=== design 1 ===
Design 1, routed metal per tile:
Scale bar: 50 um. The die is cut into 31 by 31 equal tiles; dark blue is low, red is high, scaled to the fullest tile. Values are wire area over tile area, all layers added.
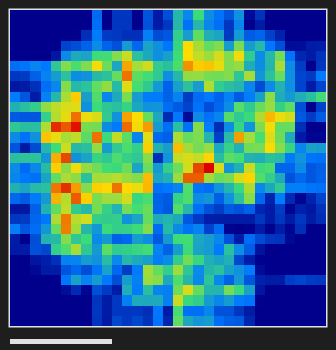

### config.mk
export PLATFORM = sky130hd
export DESIGN_NAME = pid_sample_sequencer
export DESIGN_NICKNAME = d
export VERILOG_FILES = /design/src/rtl/pid_sample_sequencer.sv
export SDC_FILE = /design/constraint.sdc
export NUM_CORES = 1
export LEC_CHECK = 0
export ABC_AREA = 1
export CAP_MARGIN = 10
export CORE_MARGIN = 10
export CORE_UTILIZATION = 47
export DETAILED_ROUTE_END_ITERATION = 8
export PLACE_DENSITY = 0.76
export SYNTH_ARGS = -nofsm -noshare
export SYNTH_HDL_FRONTEND = slang
export SYNTH_SLANG_ARGS = --single-unit
export TNS_END_PERCENT = 1
### constraint.sdc
create_clock -name clk -period 1.55 [get_ports clk]
set_input_delay 0.31 -clock clk [delete_from_list [all_inputs] [get_ports clk]]
set_output_delay 0.31 -clock clk [all_outputs]
set_load 0.005 [all_outputs]
### src/rtl/pid_sample_sequencer.sv
// Per-axis sample sequencer for the PID core: periodic tick, double-buffered
// operands, bounded wait on the PID result and a signed clamp onto the servo command.
module pid_sample_sequencer #(
    parameter int PERIOD  = 50000,
    parameter int TIMEOUT = 1024,
    parameter int CMD_MAX = 1000,
    parameter int CMD_MIN = -1000
) (
    input  logic        clk,
    input  logic        reset,
    input  logic        run,
    input  logic        cfg_we,
    input  logic [2:0]  cfg_addr,
    input  logic [15:0] cfg_wdata,
    input  logic [15:0] pv_in,
    input  logic        pv_valid,
    output logic [15:0] pid_Kp,
    output logic [15:0] pid_Ki,
    output logic [15:0] pid_Kd,
    output logic [15:0] pid_Sp,
    output logic [15:0] pid_Pv,
    output logic        pid_enable,
    input  logic [15:0] pid_data,
    input  logic        pid_ready,
    output logic [15:0] cmd_out,
    output logic        cmd_valid,
    output logic        busy,
    output logic        timeout_err,
    output logic        overrun
);

    localparam int TW = $clog2(PERIOD);
    localparam int CW = $clog2(TIMEOUT + 1);
    localparam logic signed [15:0] CMD_HI = 16'(CMD_MAX);
    localparam logic signed [15:0] CMD_LO = 16'(CMD_MIN);

    typedef struct packed {
        logic [15:0] kp;
        logic [15:0] ki;
        logic [15:0] kd;
        logic [15:0] sp;
    } operands_t;

    typedef enum logic [2:0] {
        S_IDLE,
        S_WAIT,
        S_SAMPLE,
        S_COMPUTE,
        S_OUTPUT
    } state_t;

    state_t            state;
    operands_t         shadow;
    operands_t         active;
    logic [15:0]       pv_hold;
    logic [15:0]       pv_act;
    logic [TW-1:0]     timer;
    logic [CW-1:0]     tcnt;
    logic              ready_q;
    logic              tick;
    logic              ready_edge;
    logic              flag_clr;
    logic signed [15:0] data_s;
    logic signed [15:0] clamped;

    assign pid_Kp = active.kp;
    assign pid_Ki = active.ki;
    assign pid_Kd = active.kd;
    assign pid_Sp = active.sp;
    assign pid_Pv = pv_act;

    assign tick       = run && (timer == TW'(PERIOD - 1));
    assign ready_edge = pid_ready && !ready_q;
    assign flag_clr   = cfg_we && (cfg_addr == 3'd4) && cfg_wdata[0];

    always_comb begin
        data_s = pid_data;
        if (data_s > CMD_HI)
            clamped = CMD_HI;
        else if (data_s < CMD_LO)
            clamped = CMD_LO;
        else
            clamped = data_s;
    end

    always_ff @(posedge clk or negedge reset) begin
        if (!reset) begin
            timer   <= '0;
            ready_q <= 1'b0;
        end else begin
            ready_q <= pid_ready;
            if (!run || tick)
                timer <= '0;
            else
                timer <= timer + TW'(1);
        end
    end

    // Staging side: writes and pv updates land here and only reach the PID in SAMPLE.
    always_ff @(posedge clk or negedge reset) begin
        if (!reset) begin
            shadow  <= '0;
            pv_hold <= '0;
        end else begin
            if (cfg_we) begin
                case (cfg_addr)
                    3'd0:    shadow.kp <= cfg_wdata;
                    3'd1:    shadow.ki <= cfg_wdata;
                    3'd2:    shadow.kd <= cfg_wdata;
                    3'd3:    shadow.sp <= cfg_wdata;
                    default: ;
                endcase
            end
            if (pv_valid)
                pv_hold <= pv_in;
        end
    end

    always_ff @(posedge clk or negedge reset) begin
        if (!reset) begin
            state       <= S_IDLE;
            active      <= '0;
            pv_act      <= '0;
            tcnt        <= '0;
            pid_enable  <= 1'b0;
            cmd_out     <= '0;
            cmd_valid   <= 1'b0;
            busy        <= 1'b0;
            timeout_err <= 1'b0;
            overrun     <= 1'b0;
        end else begin
            cmd_valid <= 1'b0;
            // Flag sets are placed after the clear so a same-cycle event is never lost.
            if (flag_clr) begin
                timeout_err <= 1'b0;
                overrun     <= 1'b0;
            end
            if (tick && busy)
                overrun <= 1'b1;
            case (state)
                S_IDLE: begin
                    if (run)
                        state <= S_WAIT;
                end
                S_WAIT: begin
                    if (!run) begin
                        state <= S_IDLE;
                    end else if (tick) begin
                        state <= S_SAMPLE;
                        busy  <= 1'b1;
                    end
                end
                S_SAMPLE: begin
                    active     <= shadow;
                    pv_act     <= pv_hold;
                    pid_enable <= 1'b1;
                    tcnt       <= '0;
                    state      <= S_COMPUTE;
                end
                S_COMPUTE: begin
                    // Result is clamped on capture so the command appears in the OUTPUT cycle.
                    if (ready_edge) begin
                        pid_enable <= 1'b0;
                        cmd_out    <= clamped;
                        cmd_valid  <= 1'b1;
                        state      <= S_OUTPUT;
                    end else if (tcnt == CW'(TIMEOUT - 1)) begin
                        pid_enable  <= 1'b0;
                        timeout_err <= 1'b1;
                        busy        <= 1'b0;
                        state       <= run ? S_WAIT : S_IDLE;
                    end else begin
                        tcnt <= tcnt + CW'(1);
                    end
                end
                S_OUTPUT: begin
                    busy  <= 1'b0;
                    state <= run ? S_WAIT : S_IDLE;
                end
                default: state <= S_IDLE;
            endcase
        end
    end

endmodule

=== design 2 ===
<file path="src/rtl/fib_req_arb.sv">
// Round-robin arbiter feeding parse-to-FIB requests into a one-entry output slot.
// Lookups are credit-limited, and a credit is returned on each lkup_done_i pulse.

`ifndef PAR_DATA_SZ
`define PAR_DATA_SZ 32
`endif

module fib_req_arb #(
   parameter int unsigned NUM_PORTS = 4,
   parameter int unsigned DATA_SZ   = `PAR_DATA_SZ,
   parameter int unsigned CREDITS   = 4,
   localparam int unsigned PW       = $clog2(NUM_PORTS),
   localparam int unsigned CW       = $clog2(CREDITS + 1)
) (
   input  logic                         clk_i,
   input  logic                         reset_i,
   input  logic [NUM_PORTS-1:0]         p2f_srdy_i,
   input  logic [NUM_PORTS*DATA_SZ-1:0] p2f_data_i,
   output logic [NUM_PORTS-1:0]         p2f_drdy_o,
   output logic                         lkup_srdy_o,
   input  logic                         lkup_drdy_i,
   output logic [DATA_SZ-1:0]           lkup_data_o,
   output logic [PW-1:0]                lkup_port_o,
   input  logic                         lkup_done_i,
   output logic [CW-1:0]                credit_cnt_o,
   output logic                         err_oflow_o
);

   logic               lkup_srdy_q;
   logic [DATA_SZ-1:0] lkup_data_q;
   logic [PW-1:0]      lkup_port_q;
   logic [PW-1:0]      rr_ptr_q;
   logic [CW-1:0]      credit_q;
   logic               err_oflow_q;

   logic               slot_free;
   logic               found;
   logic               grant;
   logic [PW-1:0]      winner;
   logic [PW-1:0]      rr_next;
   logic [DATA_SZ-1:0] win_data;

   assign slot_free = !lkup_srdy_q || lkup_drdy_i;

   // Scan from the highest offset down so the port closest to rr_ptr wins.
   always_comb begin
      found  = 1'b0;
      winner = '0;
      for (int k = NUM_PORTS - 1; k >= 0; k--) begin
         if (p2f_srdy_i[PW'((int'(rr_ptr_q) + k) % int'(NUM_PORTS))]) begin
            found  = 1'b1;
            winner = PW'((int'(rr_ptr_q) + k) % int'(NUM_PORTS));
         end
      end
   end

   always_comb begin
      win_data = '0;
      for (int i = 0; i < int'(NUM_PORTS); i++) begin
         if (winner == PW'(i)) begin
            win_data = p2f_data_i[i*DATA_SZ +: DATA_SZ];
         end
      end
   end

   // Eligibility looks only at the registered credit count, so a done pulse
   // arriving at zero credits enables a grant one cycle later.
   assign grant   = !reset_i && slot_free && (credit_q != '0) && found;
   assign rr_next = (winner == PW'(NUM_PORTS - 1)) ? '0 : winner + PW'(1);

   always_comb begin
      p2f_drdy_o = '0;
      if (grant) begin
         p2f_drdy_o[winner] = 1'b1;
      end
   end

   always_ff @(posedge clk_i) begin
      if (reset_i) begin
         lkup_srdy_q <= 1'b0;
         lkup_data_q <= '0;
         lkup_port_q <= '0;
         rr_ptr_q    <= '0;
         credit_q    <= CW'(CREDITS);
         err_oflow_q <= 1'b0;
      end else begin
         if (grant) begin
            lkup_srdy_q <= 1'b1;
            lkup_data_q <= win_data;
            lkup_port_q <= winner;
            rr_ptr_q    <= rr_next;
         end else if (slot_free) begin
            lkup_srdy_q <= 1'b0;
         end

         unique case ({grant, lkup_done_i})
            2'b10: credit_q <= credit_q - CW'(1);
            2'b01: begin
               if (credit_q == CW'(CREDITS)) begin
                  err_oflow_q <= 1'b1;
               end else begin
                  credit_q <= credit_q + CW'(1);
               end
            end
            default: credit_q <= credit_q;
         endcase
      end
   end

   assign lkup_srdy_o  = lkup_srdy_q;
   assign lkup_data_o  = lkup_data_q;
   assign lkup_port_o  = lkup_port_q;
   assign credit_cnt_o = credit_q;
   assign err_oflow_o  = err_oflow_q;

endmodule
</file>
<file path="config.mk">
export PLATFORM = sky130hd
export DESIGN_NAME = fib_req_arb
export DESIGN_NICKNAME = d
export VERILOG_FILES = /design/src/rtl/fib_req_arb.sv
export SDC_FILE = /design/constraint.sdc
export NUM_CORES = 1
export LEC_CHECK = 0
export CAP_MARGIN = 15
export CORE_MARGIN = 8
export CORE_UTILIZATION = 38
export CTS_BUF_LIST = sky130_fd_sc_hd__clkbuf_2 sky130_fd_sc_hd__clkbuf_4 sky130_fd_sc_hd__clkbuf_8
export DETAILED_ROUTE_END_ITERATION = 10
export MAX_ROUTING_LAYER = met4
export PLACE_DENSITY = 0.83
export SYNTH_ARGS = -nofsm -noshare
export SYNTH_HDL_FRONTEND = slang
export SYNTH_SLANG_ARGS = --single-unit
</file>
<file path="constraint.sdc">
create_clock -name clk_i -period 5.05 [get_ports clk_i]
set_input_delay 1.515 -clock clk_i [delete_from_list [all_inputs] [get_ports clk_i]]
set_output_delay 1.515 -clock clk_i [all_outputs]
set_load 0.01 [all_outputs]
</file>
=== design 3 ===
[config.mk]
export PLATFORM = sky130hd
export DESIGN_NAME = adder_share_arbiter
export DESIGN_NICKNAME = d
export VERILOG_FILES = /design/src/rtl/adder_share_pkg.sv /design/src/rtl/rr_arbiter.sv /design/src/rtl/adder_share_arbiter.sv
export SDC_FILE = /design/constraint.sdc
export NUM_CORES = 1
export LEC_CHECK = 0
export ABC_AREA = 1
export ABC_CLOCK_PERIOD_IN_PS = 3000
export CAP_MARGIN = 20
export CORE_AREA = 2 2 201 203
export DETAILED_ROUTE_END_ITERATION = 10
export DIE_AREA = 0 0 203 205
export GPL_ROUTABILITY_DRIVEN = 0
export PLACE_DENSITY = 0.75
export SETUP_SLACK_MARGIN = 0.5
export SYNTH_ARGS = -nofsm -noshare
export SYNTH_HDL_FRONTEND = slang
export SYNTH_SLANG_ARGS = --single-unit
[constraint.sdc]
create_clock -name clk -period 3 [get_ports clk]
set_clock_uncertainty 0.1 [all_clocks]
set_input_delay 0.75 -clock clk [delete_from_list [all_inputs] [get_ports clk]]
set_output_delay 0.75 -clock clk [all_outputs]
set_load 0.1 [all_outputs]
[src/rtl/adder_share_pkg.sv]
// adder_share_pkg: shared types and sizing helpers for the shared-adder arbiter.
package adder_share_pkg;
    typedef enum logic {IDLE, LOCKED} state_t;
    localparam int DEF_WIDTH = 100;
    function automatic int id_w(input int n);
        return (n > 1) ? $clog2(n) : 1;
    endfunction
endpackage

[src/rtl/rr_arbiter.sv]
// rr_arbiter: combinational round-robin pick of the first request at or above ptr, wrapping.
module rr_arbiter #(
    parameter int NREQ = 2,
    parameter int ID_W = 1
) (
    input  logic [NREQ-1:0] req,
    input  logic [ID_W-1:0] ptr,
    output logic [NREQ-1:0] grant,
    output logic [ID_W-1:0] grant_id,
    output logic            any_req
);
    always_comb begin
        grant_id = '0;
        // scan from the far end so the nearest request to ptr wins last
        for (int k = NREQ - 1; k >= 0; k--) begin
            int idx;
            idx = int'(ptr) + k;
            if (idx >= NREQ) idx = idx - NREQ;
            if (req[idx]) grant_id = ID_W'(idx);
        end
        any_req = |req;
        grant = any_req ? NREQ'(1) << grant_id : '0;
    end
endmodule

[src/rtl/adder_share_arbiter.sv]
// adder_share_arbiter: round-robin shared WIDTH-bit adder with grant locking across
// multi-beat transactions, carry chaining and a one-entry output register.
module adder_share_arbiter
    import adder_share_pkg::*;
#(
    parameter int  WIDTH = DEF_WIDTH,
    parameter int  NREQ  = 2,
    localparam int ID_W  = id_w(NREQ)
) (
    input  logic                  clk,
    input  logic                  rst_n,
    input  logic [NREQ-1:0]       req_valid,
    output logic [NREQ-1:0]       req_ready,
    input  logic [NREQ*WIDTH-1:0] req_a,
    input  logic [NREQ*WIDTH-1:0] req_b,
    input  logic [NREQ-1:0]       req_cin,
    input  logic [NREQ-1:0]       req_last,
    output logic                  rsp_valid,
    input  logic                  rsp_ready,
    output logic [WIDTH-1:0]      rsp_sum,
    output logic                  rsp_cout,
    output logic                  rsp_last,
    output logic [ID_W-1:0]       rsp_id
);
    state_t          state, state_nxt;
    logic [ID_W-1:0] ptr, owner, grant_id, sel, sel_inc;
    logic [NREQ-1:0] grant;
    logic            any_req, can_accept, accept, carry, cin;
    logic [WIDTH:0]  total;

    rr_arbiter #(.NREQ(NREQ), .ID_W(ID_W)) u_arb (
        .req(req_valid), .ptr(ptr), .grant(grant), .grant_id(grant_id), .any_req(any_req)
    );

    always_comb begin
        can_accept = !rsp_valid || rsp_ready;
        sel = (state == LOCKED) ? owner : grant_id;
        req_ready = (rst_n && can_accept) ? ((state == LOCKED) ? NREQ'(1) << owner : (any_req ? grant : '0)) : '0;
        accept = |(req_valid & req_ready);
        cin = (state == LOCKED) ? carry : req_cin[sel];
        total = {1'b0, req_a[sel*WIDTH +: WIDTH]} + {1'b0, req_b[sel*WIDTH +: WIDTH]} + (WIDTH+1)'(cin);
        sel_inc = (sel == ID_W'(NREQ - 1)) ? '0 : sel + 1'b1;
        state_nxt = accept ? (req_last[sel] ? IDLE : LOCKED) : state;
    end

    always_ff @(posedge clk or negedge rst_n) begin
        if (!rst_n) begin
            state     <= IDLE;
            ptr       <= '0;
            owner     <= '0;
            carry     <= 1'b0;
            rsp_valid <= 1'b0;
            rsp_sum   <= '0;
            rsp_cout  <= 1'b0;
            rsp_last  <= 1'b0;
            rsp_id    <= '0;
        end else begin
            state <= state_nxt;
            if (accept) begin
                carry     <= total[WIDTH];
                rsp_sum   <= total[WIDTH-1:0];
                rsp_cout  <= total[WIDTH];
                rsp_last  <= req_last[sel];
                rsp_id    <= sel;
                rsp_valid <= 1'b1;
                owner     <= sel;
                if (req_last[sel]) ptr <= sel_inc;
            end else if (rsp_ready) begin
                rsp_valid <= 1'b0;
            end
        end
    end
endmodule

=== design 4 ===
--- config.mk ---
export PLATFORM = sky130hd
export DESIGN_NAME = hazard_sched_ctrl
export DESIGN_NICKNAME = d
export VERILOG_FILES = /design/src/rtl/hazard_sched_ctrl.sv
export SDC_FILE = /design/constraint.sdc
export NUM_CORES = 1
export LEC_CHECK = 0
export ABC_AREA = 0
export CORE_ASPECT_RATIO = 0.9
export CORE_MARGIN = 5
export CORE_UTILIZATION = 44
export DETAILED_ROUTE_END_ITERATION = 10
export PLACE_DENSITY = 0.83
export SLEW_MARGIN = 30
export SYNTH_ARGS = -nofsm -noshare
export SYNTH_HDL_FRONTEND = slang
export SYNTH_SLANG_ARGS = --single-unit
export TNS_END_PERCENT = 1
--- constraint.sdc ---
create_clock -name clk -period 3.2 [get_ports clk]
set_clock_uncertainty 0.15 [all_clocks]
set_input_delay 0.64 -clock clk [delete_from_list [all_inputs] [get_ports clk]]
set_output_delay 0.64 -clock clk [all_outputs]
set_load 0.01 [all_outputs]
--- src/rtl/hazard_sched_ctrl.sv ---
// hazard_sched_ctrl: pipeline stall/flush/forwarding scheduler with MDU wait FSM and stall-cycle counter
module hazard_sched_ctrl #(
  parameter int MDU_LAT = 4,
  parameter int CNT_W   = 32
) (
  input  logic             clk,
  input  logic             rst_n,
  input  logic [31:0]      Ins_D,
  input  logic [4:0]       rs1_E,
  input  logic [4:0]       rs2_E,
  input  logic [4:0]       rd_E,
  input  logic             MemRead_E,
  input  logic             mdu_op_E,
  input  logic             PCSrc_E,
  input  logic [4:0]       rd_M,
  input  logic [4:0]       rd_W,
  input  logic             RegWrite_M,
  input  logic             RegWrite_W,
  output logic             StallF,
  output logic             StallD,
  output logic             StallE,
  output logic             FlushD,
  output logic             FlushE,
  output logic             FlushM,
  output logic [1:0]       ForwardA_E,
  output logic [1:0]       ForwardB_E,
  output logic             mdu_done,
  output logic [CNT_W-1:0] stall_cnt
);
  localparam int CW = MDU_LAT > 2 ? $clog2(MDU_LAT) : 1;
  localparam logic [CW-1:0] CNT_INIT = CW'(MDU_LAT > 1 ? MDU_LAT - 2 : 0);
  typedef enum logic {RUN, MDU_WAIT} state_t;
  state_t state;
  logic [CW-1:0] cnt;
  logic [4:0] rs1_D, rs2_D;
  logic in_wait, mdu_busy, mdu_stall, lu, br;
  assign rs1_D = Ins_D[19:15];
  assign rs2_D = Ins_D[24:20];
  always_comb begin
    in_wait    = state == MDU_WAIT;
    mdu_busy   = in_wait || mdu_op_E;
    mdu_stall  = rst_n && (in_wait ? cnt != '0 : mdu_op_E && MDU_LAT > 1);
    mdu_done   = rst_n && (in_wait ? cnt == '0 : mdu_op_E && MDU_LAT == 1);
    br         = rst_n && !mdu_busy && PCSrc_E;
    lu         = rst_n && !mdu_busy && !PCSrc_E && MemRead_E && rd_E != '0 && (rd_E == rs1_D || rd_E == rs2_D);
    StallF     = mdu_stall || lu;
    StallD     = mdu_stall || lu;
    StallE     = mdu_stall;
    FlushD     = br;
    FlushE     = br || lu;
    FlushM     = mdu_stall;
    ForwardA_E = !rst_n ? 2'b00 :
                 (RegWrite_M && rd_M != '0 && rd_M == rs1_E) ? 2'b10 :
                 (RegWrite_W && rd_W != '0 && rd_W == rs1_E) ? 2'b01 : 2'b00;
    ForwardB_E = !rst_n ? 2'b00 :
                 (RegWrite_M && rd_M != '0 && rd_M == rs2_E) ? 2'b10 :
                 (RegWrite_W && rd_W != '0 && rd_W == rs2_E) ? 2'b01 : 2'b00;
  end
  always_ff @(posedge clk or negedge rst_n) begin
    if (!rst_n) begin
      state <= RUN;
      cnt   <= '0;
    end else if (in_wait) begin
      if (cnt != '0) cnt <= cnt - 1'b1;
      else state <= RUN;
    end else if (mdu_op_E && MDU_LAT > 1) begin
      state <= MDU_WAIT;
      cnt   <= CNT_INIT;
    end
  end
  always_ff @(posedge clk or negedge rst_n) begin
    if (!rst_n) stall_cnt <= '0;
    else if (StallD && !(&stall_cnt)) stall_cnt <= stall_cnt + 1'b1;
  end
endmodule

=== design 5 ===
<file path="config.mk">
export PLATFORM = sky130hd
export DESIGN_NAME = lsu_byte_bridge
export DESIGN_NICKNAME = d
export VERILOG_FILES = /design/src/rtl/lsu_byte_bridge.sv
export SDC_FILE = /design/constraint.sdc
export NUM_CORES = 1
export LEC_CHECK = 0
export CAP_MARGIN = 20
export CORE_MARGIN = 2
export CORE_UTILIZATION = 54
export CTS_CLUSTER_DIAMETER = 100
export CTS_CLUSTER_SIZE = 14
export DETAILED_ROUTE_END_ITERATION = 12
export PLACE_DENSITY = 0.86
export RECOVER_POWER = 100
export SLEW_MARGIN = 25
export SYNTH_ARGS = -nofsm -noshare
export SYNTH_HDL_FRONTEND = slang
export SYNTH_SLANG_ARGS = --single-unit
</file>
<file path="constraint.sdc">
create_clock -name clk -period 5.2 [get_ports clk]
set_input_delay 0.52 -clock clk [delete_from_list [all_inputs] [get_ports clk]]
set_output_delay 0.52 -clock clk [all_outputs]
set_load 0.05 [all_outputs]
</file>
<file path="src/rtl/lsu_byte_bridge.sv">
`default_nettype none
// ============================================================================
// Module      : lsu_byte_bridge
// Description : Serialises memory-stage loads/stores onto a byte-wide req/ack
//               bus, stalling the pipeline and extending load results.
// Revision    : 1.0 - initial release
// ============================================================================
module lsu_byte_bridge #(
  parameter int WORD = 32
) (
  input  logic            clk,
  input  logic            reset,
  input  logic            validM,
  input  logic            memWriteM,
  input  logic            mem2regM,
  input  logic [2:0]      funct3M,
  input  logic [WORD-1:0] ALUResultM,
  input  logic [WORD-1:0] writeDataM,
  output logic            stallM,
  output logic [WORD-1:0] readDataM,
  output logic            bus_req,
  output logic            bus_we,
  output logic [WORD-1:0] bus_addr,
  output logic [7:0]      bus_wdata,
  input  logic            bus_ack,
  input  logic [7:0]      bus_rdata
);

  localparam logic [1:0] c_IDLE = 2'd0;
  localparam logic [1:0] c_XFER = 2'd1;
  localparam logic [1:0] c_DONE = 2'd2;

  logic [1:0]      r_state;
  logic [1:0]      r_idx;
  logic [1:0]      r_lastIdx;
  logic [2:0]      r_funct3;
  logic            r_we;
  logic [WORD-1:0] r_baseAddr;
  logic [WORD-1:0] r_wdata;
  logic [WORD-1:0] r_lanes;
  logic [WORD-1:0] r_readData;

  logic            w_access;
  logic            w_inXfer;
  logic            w_lastAck;
  logic [1:0]      w_lastIdx;
  logic [WORD-1:0] w_lanes;
  logic [WORD-1:0] w_extended;

  // A store wins when both request flags are set.
  assign w_access  = validM & (memWriteM | mem2regM);
  assign w_inXfer  = (r_state == c_XFER);
  assign w_lastAck = w_inXfer & bus_ack & (r_idx == r_lastIdx);

  always_comb begin
    w_lastIdx = 2'd3;
    case (funct3M[1:0])
      2'b00:   w_lastIdx = 2'd0;
      2'b01:   w_lastIdx = 2'd1;
      default: w_lastIdx = 2'd3;
    endcase
  end

  // Lane image including the byte being acknowledged this cycle.
  always_comb begin
    w_lanes = r_lanes;
    w_lanes[{r_idx, 3'b000} +: 8] = bus_rdata;
  end

  always_comb begin
    w_extended = w_lanes;
    case (r_funct3)
      3'b000:  w_extended = {{24{w_lanes[7]}}, w_lanes[7:0]};
      3'b001:  w_extended = {{16{w_lanes[15]}}, w_lanes[15:0]};
      3'b100:  w_extended = {24'd0, w_lanes[7:0]};
      3'b101:  w_extended = {16'd0, w_lanes[15:0]};
      default: w_extended = w_lanes;
    endcase
  end

  always_ff @(posedge clk or negedge reset) begin
    if (!reset) begin
      r_state    <= c_IDLE;
      r_idx      <= 2'd0;
      r_lastIdx  <= 2'd0;
      r_funct3   <= 3'd0;
      r_we       <= 1'b0;
      r_baseAddr <= '0;
      r_wdata    <= '0;
      r_lanes    <= '0;
      r_readData <= '0;
    end else begin
      case (r_state)
        c_IDLE: begin
          if (w_access) begin
            r_baseAddr <= ALUResultM;
            r_wdata    <= writeDataM;
            r_we       <= memWriteM;
            r_lastIdx  <= w_lastIdx;
            r_funct3   <= funct3M;
            r_idx      <= 2'd0;
            r_state    <= c_XFER;
          end
        end
        c_XFER: begin
          if (bus_ack) begin
            if (!r_we) begin
              r_lanes <= w_lanes;
            end
            r_idx <= r_idx + 2'd1;
            if (w_lastAck) begin
              r_state <= c_DONE;
              if (!r_we) begin
                r_readData <= w_extended;
              end
            end
          end
        end
        c_DONE: begin
          r_state <= c_IDLE;
        end
        default: begin
          r_state <= c_IDLE;
        end
      endcase
    end
  end

  // Gating with reset keeps stall low while reset is held, even if an access is presented.
  assign stallM    = reset & (((r_state == c_IDLE) & w_access) | w_inXfer);
  assign bus_req   = w_inXfer;
  assign bus_we    = r_we;
  assign bus_addr  = r_baseAddr + {{(WORD-2){1'b0}}, r_idx};
  assign bus_wdata = r_wdata[{r_idx, 3'b000} +: 8];
  assign readDataM = r_readData;

endmodule
`default_nettype wire

</file>
Design 2, placement by cell class:
Fill, decap, tap and diode cells in grey.
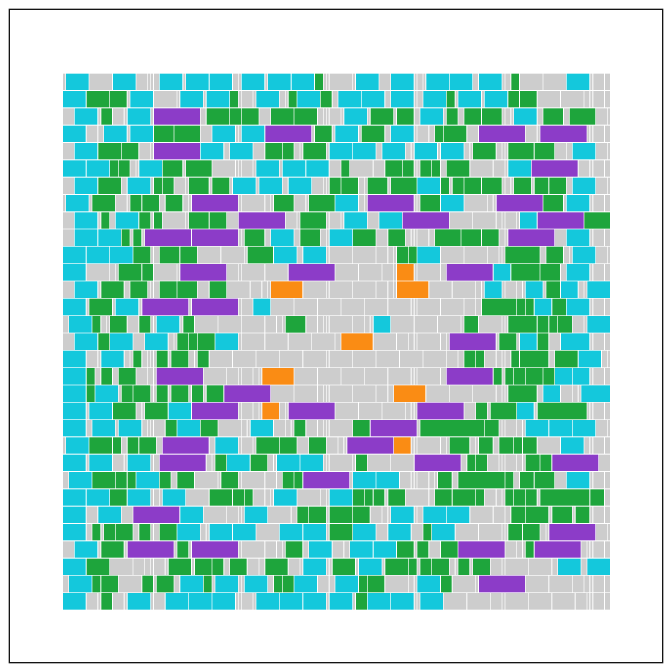
| class | colour | cells | share of their area |
|---|---|---|---|
| remaining buffers and delay cells | cyan | 191 | 41% |
| sequential cells | purple | 41 | 18% |
| combinational and other logic | green | 259 | 40% |
| clock drivers and dummy loads | orange | 8 | 2.0% |
Rows: 31
flop share of the area: 17.2%

==> reports/qor.csv, design 2 <==
stage,metric,value,unit
status,outcome,"complete, no violations",
synthesis,"EDFF count, synth",0,
grt,met1 Usage GRT,22.6,%
final_timing,Fin Setup TNS,0,ns
route,drt via density,5.30,
synthesis,"Seq share, synth",28.9,%
die,Die W,102,um
route,WL final,10300,um
synthesis,average instance area after synthesis,8.47,um^2
synthesis,cells after synthesis,335,
clock_tree,total CTS buffers,5,
setup_path,Worst Setup Start Kind,input port,
final_layout,max reg flops,32,
setup_path,CP Capture Type,output pin,
synthesis,Mapped Nets,476,
final_layout,diodes inserted,0,
synthesis,number of library cell types mapped by synthesis,42,
final_timing,final slew viol count,0,
==> design 2: logic make-up after synthesis <==
family                     count (synthesis)  synth area share [%]
buffers and inverters                     71                  11.3
adders and majority gates                  5                  2.47
DFF                                       41                  28.9
AOI/OAI and AO/OA                        147                  38.2
muxes                                      1                 0.353
and+or+nand+nor                           70                  18.7
==> design 2: final timing paths <==
kind	start	endpoint	slack [ns]	cells past startpoint
min	lkup_data_o[28]	lkup_data_o[28]	0.48	2
min reg2reg	lkup_data_o[28]	lkup_data_o[28]	0.48	2
max	p2f_srdy_i[2]	p2f_drdy_o[0]	0.10	9
max reg2reg	rr_ptr_q[1]	lkup_data_o[4]	2.19	11
==> design 2: cell type report <==
| type | count | share of cell area (%) |
|---|---|---|
| multi-input cells | 223 | 36.0 |
| well taps | 99 | 2.60 |
| flip-flops and latches | 41 | 17.2 |
| inverters | 36 | 2.83 |
| clock buffers | 8 | 1.91 |
| repair buffers | 191 | 39.5 |
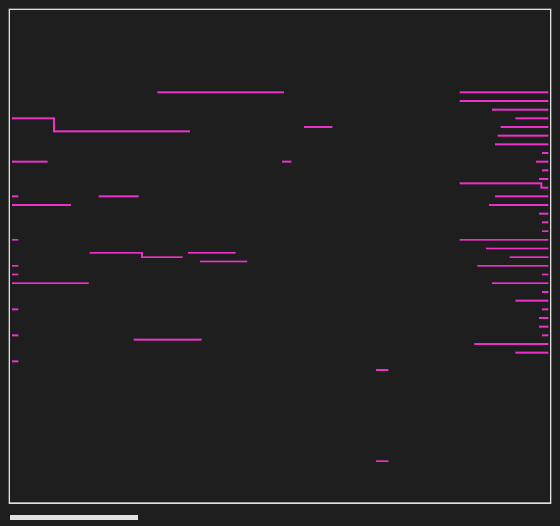
Design 4: the metal 3 layer
Scale bar: 20 um.
nets with wire on the layer: 47
wire length on this layer: 309 um
share of all routed wire: 5.5%
main direction: horizontal
longest straight run: 21.2 um
GRT met3 Usage: 4.82%
Vias: 1940

==> reports/qor.csv, design 4 <==
stage,metric,value,unit
status,outcome,"complete, but fails checks",
status,violated checks,negative setup slack,
clock_tree,CTS tree,done,
synthesis,"mux frac, synth",0,%
final_timing,setup slack after layout,-0.00927,ns
final_layout,Non-clk bufs,104,
setup_path,Worst Setup SP,rd_M[2],
synthesis,Mapped Nets,279,
final_layout,flop share of the area,26.2,%
die,Ports,107,
clock_tree,clk latency late pin,0.28,ns
synthesis,Post-Synthesis Cell Area,2200,um^2
setup_path,crit-path cells,"clkdlybuf4s50_1, or4_1, o21ai_2, buf_4, nor4_4, and2_1, dlygate4sd2_1",
setup_path,Arrival @ worst endpoint,2.42,ns
final_layout,Signal buf overhead,29.4,%
placed_design,PortBufs,84,
final_layout,most frequent logic cell in the layout,clkdlybuf4s50_1,
final_timing,fmax,312,MHz
synthesis,AO/OA Area Share,4.94,%
final_timing,final setup fails,1,
route,Remaining DRCs,0,
final_timing,slew of the pin with the lowest slew margin,0.491,ns
synthesis,Post-Synth Adder-Cell Area,1.14,%
die,Tapcells,65,
clock_tree,CTS max path bufs,2,
route,drt via density,5.07,
## design 4: sequential cells by signal, indices dropped and copies added, names as in the netlist
signal / cells
cnt: 2
stall_cnt: 32
in_wait: 1
## design 4: worst max-delay path, delay by kind of cell
kind,cells,cell delay (ns)
AND/OR/NAND/NOR,3,0.74
buffers and inverters,3,0.85
AND-OR/OR-AND,1,0.18
## design 4: per-layer routing
layer	track usage (%)	wire length, um
met1	23.3	2560
met3	4.82	309
met4	4.75	56
met5	0	0
met2	30.3	2680
## design 4: cells in the mapped netlist, types with 2 or more instances
master	number	area share, %
or4_1	4	1.4
nand3_1	17	3.9
a21oi_2	3	1.2
and3_4	2	1.0
buf_6	2	1.0
inv_1	5	0.85
nor4_4	2	1.9
nor4_1	5	1.4
and3_2	4	1.4
ha_1	2	1.1
xor2_1	22	8.7
nand2_1	18	3.1
buf_4	2	0.68
nor2_1	5	0.85
nor3_1	3	0.68
and3_1	9	2.6
xnor2_1	40	16
nand4_1	10	2.8
dfrtp_1	35	40
a21o_1	2	0.68
and2_1	2	0.57
and2_2	2	0.68
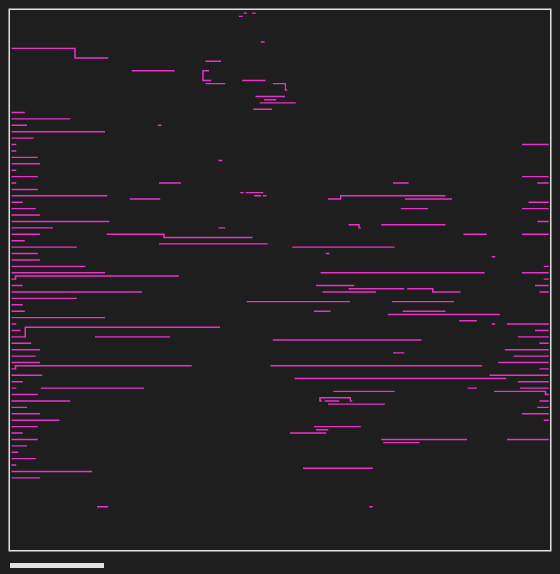
Design 5: the metal 3 layer
Scale bar: 20 um.
share of all routed wire: 7.8%
longest straight run: 44.6 um
wire length on this layer: 1280 um
GRT met3 Usage: 7.15%
WL final: 16300 um
Vias: 5114

==> reports/qor.csv, design 5 <==
stage,metric,value,unit
synthesis,"EDFF count, synth",0,
status,outcome,"complete, but fails checks",
final_timing,Fin. Hold Viols,0,
final_layout,share of cells above drive strength 1,6.85,%
final_timing,cycle use final,90.4,%
placed_design,placed cell count,846,
grt,GR Layer Usage met2,43.1,%
flow_run,max cap viols,2,
setup_path,Critical Path Max Stage Delay,0.91,ns
die,Die W,115,um
route,drt via density,5.83,
final_timing,final slew viol count,128,
clock_tree,CTS max path bufs,2,
setup_path,CP required,4.68,ns
status,violated checks,"max-capacitance violations, max-slew violations",
final_layout,Clock-cell share,6.88,%
final_layout,final instance area,8850,um^2
-- design 5: sequential cells by signal, indices dropped and copies added, names as in the netlist, 2 cells and up --
name and count:
readDataM 32, r_lastIdx 2, r_lanes 32, r_baseAddr 32, r_funct3 3, r_state 2
r_wdata 32, r_idx 2
-- design 5: layout by cell type, fill, tap and decap left out, types with 3 or more instances in the layout --
| cell | instances |
|---|---|
| a21oi_1 | 48 |
| a22o_1 | 21 |
| a32oi_1 | 8 |
| and2_1 | 5 |
| and3_1 | 14 |
| and4_1 | 4 |
| buf_4 | 3 |
| bufinv_16 | 3 |
| clkbuf_16 | 17 |
| clkbuf_8 | 3 |
| clkdlybuf4s50_1 | 80 |
| clkinv_2 | 3 |
| dfrtp_1 | 138 |
| dlygate4sd3_1 | 74 |
| ha_1 | 7 |
| inv_1 | 8 |
| inv_6 | 3 |
| mux2_1 | 68 |
| mux4_2 | 8 |
| nand2_1 | 19 |
| nand2b_1 | 4 |
| nand3_1 | 11 |
| nand4_1 | 6 |
| nor2_1 | 53 |
| nor2b_1 | 25 |
| nor3_1 | 7 |
| nor3b_1 | 7 |
| nor4_2 | 4 |
| o21ai_0 | 17 |
| o22a_1 | 8 |
| xnor2_1 | 20 |
| xor2_1 | 12 |
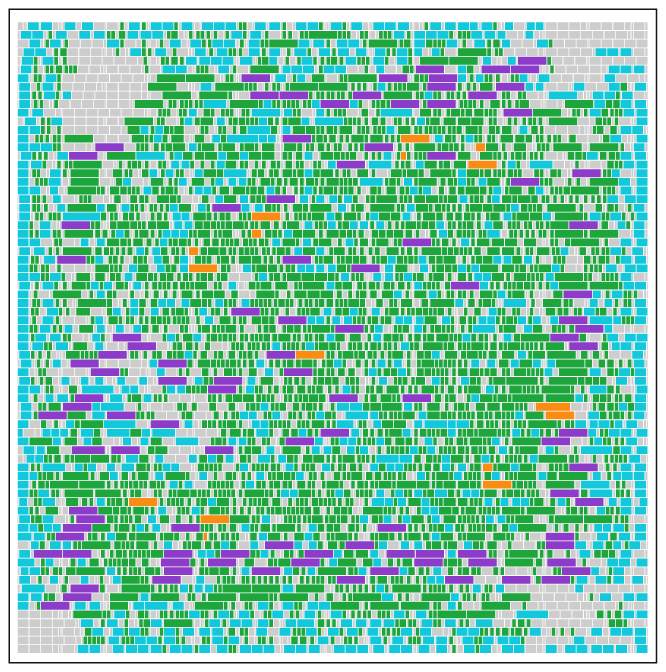
Design 3: placement by cell class
Fill, decap, tap and diode cells in grey.
| class | colour | cells | share of their area |
|---|---|---|---|
| combinational and other logic | green | 3045 | 60% |
| remaining buffers and delay cells | cyan | 926 | 30% |
| sequential cells | purple | 106 | 9.2% |
| clock drivers and dummy loads | orange | 16 | 1.0% |
CORE AREA: 39400 um^2
flop share of the area: 9.01%
Rows: 73
Finished Core Util: 74.9%
final instance area: 29500 um^2

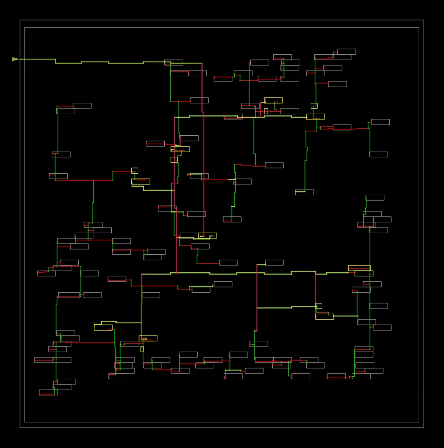
Design 3: clock wiring as the flow saved it
CTS Sinks: 106
clk latency late pin: 0.40 ns
FF+latch count: 106

==> reports/qor.csv, design 3 <==
stage,metric,value,unit
final_timing,final setup fails,79,
flow_run,OpenROAD warning count,29,
synthesis,most numerous cell in the Yosys netlist,nand2_1,
final_layout,Clock-cell share,1.01,%
status,outcome,"complete, but fails checks",
final_layout,combinational gate count,2505,
status,violated checks,negative setup slack,
setup_path,CP required,3.20,ns
final_timing,setup slack after layout,-0.397,ns
grt,GRT met3 Usage,7.73,%
synthesis,average instance area after synthesis,5.04,um^2
synthesis,synth cell count leaders,"1723 x nand2_1, 538 x inv_1, 232 x nor2_1, 140 x nand3_1, 106 x dfrtp_1",
synthesis,Post-Synthesis Cell Area,16200,um^2
final_timing,Period minus WS final,3.40,ns
final_layout,Final Instance Count excl. Fillers,4620,
final_timing,slew margin rel.,50.9,%
final_timing,fmax,294,MHz
setup_path,FF-to-FF End,rsp_sum[80],
route,wire length on met3,8370,um
grt,GR Layer Usage met2,60.5,%
route,WL final,81100,um
synthesis,cells after synthesis,3217,
route,drt via density,5.03,
route,Final ANT Viol Nets,0,
[design 3: worst max-delay path: stages]
cell and delay, ns:
buf_8 0.09, inv_8 0.03, o21ai_4 0.18, nand2_4 0.10, nand2_8 0.13, buf_6 0.17, buf_16 0.17, buf_6 0.15
nand2_1 0.05, nand2_1 0.10, ha_4 0.24, nand2_1 0.07, nand2_1 0.09, a21oi_1 0.14, buf_4 0.18, nand2_1 0.13
buf_4 0.17, nand2_1 0.05, nand2_1 0.12, a21oi_2 0.18, nand3_1 0.11, nand3_1 0.09, nand2_1 0.06
[design 3: cells by family (layout without fill, tap and decap cells)]
family / count (synthesis) / count (layout) / share of synthesized area (%)
multiplexers: 2 / 2 / 0.123
AND-OR/OR-AND: 195 / 195 / 6.50
buffers and inverters: 606 / 1482 / 14.4
AND/OR/NAND/NOR: 2151 / 2151 / 51.7
other: 0 / 2 / 0
flip-flops: 106 / 106 / 16.4
XOR/XNOR: 56 / 56 / 3.02
adder cells (fa/ha/maj): 101 / 101 / 7.88
[design 3: sequential cells by signal, indices dropped and copies added (netlist names)]
signal / count
rsp_sum: 100
owner: 1
ptr: 1
rsp_cout: 1
rsp_last: 1
rsp_valid: 1
state: 1
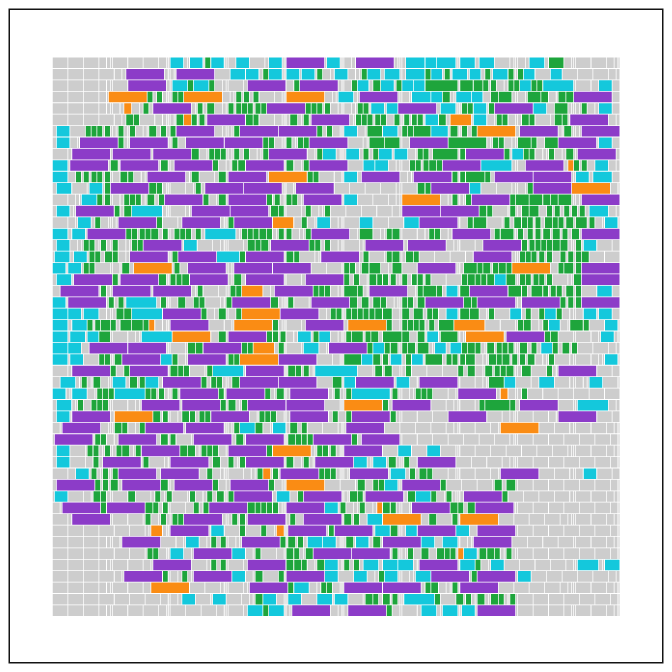
Design 1: placement by cell class
Fill, decap, tap and diode cells in grey.
| class | colour | cells | share of their area |
|---|---|---|---|
| sequential cells | purple | 212 | 47% |
| clock drivers and dummy loads | orange | 38 | 6.2% |
| combinational and other logic | green | 737 | 29% |
| remaining buffers and delay cells | cyan | 208 | 18% |
Finished Core Util: 64.4%
Rows: 49
flop share of the area: 45.7%
CORE AREA: 18000 um^2

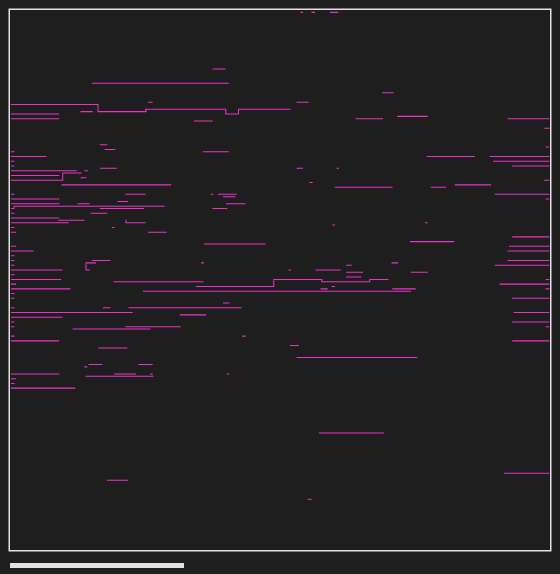
Design 1: the metal 3 layer
Scale bar: 50 um.
share of all routed wire: 5.6%
wire length on this layer: 1300 um
main direction: horizontal
nets with wire on the layer: 109
WL final: 23100 um
GRT met3 Usage: 4.47%
Vias: 7120

About 'routed metal per tile' of design 1:
fullest tile: 0.49
emptiest ninth of the die: lower right
tiles over half the peak: 23%
All-Layer GR Usage: 18.6%
average wire per standard cell: 16.2 um

==> reports/qor.csv, design 1 <==
stage,metric,value,unit
status,outcome,"complete, no violations",
synthesis,xor/xnor share,0.915,%
final_timing,Period minus WS final,1.52,ns
min_path,min-delay src,pid_data[6],
placed_design,Area after DPL,10800,um^2
min_path,hold path depth,3,
setup_path,CP Buf/Inv Count,1,
die,Ports,158,
route,Remaining DRCs,0,
synthesis,most numerous cell in the Yosys netlist,nand2_1,
synthesis,Synth area leaders,"dfrtp_1 62%, nand2_1 17%, o21ai_0 5.6%",
grt,antenna violations before repair,0,
clock_tree,Worst-path clk slew,0.06,ns
synthesis,Basic Gates by Area,23.8,%
grt,largest net degree at the start of global routing,69,
placed_design,PortBufs,157,
-- design 1: sequential cells by signal, indices dropped and copies added (netlist names), 3 cells and up --
| signal | count |
|---|---|
| shadow | 64 |
| cmd_out | 16 |
| pid_Kd | 16 |
| pid_Ki | 16 |
| pid_Kp | 16 |
| pid_Pv | 16 |
| pid_Sp | 16 |
| pv_hold | 16 |
| timer | 16 |
| tcnt | 11 |
| state | 3 |
-- design 1: cell families after synthesis --
| group | Yosys count |
|---|---|
| flip-flops | 212 |
| buffers and inverters | 117 |
| adder cells (fa/ha/maj) | 3 |
| AND-OR/OR-AND | 135 |
| XOR/XNOR | 9 |
| AND/OR/NAND/NOR | 510 |
-- design 1: routing by layer --
layer  share of wire (%)  global-route usage, %  vias to the layer above
met1                  43                   25.0                     3382
li1                    -                      -                     3501
met3                 5.6                   4.47                       40
met4                 2.8                   5.48                        0
met2                  48                   29.4                      197
met5                   0                      0                        -

==> gallery <==
Routed metal per tile.
Plate I
Scale bar: 20 um. The die is cut into 20 by 20 equal tiles; dark blue is low, red is high, scaled to the fullest tile. Values are wire area over tile area, all layers added.
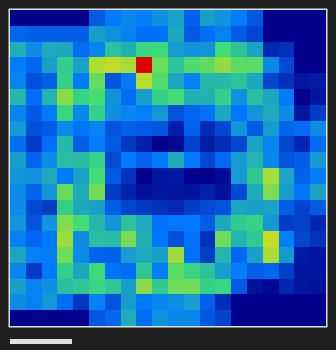
Plate II
Scale bar: 20 um. The die is cut into 23 by 23 equal tiles; dark blue is low, red is high, scaled to the fullest tile. Values are wire area over tile area, all layers added.
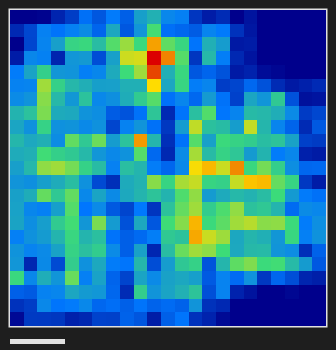
Plate III
Scale bar: 20 um. The die is cut into 17 by 15 equal tiles; dark blue is low, red is high, scaled to the fullest tile. Values are wire area over tile area, all layers added.
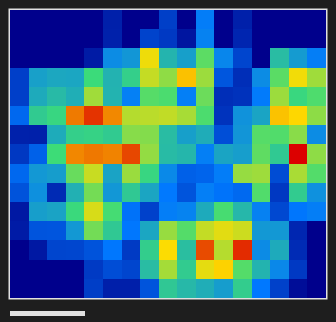
Plate IV
Scale bar: 50 um. The die is cut into 20 by 20 equal tiles; dark blue is low, red is high, scaled to the fullest tile. Values are wire area over tile area, all layers added.
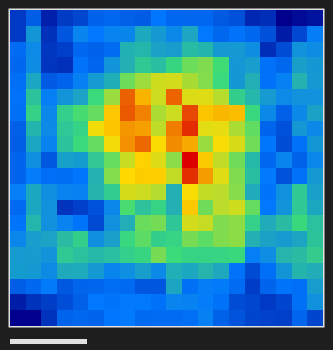
The one with the smallest die is Plate III.
The one with the largest die is Plate IV.
Plate I comes from design 2.
Plate III comes from design 4.
Plate II comes from design 5.
Plate IV comes from design 3.


=== design 6 ===
Design 6, clock wiring as the flow saved it:
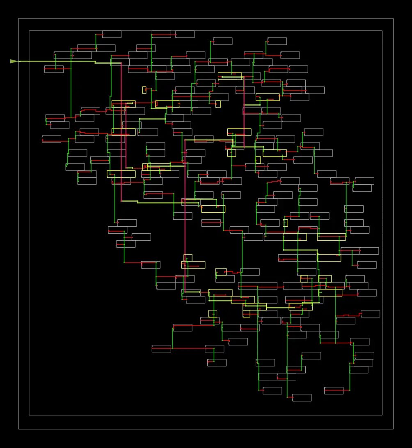

`src/rtl/ula_pkg.sv`:
```
// Shared definitions for the sequential ULA: opcode constants, the
// controller state encoding and the BCD digit-count helper used to
// validate the DIGITS parameter at elaboration.
package ula_pkg;

  localparam logic [2:0] OP_ADD = 3'b000;
  localparam logic [2:0] OP_SUB = 3'b001;
  localparam logic [2:0] OP_AND = 3'b010;
  localparam logic [2:0] OP_OR  = 3'b011;
  localparam logic [2:0] OP_XOR = 3'b100;
  localparam logic [2:0] OP_MUL = 3'b101;
  localparam logic [2:0] OP_DIV = 3'b110;
  localparam logic [2:0] OP_NOP = 3'b111;

  typedef enum logic [2:0] {
    ST_IDLE,
    ST_MUL,
    ST_DIV,
    ST_CONV,
    ST_DONE
  } state_t;

  // Smallest d with 10^d > 2^(2*width): floor(2*width*log10(2)) + 1.
  function automatic int unsigned bcd_digits_for(input int unsigned width);
    return (2 * width * 30103) / 100000 + 1;
  endfunction

endpackage

```
`src/rtl/bcd_dabble_seq.sv`:
```
// Sequential double-dabble binary-to-BCD converter.
//   clk, rst : clock and synchronous active-high reset
//   load     : start a conversion of 'value'
//   value    : IN_W-bit unsigned binary input
//   busy     : conversion in progress
//   done     : high during the cycle whose rising edge completes the
//              conversion (bcd is updated on that same edge)
//   bcd      : DIGITS packed BCD digits, digit 0 in [3:0]; holds the
//              last completed conversion
// A conversion takes IN_W edges: the load edge performs the first shift.
module bcd_dabble_seq #(
  parameter int unsigned IN_W   = 16,
  parameter int unsigned DIGITS = 5
) (
  input  logic                  clk,
  input  logic                  rst,
  input  logic                  load,
  input  logic [IN_W-1:0]       value,
  output logic                  busy,
  output logic                  done,
  output logic [4*DIGITS-1:0]   bcd
);

  localparam int unsigned CNT_W = $clog2(IN_W) + 1;

  logic [IN_W-1:0]     sh_q;
  logic [4*DIGITS-1:0] acc_q;
  logic [4*DIGITS-1:0] acc_adj;
  logic [4*DIGITS-1:0] acc_next;
  logic [CNT_W-1:0]    cnt_q;

  always_comb begin
    acc_adj = acc_q;
    for (int unsigned i = 0; i < DIGITS; i++) begin
      if (acc_q[4*i +: 4] >= 4'd5) acc_adj[4*i +: 4] = acc_q[4*i +: 4] + 4'd3;
    end
    acc_next = (acc_adj << 1) | {{(4*DIGITS-1){1'b0}}, sh_q[IN_W-1]};
  end

  assign done = busy && (cnt_q == CNT_W'(IN_W - 1));

  always_ff @(posedge clk) begin
    if (rst) begin
      sh_q  <= '0;
      acc_q <= '0;
      cnt_q <= '0;
      busy  <= 1'b0;
      bcd   <= '0;
    end else if (load) begin
      // Accumulator starts at zero, so the first shift needs no adjust.
      sh_q  <= value << 1;
      acc_q <= (4*DIGITS)'(value[IN_W-1]);
      cnt_q <= CNT_W'(1);
      busy  <= 1'b1;
    end else if (busy) begin
      sh_q  <= sh_q << 1;
      acc_q <= acc_next;
      cnt_q <= cnt_q + 1'b1;
      if (done) begin
        bcd  <= acc_next;
        busy <= 1'b0;
      end
    end
  end

endmodule

```
`src/rtl/ula_seq_nbits.sv`:
```
// Multi-cycle WIDTH-bit ULA with start/ready/done handshake.
//   CLK, RST    : clock, synchronous active-high reset
//   A_in, B_in  : operands; Cin carry/borrow-in; OP_sel opcode
//   Start_in    : request, accepted only while Ready_out=1
//   Ready_out   : high in IDLE; Done_out one-cycle completion pulse
//   Result_out  : 2*WIDTH result; Rem_out division remainder
//   Cout, OV, Z, ERR, Neg_out : status flags
//   BCD_out     : decimal magnitude of the result, digit 0 in [3:0]
// Outputs change only on the edge entering DONE and hold until the next.
module ula_seq_nbits
  import ula_pkg::*;
#(
  parameter int unsigned WIDTH  = 8,
  parameter int unsigned DIGITS = 5
) (
  input  logic                  CLK,
  input  logic                  RST,
  input  logic [WIDTH-1:0]      A_in,
  input  logic [WIDTH-1:0]      B_in,
  input  logic                  Cin,
  input  logic [2:0]            OP_sel,
  input  logic                  Start_in,
  output logic                  Ready_out,
  output logic                  Done_out,
  output logic [2*WIDTH-1:0]    Result_out,
  output logic [WIDTH-1:0]      Rem_out,
  output logic                  Cout,
  output logic                  OV,
  output logic                  Z,
  output logic                  ERR,
  output logic                  Neg_out,
  output logic [4*DIGITS-1:0]   BCD_out
);

  if (WIDTH < 4) begin : g_width_check
    $error("ula_seq_nbits: WIDTH must be at least 4");
  end
  if (DIGITS < bcd_digits_for(WIDTH)) begin : g_digits_check
    $error("ula_seq_nbits: DIGITS too small to hold 2^(2*WIDTH)");
  end

  localparam int unsigned IT_W = $clog2(WIDTH) + 1;

  state_t               state;
  logic [WIDTH-1:0]     a_q, b_q, r_q, q_q;
  logic [2*WIDTH-1:0]   p_q, res_q;
  logic [WIDTH-1:0]     rem_q;
  logic                 cout_q, ov_q, err_q, neg_q, conv_load;
  logic [IT_W-1:0]      it_q;

  logic [WIDTH:0]       sum_w, dif_w, mul_t, div_sh, div_trial;
  logic [WIDTH-1:0]     s_res, r_next, q_next, neg_mag;
  logic                 s_cout, s_ov, s_neg;
  logic [2*WIDTH-1:0]   p_next, mag;
  logic                 dab_busy, dab_done;

  always_comb begin
    sum_w  = {1'b0, A_in} + {1'b0, B_in} + {{WIDTH{1'b0}}, Cin};
    dif_w  = {1'b0, A_in} - {1'b0, B_in} - {{WIDTH{1'b0}}, Cin};
    s_res  = '0;
    s_cout = 1'b0;
    s_ov   = 1'b0;
    s_neg  = 1'b0;
    case (OP_sel)
      OP_ADD: begin
        s_res  = sum_w[WIDTH-1:0];
        s_cout = sum_w[WIDTH];
        s_ov   = (A_in[WIDTH-1] == B_in[WIDTH-1]) && (sum_w[WIDTH-1] != A_in[WIDTH-1]);
      end
      OP_SUB: begin
        s_res  = dif_w[WIDTH-1:0];
        s_cout = dif_w[WIDTH];
        s_ov   = (A_in[WIDTH-1] != B_in[WIDTH-1]) && (dif_w[WIDTH-1] != A_in[WIDTH-1]);
        s_neg  = dif_w[WIDTH-1];
      end
      OP_AND:  s_res = A_in & B_in;
      OP_OR:   s_res = A_in | B_in;
      OP_XOR:  s_res = A_in ^ B_in;
      default: s_res = '0;
    endcase
  end

  // Shift-add: high half accumulates the multiplicand, low half holds the
  // remaining multiplier bits and fills with product bits from the top.
  always_comb begin
    mul_t  = {1'b0, p_q[2*WIDTH-1:WIDTH]} + (p_q[0] ? {1'b0, a_q} : '0);
    p_next = {mul_t, p_q[WIDTH-1:1]};
  end

  // Restoring division: keep the trial difference only when non-negative.
  always_comb begin
    div_sh    = {r_q, q_q[WIDTH-1]};
    div_trial = div_sh - {1'b0, b_q};
    if (!div_trial[WIDTH]) begin
      r_next = div_trial[WIDTH-1:0];
      q_next = {q_q[WIDTH-2:0], 1'b1};
    end else begin
      r_next = div_sh[WIDTH-1:0];
      q_next = {q_q[WIDTH-2:0], 1'b0};
    end
  end

  always_comb begin
    neg_mag = ~res_q[WIDTH-1:0] + 1'b1;
    mag     = neg_q ? {{WIDTH{1'b0}}, neg_mag} : res_q;
  end

  bcd_dabble_seq #(
    .IN_W   (2*WIDTH),
    .DIGITS (DIGITS)
  ) u_dabble (
    .clk   (CLK),
    .rst   (RST),
    .load  (conv_load),
    .value (mag),
    .busy  (dab_busy),
    .done  (dab_done),
    .bcd   (BCD_out)
  );

  always_ff @(posedge CLK) begin
    if (RST) begin
      state      <= ST_IDLE;
      a_q        <= '0;
      b_q        <= '0;
      r_q        <= '0;
      q_q        <= '0;
      p_q        <= '0;
      res_q      <= '0;
      rem_q      <= '0;
      cout_q     <= 1'b0;
      ov_q       <= 1'b0;
      err_q      <= 1'b0;
      neg_q      <= 1'b0;
      conv_load  <= 1'b0;
      it_q       <= '0;
      Ready_out  <= 1'b1;
      Done_out   <= 1'b0;
      Result_out <= '0;
      Rem_out    <= '0;
      Cout       <= 1'b0;
      OV         <= 1'b0;
      Z          <= 1'b0;
      ERR        <= 1'b0;
      Neg_out    <= 1'b0;
    end else begin
      case (state)
        ST_IDLE: begin
          if (Start_in) begin
            Ready_out <= 1'b0;
            err_q     <= 1'b0;
            rem_q     <= '0;
            neg_q     <= 1'b0;
            cout_q    <= 1'b0;
            ov_q      <= 1'b0;
            it_q      <= '0;
            case (OP_sel)
              OP_MUL: begin
                a_q   <= A_in;
                p_q   <= {{WIDTH{1'b0}}, B_in};
                state <= ST_MUL;
              end
              OP_DIV: begin
                if (B_in != '0) begin
                  b_q   <= B_in;
                  q_q   <= A_in;
                  r_q   <= '0;
                  state <= ST_DIV;
                end else begin
                  err_q     <= 1'b1;
                  res_q     <= '0;
                  conv_load <= 1'b1;
                  state     <= ST_CONV;
                end
              end
              default: begin
                res_q     <= (2*WIDTH)'(s_res);
                cout_q    <= s_cout;
                ov_q      <= s_ov;
                neg_q     <= s_neg;
                conv_load <= 1'b1;
                state     <= ST_CONV;
              end
            endcase
          end
        end
        ST_MUL: begin
          p_q  <= p_next;
          it_q <= it_q + 1'b1;
          if (it_q == IT_W'(WIDTH - 1)) begin
            res_q     <= p_next;
            conv_load <= 1'b1;
            state     <= ST_CONV;
          end
        end
        ST_DIV: begin
          r_q  <= r_next;
          q_q  <= q_next;
          it_q <= it_q + 1'b1;
          if (it_q == IT_W'(WIDTH - 1)) begin
            res_q     <= {{WIDTH{1'b0}}, q_next};
            rem_q     <= r_next;
            conv_load <= 1'b1;
            state     <= ST_CONV;
          end
        end
        ST_CONV: begin
          conv_load <= 1'b0;
          if (dab_busy && dab_done) begin
            Done_out   <= 1'b1;
            Result_out <= res_q;
            Rem_out    <= rem_q;
            Cout       <= cout_q;
            OV         <= ov_q;
            Z          <= (res_q == '0);
            ERR        <= err_q;
            Neg_out    <= neg_q;
            state      <= ST_DONE;
          end
        end
        ST_DONE: begin
          Done_out  <= 1'b0;
          Ready_out <= 1'b1;
          state     <= ST_IDLE;
        end
        default: state <= ST_IDLE;
      endcase
    end
  end

endmodule

```
`config.mk`:
```
export PLATFORM = sky130hd
export DESIGN_NAME = ula_seq_nbits
export DESIGN_NICKNAME = d
export VERILOG_FILES = /design/src/rtl/ula_pkg.sv /design/src/rtl/bcd_dabble_seq.sv /design/src/rtl/ula_seq_nbits.sv
export SDC_FILE = /design/constraint.sdc
export NUM_CORES = 1
export LEC_CHECK = 0
export ABC_AREA = 0
export CAP_MARGIN = 25
export CORE_ASPECT_RATIO = 1.1
export CORE_MARGIN = 4
export CORE_UTILIZATION = 45
export DETAILED_ROUTE_END_ITERATION = 8
export PLACE_DENSITY = 0.77
export SLEW_MARGIN = 5
export SYNTH_ARGS = -nofsm -noshare
export SYNTH_HDL_FRONTEND = slang
export SYNTH_SLANG_ARGS = --single-unit
```
`constraint.sdc`:
```
create_clock -name CLK -period 2.4 [get_ports CLK]
set_input_delay 0.36 -clock CLK [delete_from_list [all_inputs] [get_ports CLK]]
set_output_delay 0.36 -clock CLK [all_outputs]
set_load 0.005 [all_outputs]
```
=== design 7 ===
[config.mk]
export PLATFORM = sky130hd
export DESIGN_NAME = fifo_ctrl_flat
export DESIGN_NICKNAME = d
export VERILOG_FILES = /design/src/rtl/fifo_ctrl_if.sv /design/src/rtl/fifo_ctrl.sv /design/src/flat_wrapper.sv
export SDC_FILE = /design/constraint.sdc
export NUM_CORES = 1
export LEC_CHECK = 0
export ABC_AREA = 1
export CORE_ASPECT_RATIO = 0.75
export CORE_MARGIN = 3
export CORE_UTILIZATION = 30
export DETAILED_ROUTE_END_ITERATION = 16
export PLACE_DENSITY = 0.46
export SLEW_MARGIN = 20
export SYNTH_ARGS = -nofsm -noshare
export SYNTH_HDL_FRONTEND = slang
export SYNTH_SLANG_ARGS = --single-unit
[constraint.sdc]
create_clock -name i_clk -period 2.1 [get_ports i_clk]
set_input_delay 0.21 -clock i_clk [delete_from_list [all_inputs] [get_ports i_clk]]
set_output_delay 0.21 -clock i_clk [all_outputs]
set_load 0.1 [all_outputs]
[src/rtl/fifo_ctrl_if.sv]
// rtl/fifo_ctrl_if.sv - FIFO push/pull and status bundle; FIFO_CTRL_ERR_FLAGS_EN adds o_ovf/o_udf
interface fifo_ctrl_if #(
    parameter int WIDTH = 8,
    parameter int DEPTH = 16
);
    localparam int ADDR_W = $clog2(DEPTH);

    logic              i_wr_en;
    logic [WIDTH-1:0]  i_D;
    logic              i_rd_en;
    logic [WIDTH-1:0]  o_Q;
    logic              o_valid;
    logic              o_full;
    logic              o_empty;
    logic              o_afull;
    logic [ADDR_W:0]   o_count;
`ifdef FIFO_CTRL_ERR_FLAGS_EN
    logic              o_ovf;
    logic              o_udf;

    modport master (
        output i_wr_en, i_D, i_rd_en,
        input  o_Q, o_valid, o_full, o_empty, o_afull, o_count, o_ovf, o_udf
    );
    modport slave (
        input  i_wr_en, i_D, i_rd_en,
        output o_Q, o_valid, o_full, o_empty, o_afull, o_count, o_ovf, o_udf
    );
`else
    modport master (
        output i_wr_en, i_D, i_rd_en,
        input  o_Q, o_valid, o_full, o_empty, o_afull, o_count
    );
    modport slave (
        input  i_wr_en, i_D, i_rd_en,
        output o_Q, o_valid, o_full, o_empty, o_afull, o_count
    );
`endif
endinterface

[src/rtl/fifo_ctrl.sv]
// rtl/fifo_ctrl.sv - single-clock FIFO with registered read data and status
// Optional sticky overflow/underflow flags enabled by FIFO_CTRL_ERR_FLAGS_EN.
module fifo_ctrl #(
    parameter int WIDTH    = 8,
    parameter int DEPTH    = 16,
    parameter int AF_LEVEL = 12
) (
    input  logic        i_clk,
    input  logic        i_rst,
    fifo_ctrl_if.slave  bus
);
    localparam int ADDR_W = $clog2(DEPTH);
    localparam logic [ADDR_W:0] ONE  = {{ADDR_W{1'b0}}, 1'b1};
    localparam logic [ADDR_W:0] AF_L = (ADDR_W+1)'(AF_LEVEL);

    logic [WIDTH-1:0] r_mem [DEPTH];
    logic [ADDR_W:0]  r_wr_ptr;
    logic [ADDR_W:0]  r_rd_ptr;
    logic [ADDR_W:0]  r_count;
    logic [WIDTH-1:0] r_q;
    logic             r_valid;
    logic             r_full;
    logic             r_empty;
    logic             r_afull;

    logic             w_rd_ok;
    logic             w_wr_ok;
    logic [ADDR_W:0]  w_wr_ptr_nxt;
    logic [ADDR_W:0]  w_rd_ptr_nxt;
    logic [ADDR_W:0]  w_count_nxt;

    // A write into a full FIFO is legal only when a read frees a slot on the same edge.
    assign w_rd_ok = bus.i_rd_en & ~r_empty;
    assign w_wr_ok = bus.i_wr_en & (~r_full | w_rd_ok);

    assign w_wr_ptr_nxt = w_wr_ok ? r_wr_ptr + ONE : r_wr_ptr;
    assign w_rd_ptr_nxt = w_rd_ok ? r_rd_ptr + ONE : r_rd_ptr;

    always_comb begin
        w_count_nxt = r_count;
        case ({w_wr_ok, w_rd_ok})
            2'b10:   w_count_nxt = r_count + ONE;
            2'b01:   w_count_nxt = r_count - ONE;
            default: w_count_nxt = r_count;
        endcase
    end

    always_ff @(posedge i_clk) begin
        if (!i_rst && w_wr_ok) begin
            r_mem[r_wr_ptr[ADDR_W-1:0]] <= bus.i_D;
        end
    end

    // Status flags are computed from next-state pointers so they match the state after the edge.
    always_ff @(posedge i_clk) begin
        if (i_rst) begin
            r_wr_ptr <= '0;
            r_rd_ptr <= '0;
            r_count  <= '0;
            r_q      <= '0;
            r_valid  <= 1'b0;
            r_full   <= 1'b0;
            r_empty  <= 1'b1;
            r_afull  <= 1'b0;
        end else begin
            r_wr_ptr <= w_wr_ptr_nxt;
            r_rd_ptr <= w_rd_ptr_nxt;
            r_count  <= w_count_nxt;
            r_valid  <= w_rd_ok;
            if (w_rd_ok) begin
                r_q <= r_mem[r_rd_ptr[ADDR_W-1:0]];
            end
            r_empty  <= (w_wr_ptr_nxt == w_rd_ptr_nxt);
            r_full   <= (w_wr_ptr_nxt[ADDR_W] != w_rd_ptr_nxt[ADDR_W]) &&
                        (w_wr_ptr_nxt[ADDR_W-1:0] == w_rd_ptr_nxt[ADDR_W-1:0]);
            r_afull  <= (w_count_nxt >= AF_L);
        end
    end

    assign bus.o_Q     = r_q;
    assign bus.o_valid = r_valid;
    assign bus.o_full  = r_full;
    assign bus.o_empty = r_empty;
    assign bus.o_afull = r_afull;
    assign bus.o_count = r_count;

`ifdef FIFO_CTRL_ERR_FLAGS_EN
    logic r_ovf;
    logic r_udf;

    always_ff @(posedge i_clk) begin
        if (i_rst) begin
            r_ovf <= 1'b0;
            r_udf <= 1'b0;
        end else begin
            if (bus.i_wr_en && r_full && !w_rd_ok) r_ovf <= 1'b1;
            if (bus.i_rd_en && r_empty)            r_udf <= 1'b1;
        end
    end

    assign bus.o_ovf = r_ovf;
    assign bus.o_udf = r_udf;
`endif
endmodule

[src/flat_wrapper.sv]
// flat-port wrapper written by rule: the top's interface ports become plain ports
module fifo_ctrl_flat 
#(
    parameter int WIDTH    = 8,
    parameter int DEPTH    = 16,
    parameter int AF_LEVEL = 12
)
  (i_clk, i_rst, bus_i_wr_en, bus_i_D, bus_i_rd_en, bus_o_Q, bus_o_valid, bus_o_full, bus_o_empty, bus_o_afull, bus_o_count);
  fifo_ctrl_if #(.WIDTH(WIDTH), .DEPTH(DEPTH)) bus_i ();
  input  logic i_clk;
  input  logic i_rst;
  input wire logic [$bits(bus_i.i_wr_en)-1:0] bus_i_wr_en;
  input wire logic [$bits(bus_i.i_D)-1:0] bus_i_D;
  input wire logic [$bits(bus_i.i_rd_en)-1:0] bus_i_rd_en;
  output wire logic [$bits(bus_i.o_Q)-1:0] bus_o_Q;
  output wire logic [$bits(bus_i.o_valid)-1:0] bus_o_valid;
  output wire logic [$bits(bus_i.o_full)-1:0] bus_o_full;
  output wire logic [$bits(bus_i.o_empty)-1:0] bus_o_empty;
  output wire logic [$bits(bus_i.o_afull)-1:0] bus_o_afull;
  output wire logic [$bits(bus_i.o_count)-1:0] bus_o_count;
  assign bus_i.i_wr_en = bus_i_wr_en;
  assign bus_i.i_D = bus_i_D;
  assign bus_i.i_rd_en = bus_i_rd_en;
  assign bus_o_Q = bus_i.o_Q;
  assign bus_o_valid = bus_i.o_valid;
  assign bus_o_full = bus_i.o_full;
  assign bus_o_empty = bus_i.o_empty;
  assign bus_o_afull = bus_i.o_afull;
  assign bus_o_count = bus_i.o_count;
  fifo_ctrl #(.WIDTH(WIDTH), .DEPTH(DEPTH), .AF_LEVEL(AF_LEVEL)) u_core (.i_clk(i_clk), .i_rst(i_rst), .bus(bus_i));
endmodule
=== design 8 ===
<file path="config.mk">
export PLATFORM = sky130hd
export DESIGN_NAME = alu_seq_flat
export DESIGN_NICKNAME = d
export VERILOG_FILES = /design/src/rtl/alu_seq_if.sv /design/src/rtl/alu_seq.sv /design/src/flat_wrapper.sv
export SDC_FILE = /design/constraint.sdc
export NUM_CORES = 1
export LEC_CHECK = 0
export CORE_ASPECT_RATIO = 1.5
export CORE_UTILIZATION = 28
export DETAILED_ROUTE_END_ITERATION = 8
export MAX_ROUTING_LAYER = met4
export SETUP_SLACK_MARGIN = 0.3
export SYNTH_ARGS = -nofsm -noshare
export SYNTH_HDL_FRONTEND = slang
export SYNTH_SLANG_ARGS = --single-unit
</file>
<file path="constraint.sdc">
create_clock -name clk -period 5.5 [get_ports clk]
set_input_delay 0.825 -clock clk [delete_from_list [all_inputs] [get_ports clk]]
set_output_delay 0.825 -clock clk [all_outputs]
set_load 0.01 [all_outputs]
</file>
<file path="src/rtl/alu_seq_if.sv">
// Request/response channel of the sequential ALU: a valid/ready operation
// input and a valid/ready result output with flags.
interface alu_seq_if #(
    parameter int IN_WIDTH = 4
);
    logic                    in_valid;
    logic                    in_ready;
    logic [IN_WIDTH-1:0]     a;
    logic [IN_WIDTH-1:0]     b;
    logic [2:0]              opcode;
    logic                    out_valid;
    logic                    out_ready;
    logic [2*IN_WIDTH-1:0]   result;
    logic                    zero;
    logic                    div0;

    modport master (
        output in_valid, a, b, opcode, out_ready,
        input  in_ready, out_valid, result, zero, div0
    );

    modport slave (
        input  in_valid, a, b, opcode, out_ready,
        output in_ready, out_valid, result, zero, div0
    );
endinterface

</file>
<file path="src/rtl/alu_seq.sv">
// Sequential handshaked ALU: single-cycle logic/add ops, iterative shift-add
// multiply and restoring divide, registered result with zero/div0 flags.
module alu_seq #(
    parameter int IN_WIDTH = 4
) (
    input  logic     clk,
    input  logic     rst,
    alu_seq_if.slave bus
);
    localparam int RW = 2 * IN_WIDTH;
    localparam int CW = $clog2(IN_WIDTH) + 1;

    localparam logic [2:0] OP_ADD = 3'd0;
    localparam logic [2:0] OP_SUB = 3'd1;
    localparam logic [2:0] OP_AND = 3'd2;
    localparam logic [2:0] OP_OR  = 3'd3;
    localparam logic [2:0] OP_XOR = 3'd4;
    localparam logic [2:0] OP_MUL = 3'd5;
    localparam logic [2:0] OP_DIV = 3'd6;
    localparam logic [2:0] OP_SHL = 3'd7;

    typedef enum logic [1:0] {
        IDLE = 2'd0,
        BUSY = 2'd1,
        DONE = 2'd2
    } state_t;

    state_t               state;
    logic [CW-1:0]        cnt;
    logic                 in_ready_r;
    logic                 out_valid_r;
    logic [RW-1:0]        result_r;
    logic                 zero_r;
    logic                 div0_r;

    logic [2:0]           op_p0;
    logic [IN_WIDTH-1:0]  b_p0;
    logic [RW-1:0]        mcand_p0;
    logic [IN_WIDTH-1:0]  mplier_p0;
    logic [RW-1:0]        acc_p0;
    logic [IN_WIDTH-1:0]  rem_p0;
    logic [IN_WIDTH-1:0]  quot_p0;

    logic                 accept;
    logic                 iter_op;
    logic [RW-1:0]        imm_result;
    logic [RW-1:0]        acc_next;
    logic [IN_WIDTH:0]    rem_shift;
    logic [IN_WIDTH:0]    trial;
    logic [IN_WIDTH-1:0]  rem_next;
    logic [IN_WIDTH-1:0]  quot_next;
    logic [RW-1:0]        iter_result;

    // Single-cycle operations on zero-extended operands, modulo 2^RW.
    function automatic logic [RW-1:0] alu_logic(
        input logic [2:0]          op,
        input logic [IN_WIDTH-1:0] x,
        input logic [IN_WIDTH-1:0] y
    );
        logic [RW-1:0] xe;
        logic [RW-1:0] ye;
        logic [RW-1:0] r;
        xe = {{IN_WIDTH{1'b0}}, x};
        ye = {{IN_WIDTH{1'b0}}, y};
        case (op)
            OP_ADD:  r = xe + ye;
            OP_SUB:  r = xe - ye;
            OP_AND:  r = xe & ye;
            OP_OR:   r = xe | ye;
            OP_XOR:  r = xe ^ ye;
            OP_SHL:  r = (32'(y) >= 32'(RW)) ? '0 : (xe << y);
            default: r = '0;
        endcase
        return r;
    endfunction

    assign accept     = (state == IDLE) && bus.in_valid;
    assign iter_op    = (bus.opcode == OP_MUL) || (bus.opcode == OP_DIV);
    assign imm_result = alu_logic(bus.opcode, bus.a, bus.b);

    // With b == 0 every trial subtraction succeeds, giving all-ones quotient and remainder = a.
    always_comb begin
        acc_next    = acc_p0 + (mplier_p0[0] ? mcand_p0 : '0);
        rem_shift   = {rem_p0, quot_p0[IN_WIDTH-1]};
        trial       = rem_shift - {1'b0, b_p0};
        rem_next    = rem_shift[IN_WIDTH-1:0];
        quot_next   = {quot_p0[IN_WIDTH-2:0], 1'b0};
        if (!trial[IN_WIDTH]) begin
            rem_next  = trial[IN_WIDTH-1:0];
            quot_next = {quot_p0[IN_WIDTH-2:0], 1'b1};
        end
        iter_result = (op_p0 == OP_MUL) ? acc_next : {rem_next, quot_next};
    end

    // Stage p0: operand capture on accept, then one iteration step per BUSY cycle.
    always_ff @(posedge clk) begin
        if (accept) begin
            op_p0     <= bus.opcode;
            b_p0      <= bus.b;
            mcand_p0  <= {{IN_WIDTH{1'b0}}, bus.a};
            mplier_p0 <= bus.b;
            acc_p0    <= '0;
            rem_p0    <= '0;
            quot_p0   <= bus.a;
        end else if (state == BUSY) begin
            mcand_p0  <= mcand_p0 << 1;
            mplier_p0 <= mplier_p0 >> 1;
            acc_p0    <= acc_next;
            rem_p0    <= rem_next;
            quot_p0   <= quot_next;
        end
    end

    // Stage p1: control FSM and registered result/flags presented in DONE.
    always_ff @(posedge clk) begin
        if (rst) begin
            state       <= IDLE;
            cnt         <= '0;
            in_ready_r  <= 1'b1;
            out_valid_r <= 1'b0;
            result_r    <= '0;
            zero_r      <= 1'b0;
            div0_r      <= 1'b0;
        end else begin
            case (state)
                IDLE: begin
                    if (bus.in_valid) begin
                        in_ready_r <= 1'b0;
                        cnt        <= '0;
                        if (iter_op) begin
                            state <= BUSY;
                        end else begin
                            state       <= DONE;
                            out_valid_r <= 1'b1;
                            result_r    <= imm_result;
                            zero_r      <= (imm_result == '0);
                            div0_r      <= 1'b0;
                        end
                    end
                end
                BUSY: begin
                    if (cnt == CW'(IN_WIDTH - 1)) begin
                        state       <= DONE;
                        cnt         <= '0;
                        out_valid_r <= 1'b1;
                        result_r    <= iter_result;
                        zero_r      <= (iter_result == '0);
                        div0_r      <= (op_p0 == OP_DIV) && (b_p0 == '0);
                    end else begin
                        cnt <= cnt + 1'b1;
                    end
                end
                DONE: begin
                    if (bus.out_ready) begin
                        state       <= IDLE;
                        out_valid_r <= 1'b0;
                        in_ready_r  <= 1'b1;
                    end
                end
                default: begin
                    state       <= IDLE;
                    cnt         <= '0;
                    in_ready_r  <= 1'b1;
                    out_valid_r <= 1'b0;
                end
            endcase
        end
    end

    assign bus.in_ready  = in_ready_r;
    assign bus.out_valid = out_valid_r;
    assign bus.result    = result_r;
    assign bus.zero      = zero_r;
    assign bus.div0      = div0_r;
endmodule

</file>
<file path="src/flat_wrapper.sv">
// flat-port wrapper written by rule: the top's interface ports become plain ports
module alu_seq_flat 
#(
    parameter int IN_WIDTH = 4
)
  (clk, rst, bus_in_valid, bus_a, bus_b, bus_opcode, bus_out_ready, bus_in_ready, bus_out_valid, bus_result, bus_zero, bus_div0);
  alu_seq_if #(.IN_WIDTH(IN_WIDTH)) bus_i ();
  input  logic clk;
  input  logic rst;
  input wire logic [$bits(bus_i.in_valid)-1:0] bus_in_valid;
  input wire logic [$bits(bus_i.a)-1:0] bus_a;
  input wire logic [$bits(bus_i.b)-1:0] bus_b;
  input wire logic [$bits(bus_i.opcode)-1:0] bus_opcode;
  input wire logic [$bits(bus_i.out_ready)-1:0] bus_out_ready;
  output wire logic [$bits(bus_i.in_ready)-1:0] bus_in_ready;
  output wire logic [$bits(bus_i.out_valid)-1:0] bus_out_valid;
  output wire logic [$bits(bus_i.result)-1:0] bus_result;
  output wire logic [$bits(bus_i.zero)-1:0] bus_zero;
  output wire logic [$bits(bus_i.div0)-1:0] bus_div0;
  assign bus_i.in_valid = bus_in_valid;
  assign bus_i.a = bus_a;
  assign bus_i.b = bus_b;
  assign bus_i.opcode = bus_opcode;
  assign bus_i.out_ready = bus_out_ready;
  assign bus_in_ready = bus_i.in_ready;
  assign bus_out_valid = bus_i.out_valid;
  assign bus_result = bus_i.result;
  assign bus_zero = bus_i.zero;
  assign bus_div0 = bus_i.div0;
  alu_seq #(.IN_WIDTH(IN_WIDTH)) u_core (.clk(clk), .rst(rst), .bus(bus_i));
endmodule
</file>

==> layout pictures side by side <==
Signal wires on met1.
picture 1
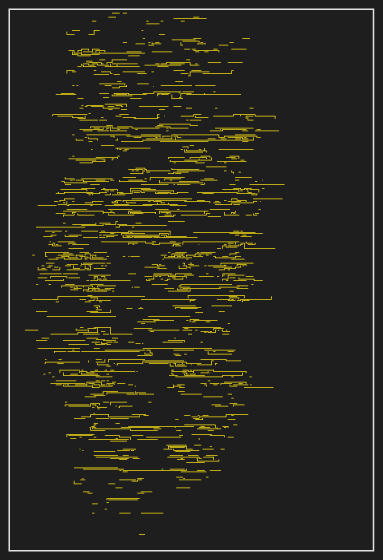
picture 2
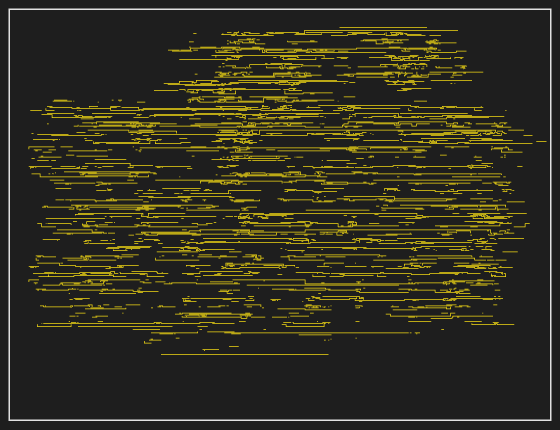
picture 3
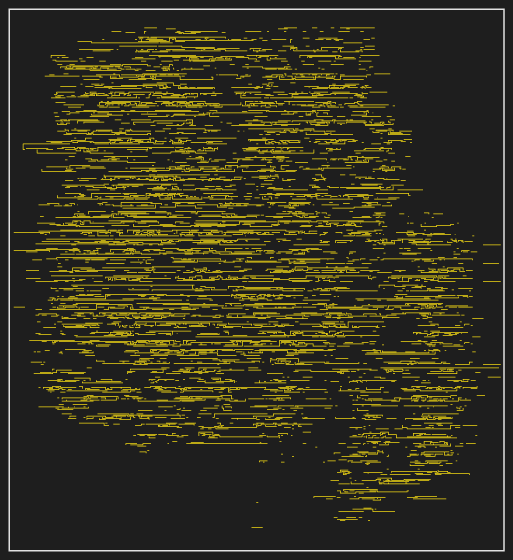
- design 6 = picture 3
- design 7 = picture 2
- design 8 = picture 1

Design 6, placement by cell class:
Fill, decap, tap and diode cells in grey.
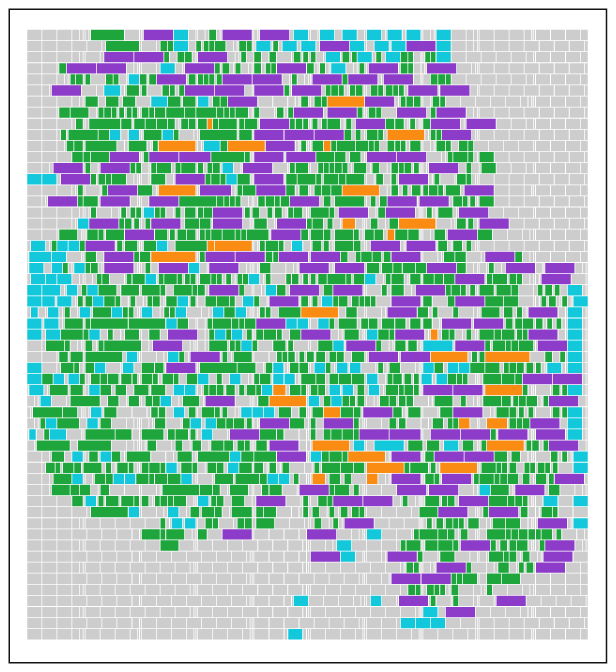
| class | colour | cells | share of their area |
|---|---|---|---|
| combinational and other logic | green | 932 | 51% |
| remaining buffers and delay cells | cyan | 184 | 14% |
| clock drivers and dummy loads | orange | 31 | 4.9% |
| sequential cells | purple | 176 | 30% |
Finished Core Util: 58.1%
flop share of the area: 29.5%

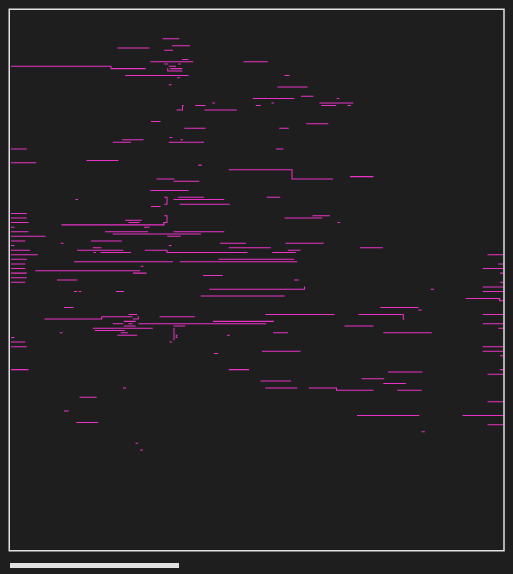
Design 6: the metal 3 layer
Scale bar: 50 um.
share of all routed wire: 4.9%
nets with wire on the layer: 124
wire length on this layer: 1270 um
longest straight run: 37.5 um
main direction: horizontal
Vias: 8819
WL final: 25800 um

Notes on 'clock wiring as the flow saved it' of design 6 above:
FF+latch count: 176
CTS Sinks: 176
total CTS buffers: 17
clock group power: 2750 uW

==> reports/qor.csv, design 6 <==
stage,metric,value,unit
final_layout,logic area,5750,um^2
synthesis,Basic Gates by Area,20.2,%
die,Die W,146,um
final_timing,setup slack after layout,-0.0936,ns
final_timing,slew of the pin with the lowest slew margin,0.636,ns
synthesis,average instance area after synthesis,8.04,um^2
setup_path,CP Max Fanout,5,
final_layout,non-clock inverter total of the final layout,52,
die,Ports,74,
min_path,hold path depth,2,
final_layout,largest class,multi-input combinational cells,
min_path,worst min path class,in -> reg,
final_timing,final setup fails,14,
synthesis,"EDFF count, synth",0,
final_timing,slew margin rel.,57.4,%
pwr,Max IR drop VDD,0.000536,V
setup_path,CP required,2.71,ns
status,violated checks,negative setup slack,
route,drt via density,5.59,
synthesis,number of library cell types mapped by synthesis,65,
clock_tree,Worst-path clk slew,0.07,ns
synthesis,cells after synthesis,1172,
clock_tree,clk latency late pin,0.43,ns
final_timing,unrepaired setup endpoints after global routing,yes,
final_layout,largest registers,"u_dabble.acc_q: 20 flops, u_dabble.bcd: 20 flops",
synthesis,yosys cell count,1172,
setup_path,Crit Path Class,reg -> reg,
status,outcome,"complete, but fails checks",
setup_path,Critical Path Stages,10,
design 6: where the power goes:
part	leakage, uW	switching (uW)	internal (uW)
Clock	0.000282	1190	1560
Sequential	0.00143	151	3040
Combinational	0.00284	973	825
design 6: metal layers:
| metal | up-vias | routed length (um) | track usage (%) |
|---|---|---|---|
| met5 | - | 0 | 0 |
| met1 | 4134 | 10800 | 25.6 |
| met4 | 0 | 1030 | 9.97 |
| li1 | 4350 | - | - |
| met3 | 66 | 1270 | 3.89 |
| met2 | 269 | 12700 | 37.4 |
design 6: stage by stage:
| stage | util [%] | hold WS [ns] | TNS, ns | total power [uW] |
|---|---|---|---|---|
| after floorplan | - | 0.425 | 0 | 4220 |
| after global placement | 53.6 | 0.439 | -10.77 | 4750 |
| after detailed placement | 53.6 | 0.444 | -11.96 | 4790 |
| after CTS | 57.0 | 0.311 | 0 | 7590 |
| after global routing | 58.1 | 0.328 | -2.29 | 8070 |
| final | 58.1 | 0.307 | -0.783 | 7740 |
design 6: timing repair:
action | in CTS | in global routing
pin swaps | 9 | 23
setup endpoints to repair | 21 | 33
cloned | 0 | 1
buffers inserted | 1 | 6
resized | 28 | 60
hold endpoints to repair | 0 | 0
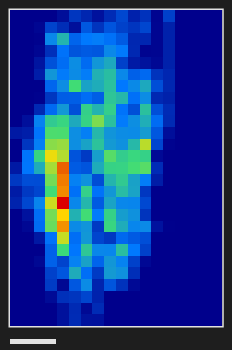
Design 8: routed metal per tile
Scale bar: 20 um. The die is cut into 18 by 27 equal tiles; dark blue is low, red is high, scaled to the fullest tile. Values are wire area over tile area, all layers added.
emptiest ninth of the die: lower right
tiles over half the peak: 5.3%
nearly empty tiles: 44%
fullest tile: 0.75
mean over tiles: 0.11
Vias: 2762
All-Layer GR Usage: 15.0%

==> reports/qor.csv, design 8 <==
stage,metric,value,unit
pwr,combinational power share,21.1,%
pwr,clock power share,36.4,%
final_timing,skew final,0.00626,ns
clock_tree,post_cts resized,0,
final_timing,slew of the pin with the lowest slew margin,1.07,ns
route,Remaining DRCs,0,
status,outcome,"complete, no violations",
grt,GRT overflow,0,
setup_path,CP Capture Type,flip-flop,
clock_tree,CTS Sinks,52,
final_layout,Signal buf overhead,7.06,%
placed_design,placed cell count,535,
synthesis,Basic Gates by Area,18.0,%
pwr,Sw Share,27.2,%
setup_path,CP required,5.71,ns
route,wire length on met3,245,um
grt,first-pass GRT wire length,14000,um
[design 8: final timing paths]
kind	startpoint	end	slack (ns)	depth (start not counted)
hold reg to reg	u_core.bus.result[5]	u_core.bus.result[5]	0.45	2
setup reg to reg	u_core.b_p0[0]	u_core.bus.zero	2.31	9
hold / removal	u_core.bus.result[5]	u_core.bus.result[5]	0.45	2
setup / recovery	bus_b[1]	u_core.bus.zero	1.85	9
[design 8: synthesized netlist by cell type, types with 8 or more instances]
master	number	area (um^2)
nor2_1	27	101
ha_1	26	325
and2_1	8	50.1
dfxtp_1	33	661
edfxtp_1	19	571
mux2i_1	9	90.1
a22o_1	8	70.1
clkbuf_1	15	56.3
a21oi_1	22	110
mux2_2	13	146
o21ai_0	14	70.1
xor2_1	8	70.1
inv_1	25	93.8
nand2_1	39	146
nor3_1	8	40.0
[design 8: state kept, by name (all words and copies together) (netlist names)]
name and count:
u_core.acc_p0 8, u_core.bus.result 8, u_core.mcand_p0 8, u_core.b_p0 4, u_core.mplier_p0 4, u_core.quot_p0 4
u_core.rem_p0 4, u_core.cnt 3, u_core.op_p0 3, u_core.state 2, u_core.bus.div0 1, u_core.bus.in_ready 1
u_core.bus.out_valid 1, u_core.bus.zero 1
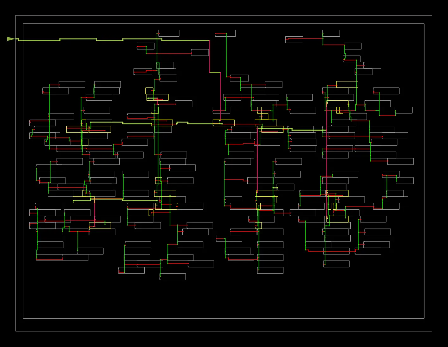
Design 7: clock wiring as the flow saved it
clock group power: 2690 uW
clk latency late pin: 0.42 ns
skew final: 0.00900 ns
# clk buffers: 20
total CTS buffers: 17

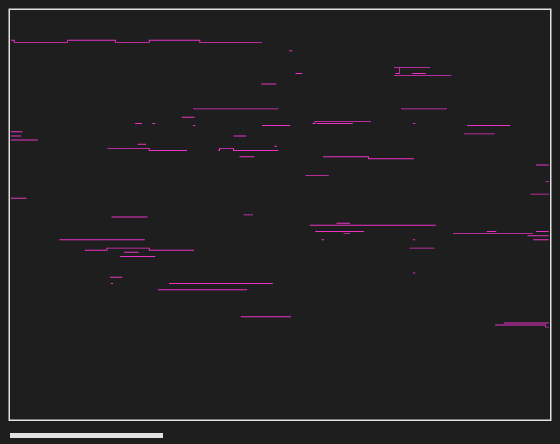
Design 7: the metal 3 layer
Scale bar: 50 um.
nets with wire on the layer: 43
share of all routed wire: 4.2%
Vias: 4604
GRT met3 Usage: 3.00%
WL final: 16400 um

==> reports/qor.csv, design 7 <==
stage,metric,value,unit
final_timing,fmax,535,MHz
min_path,min-delay src,bus_i_D[4],
synthesis,"mux frac, synth",0,%
clock_tree,"Setup Fix Bufs, Post-CTS",0,
pwr,Combinational Power,971,uW
synthesis,most numerous cell in the Yosys netlist,edfxtp_1,
synthesis,average instance area after synthesis,10.6,um^2
final_layout,Non-clk bufs,71,
clock_tree,CTS Sinks,155,
final_layout,FILL cells,2106,
status,outcome,"complete, no violations",
synthesis,Post-Synthesis Cell Area,6560,um^2
pwr,Sw Share,27.6,%
setup_path,CP Capture Type,flip-flop,
setup_path,Most common cell on crit path,nand2_1,
route,drt via density,4.70,
die,Die W,177,um
final_timing,final slew viol count,0,
-- design 7: per-layer routing --
metal	track usage [%]	vias up	share of wire, %
met5	0	-	0
met1	20.7	2245	50
met4	4.27	0	1.4
met2	21.4	93	44
li1	-	2246	-
met3	3.00	20	4.2
-- design 7: sequential cells by signal, indices dropped and copies added (netlist names) --
name and cells:
u_core.bus.o_full 1, u_core.r_rd_ptr 5, u_core.bus.o_Q 8, u_core.bus.o_afull 1, u_core.bus.o_count 5, u_core.r_wr_ptr 5, u_core.r_mem 128, u_core.bus.o_valid 1
u_core.bus.o_empty 1
-- design 7: through the flow --
| stage | worst slack [ns] | instance area, um^2 | setup TNS, ns | total power, uW |
|---|---|---|---|---|
| after floorplan | 0.0159 | 6600 | 0 | 4170 |
| after global routing | 0.0387 | 7870 | 0 | 7400 |
| after global placement | -0.0702 | 7360 | -5.66 | 4490 |
| after CTS | 0.234 | 7870 | 0 | 7180 |
| after detailed placement | -0.128 | 7360 | -12.77 | 4500 |
| final | 0.231 | 7870 | 0 | 7110 |


## Gallery

Signal wires on met1.
image #1
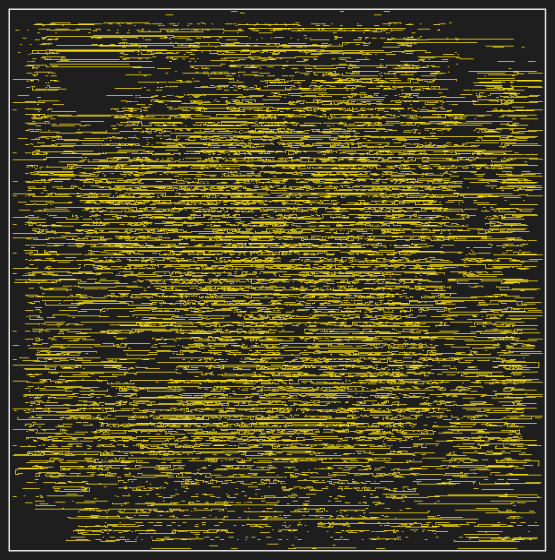
image #2
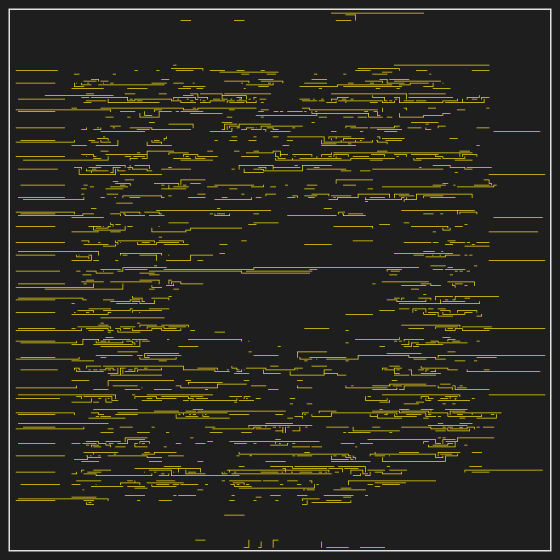
image #3
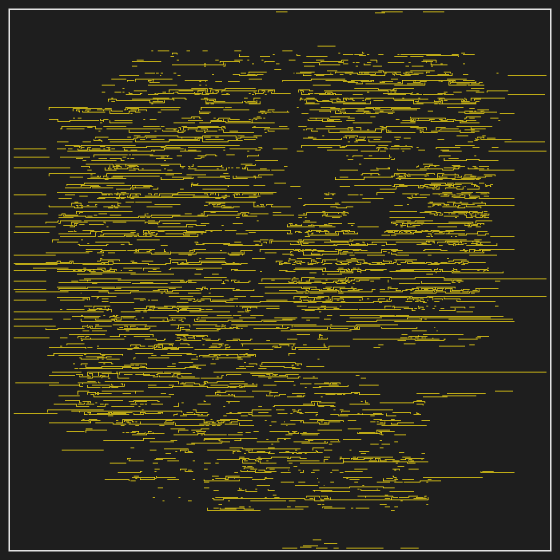
image #4
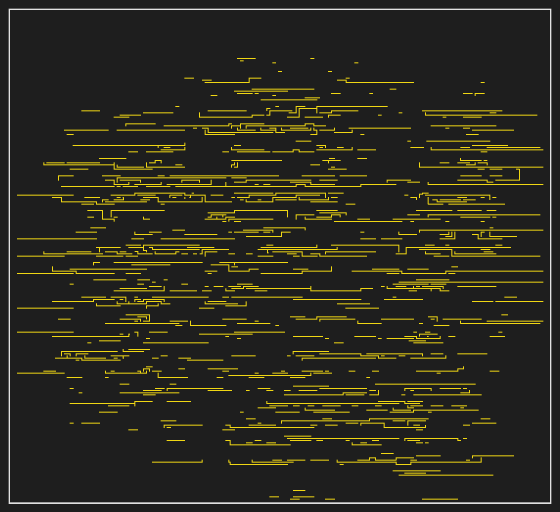
image #5
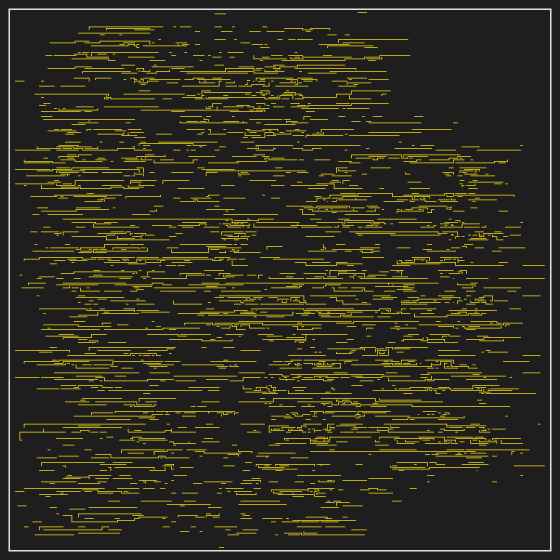
- design 5 = image #5
- design 2 = image #2
- design 3 = image #1
- design 1 = image #3
- design 4 = image #4

Key to image #4:
longest straight run: 22.5 um
main direction: horizontal


==> screenshots <==
The metal 3 layer.
panel A
Scale bar: 50 um.
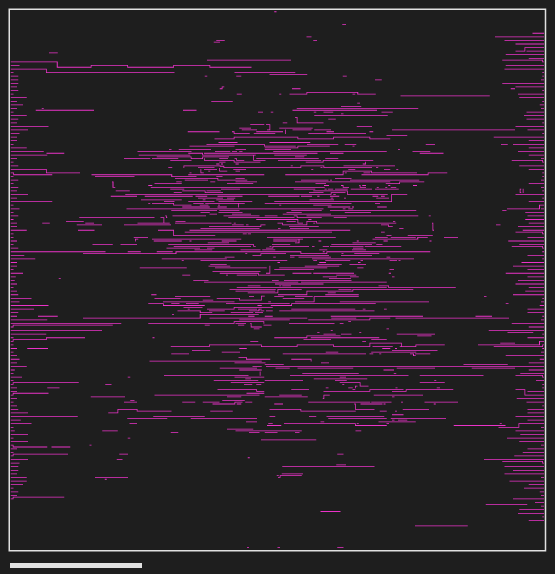
panel B
Scale bar: 20 um.
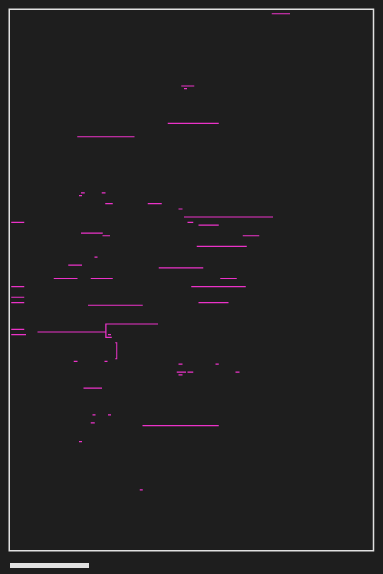
panel C
Scale bar: 20 um.
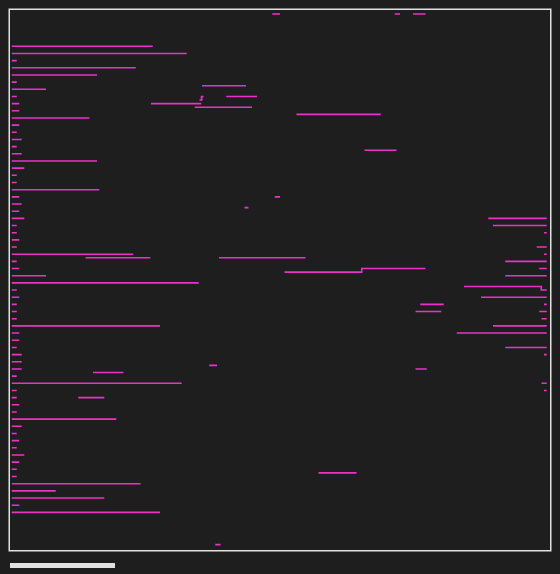
panel C -> design 2
panel B -> design 8
panel A -> design 3

No activity file was given, so power comes from the tool's default toggle rates.
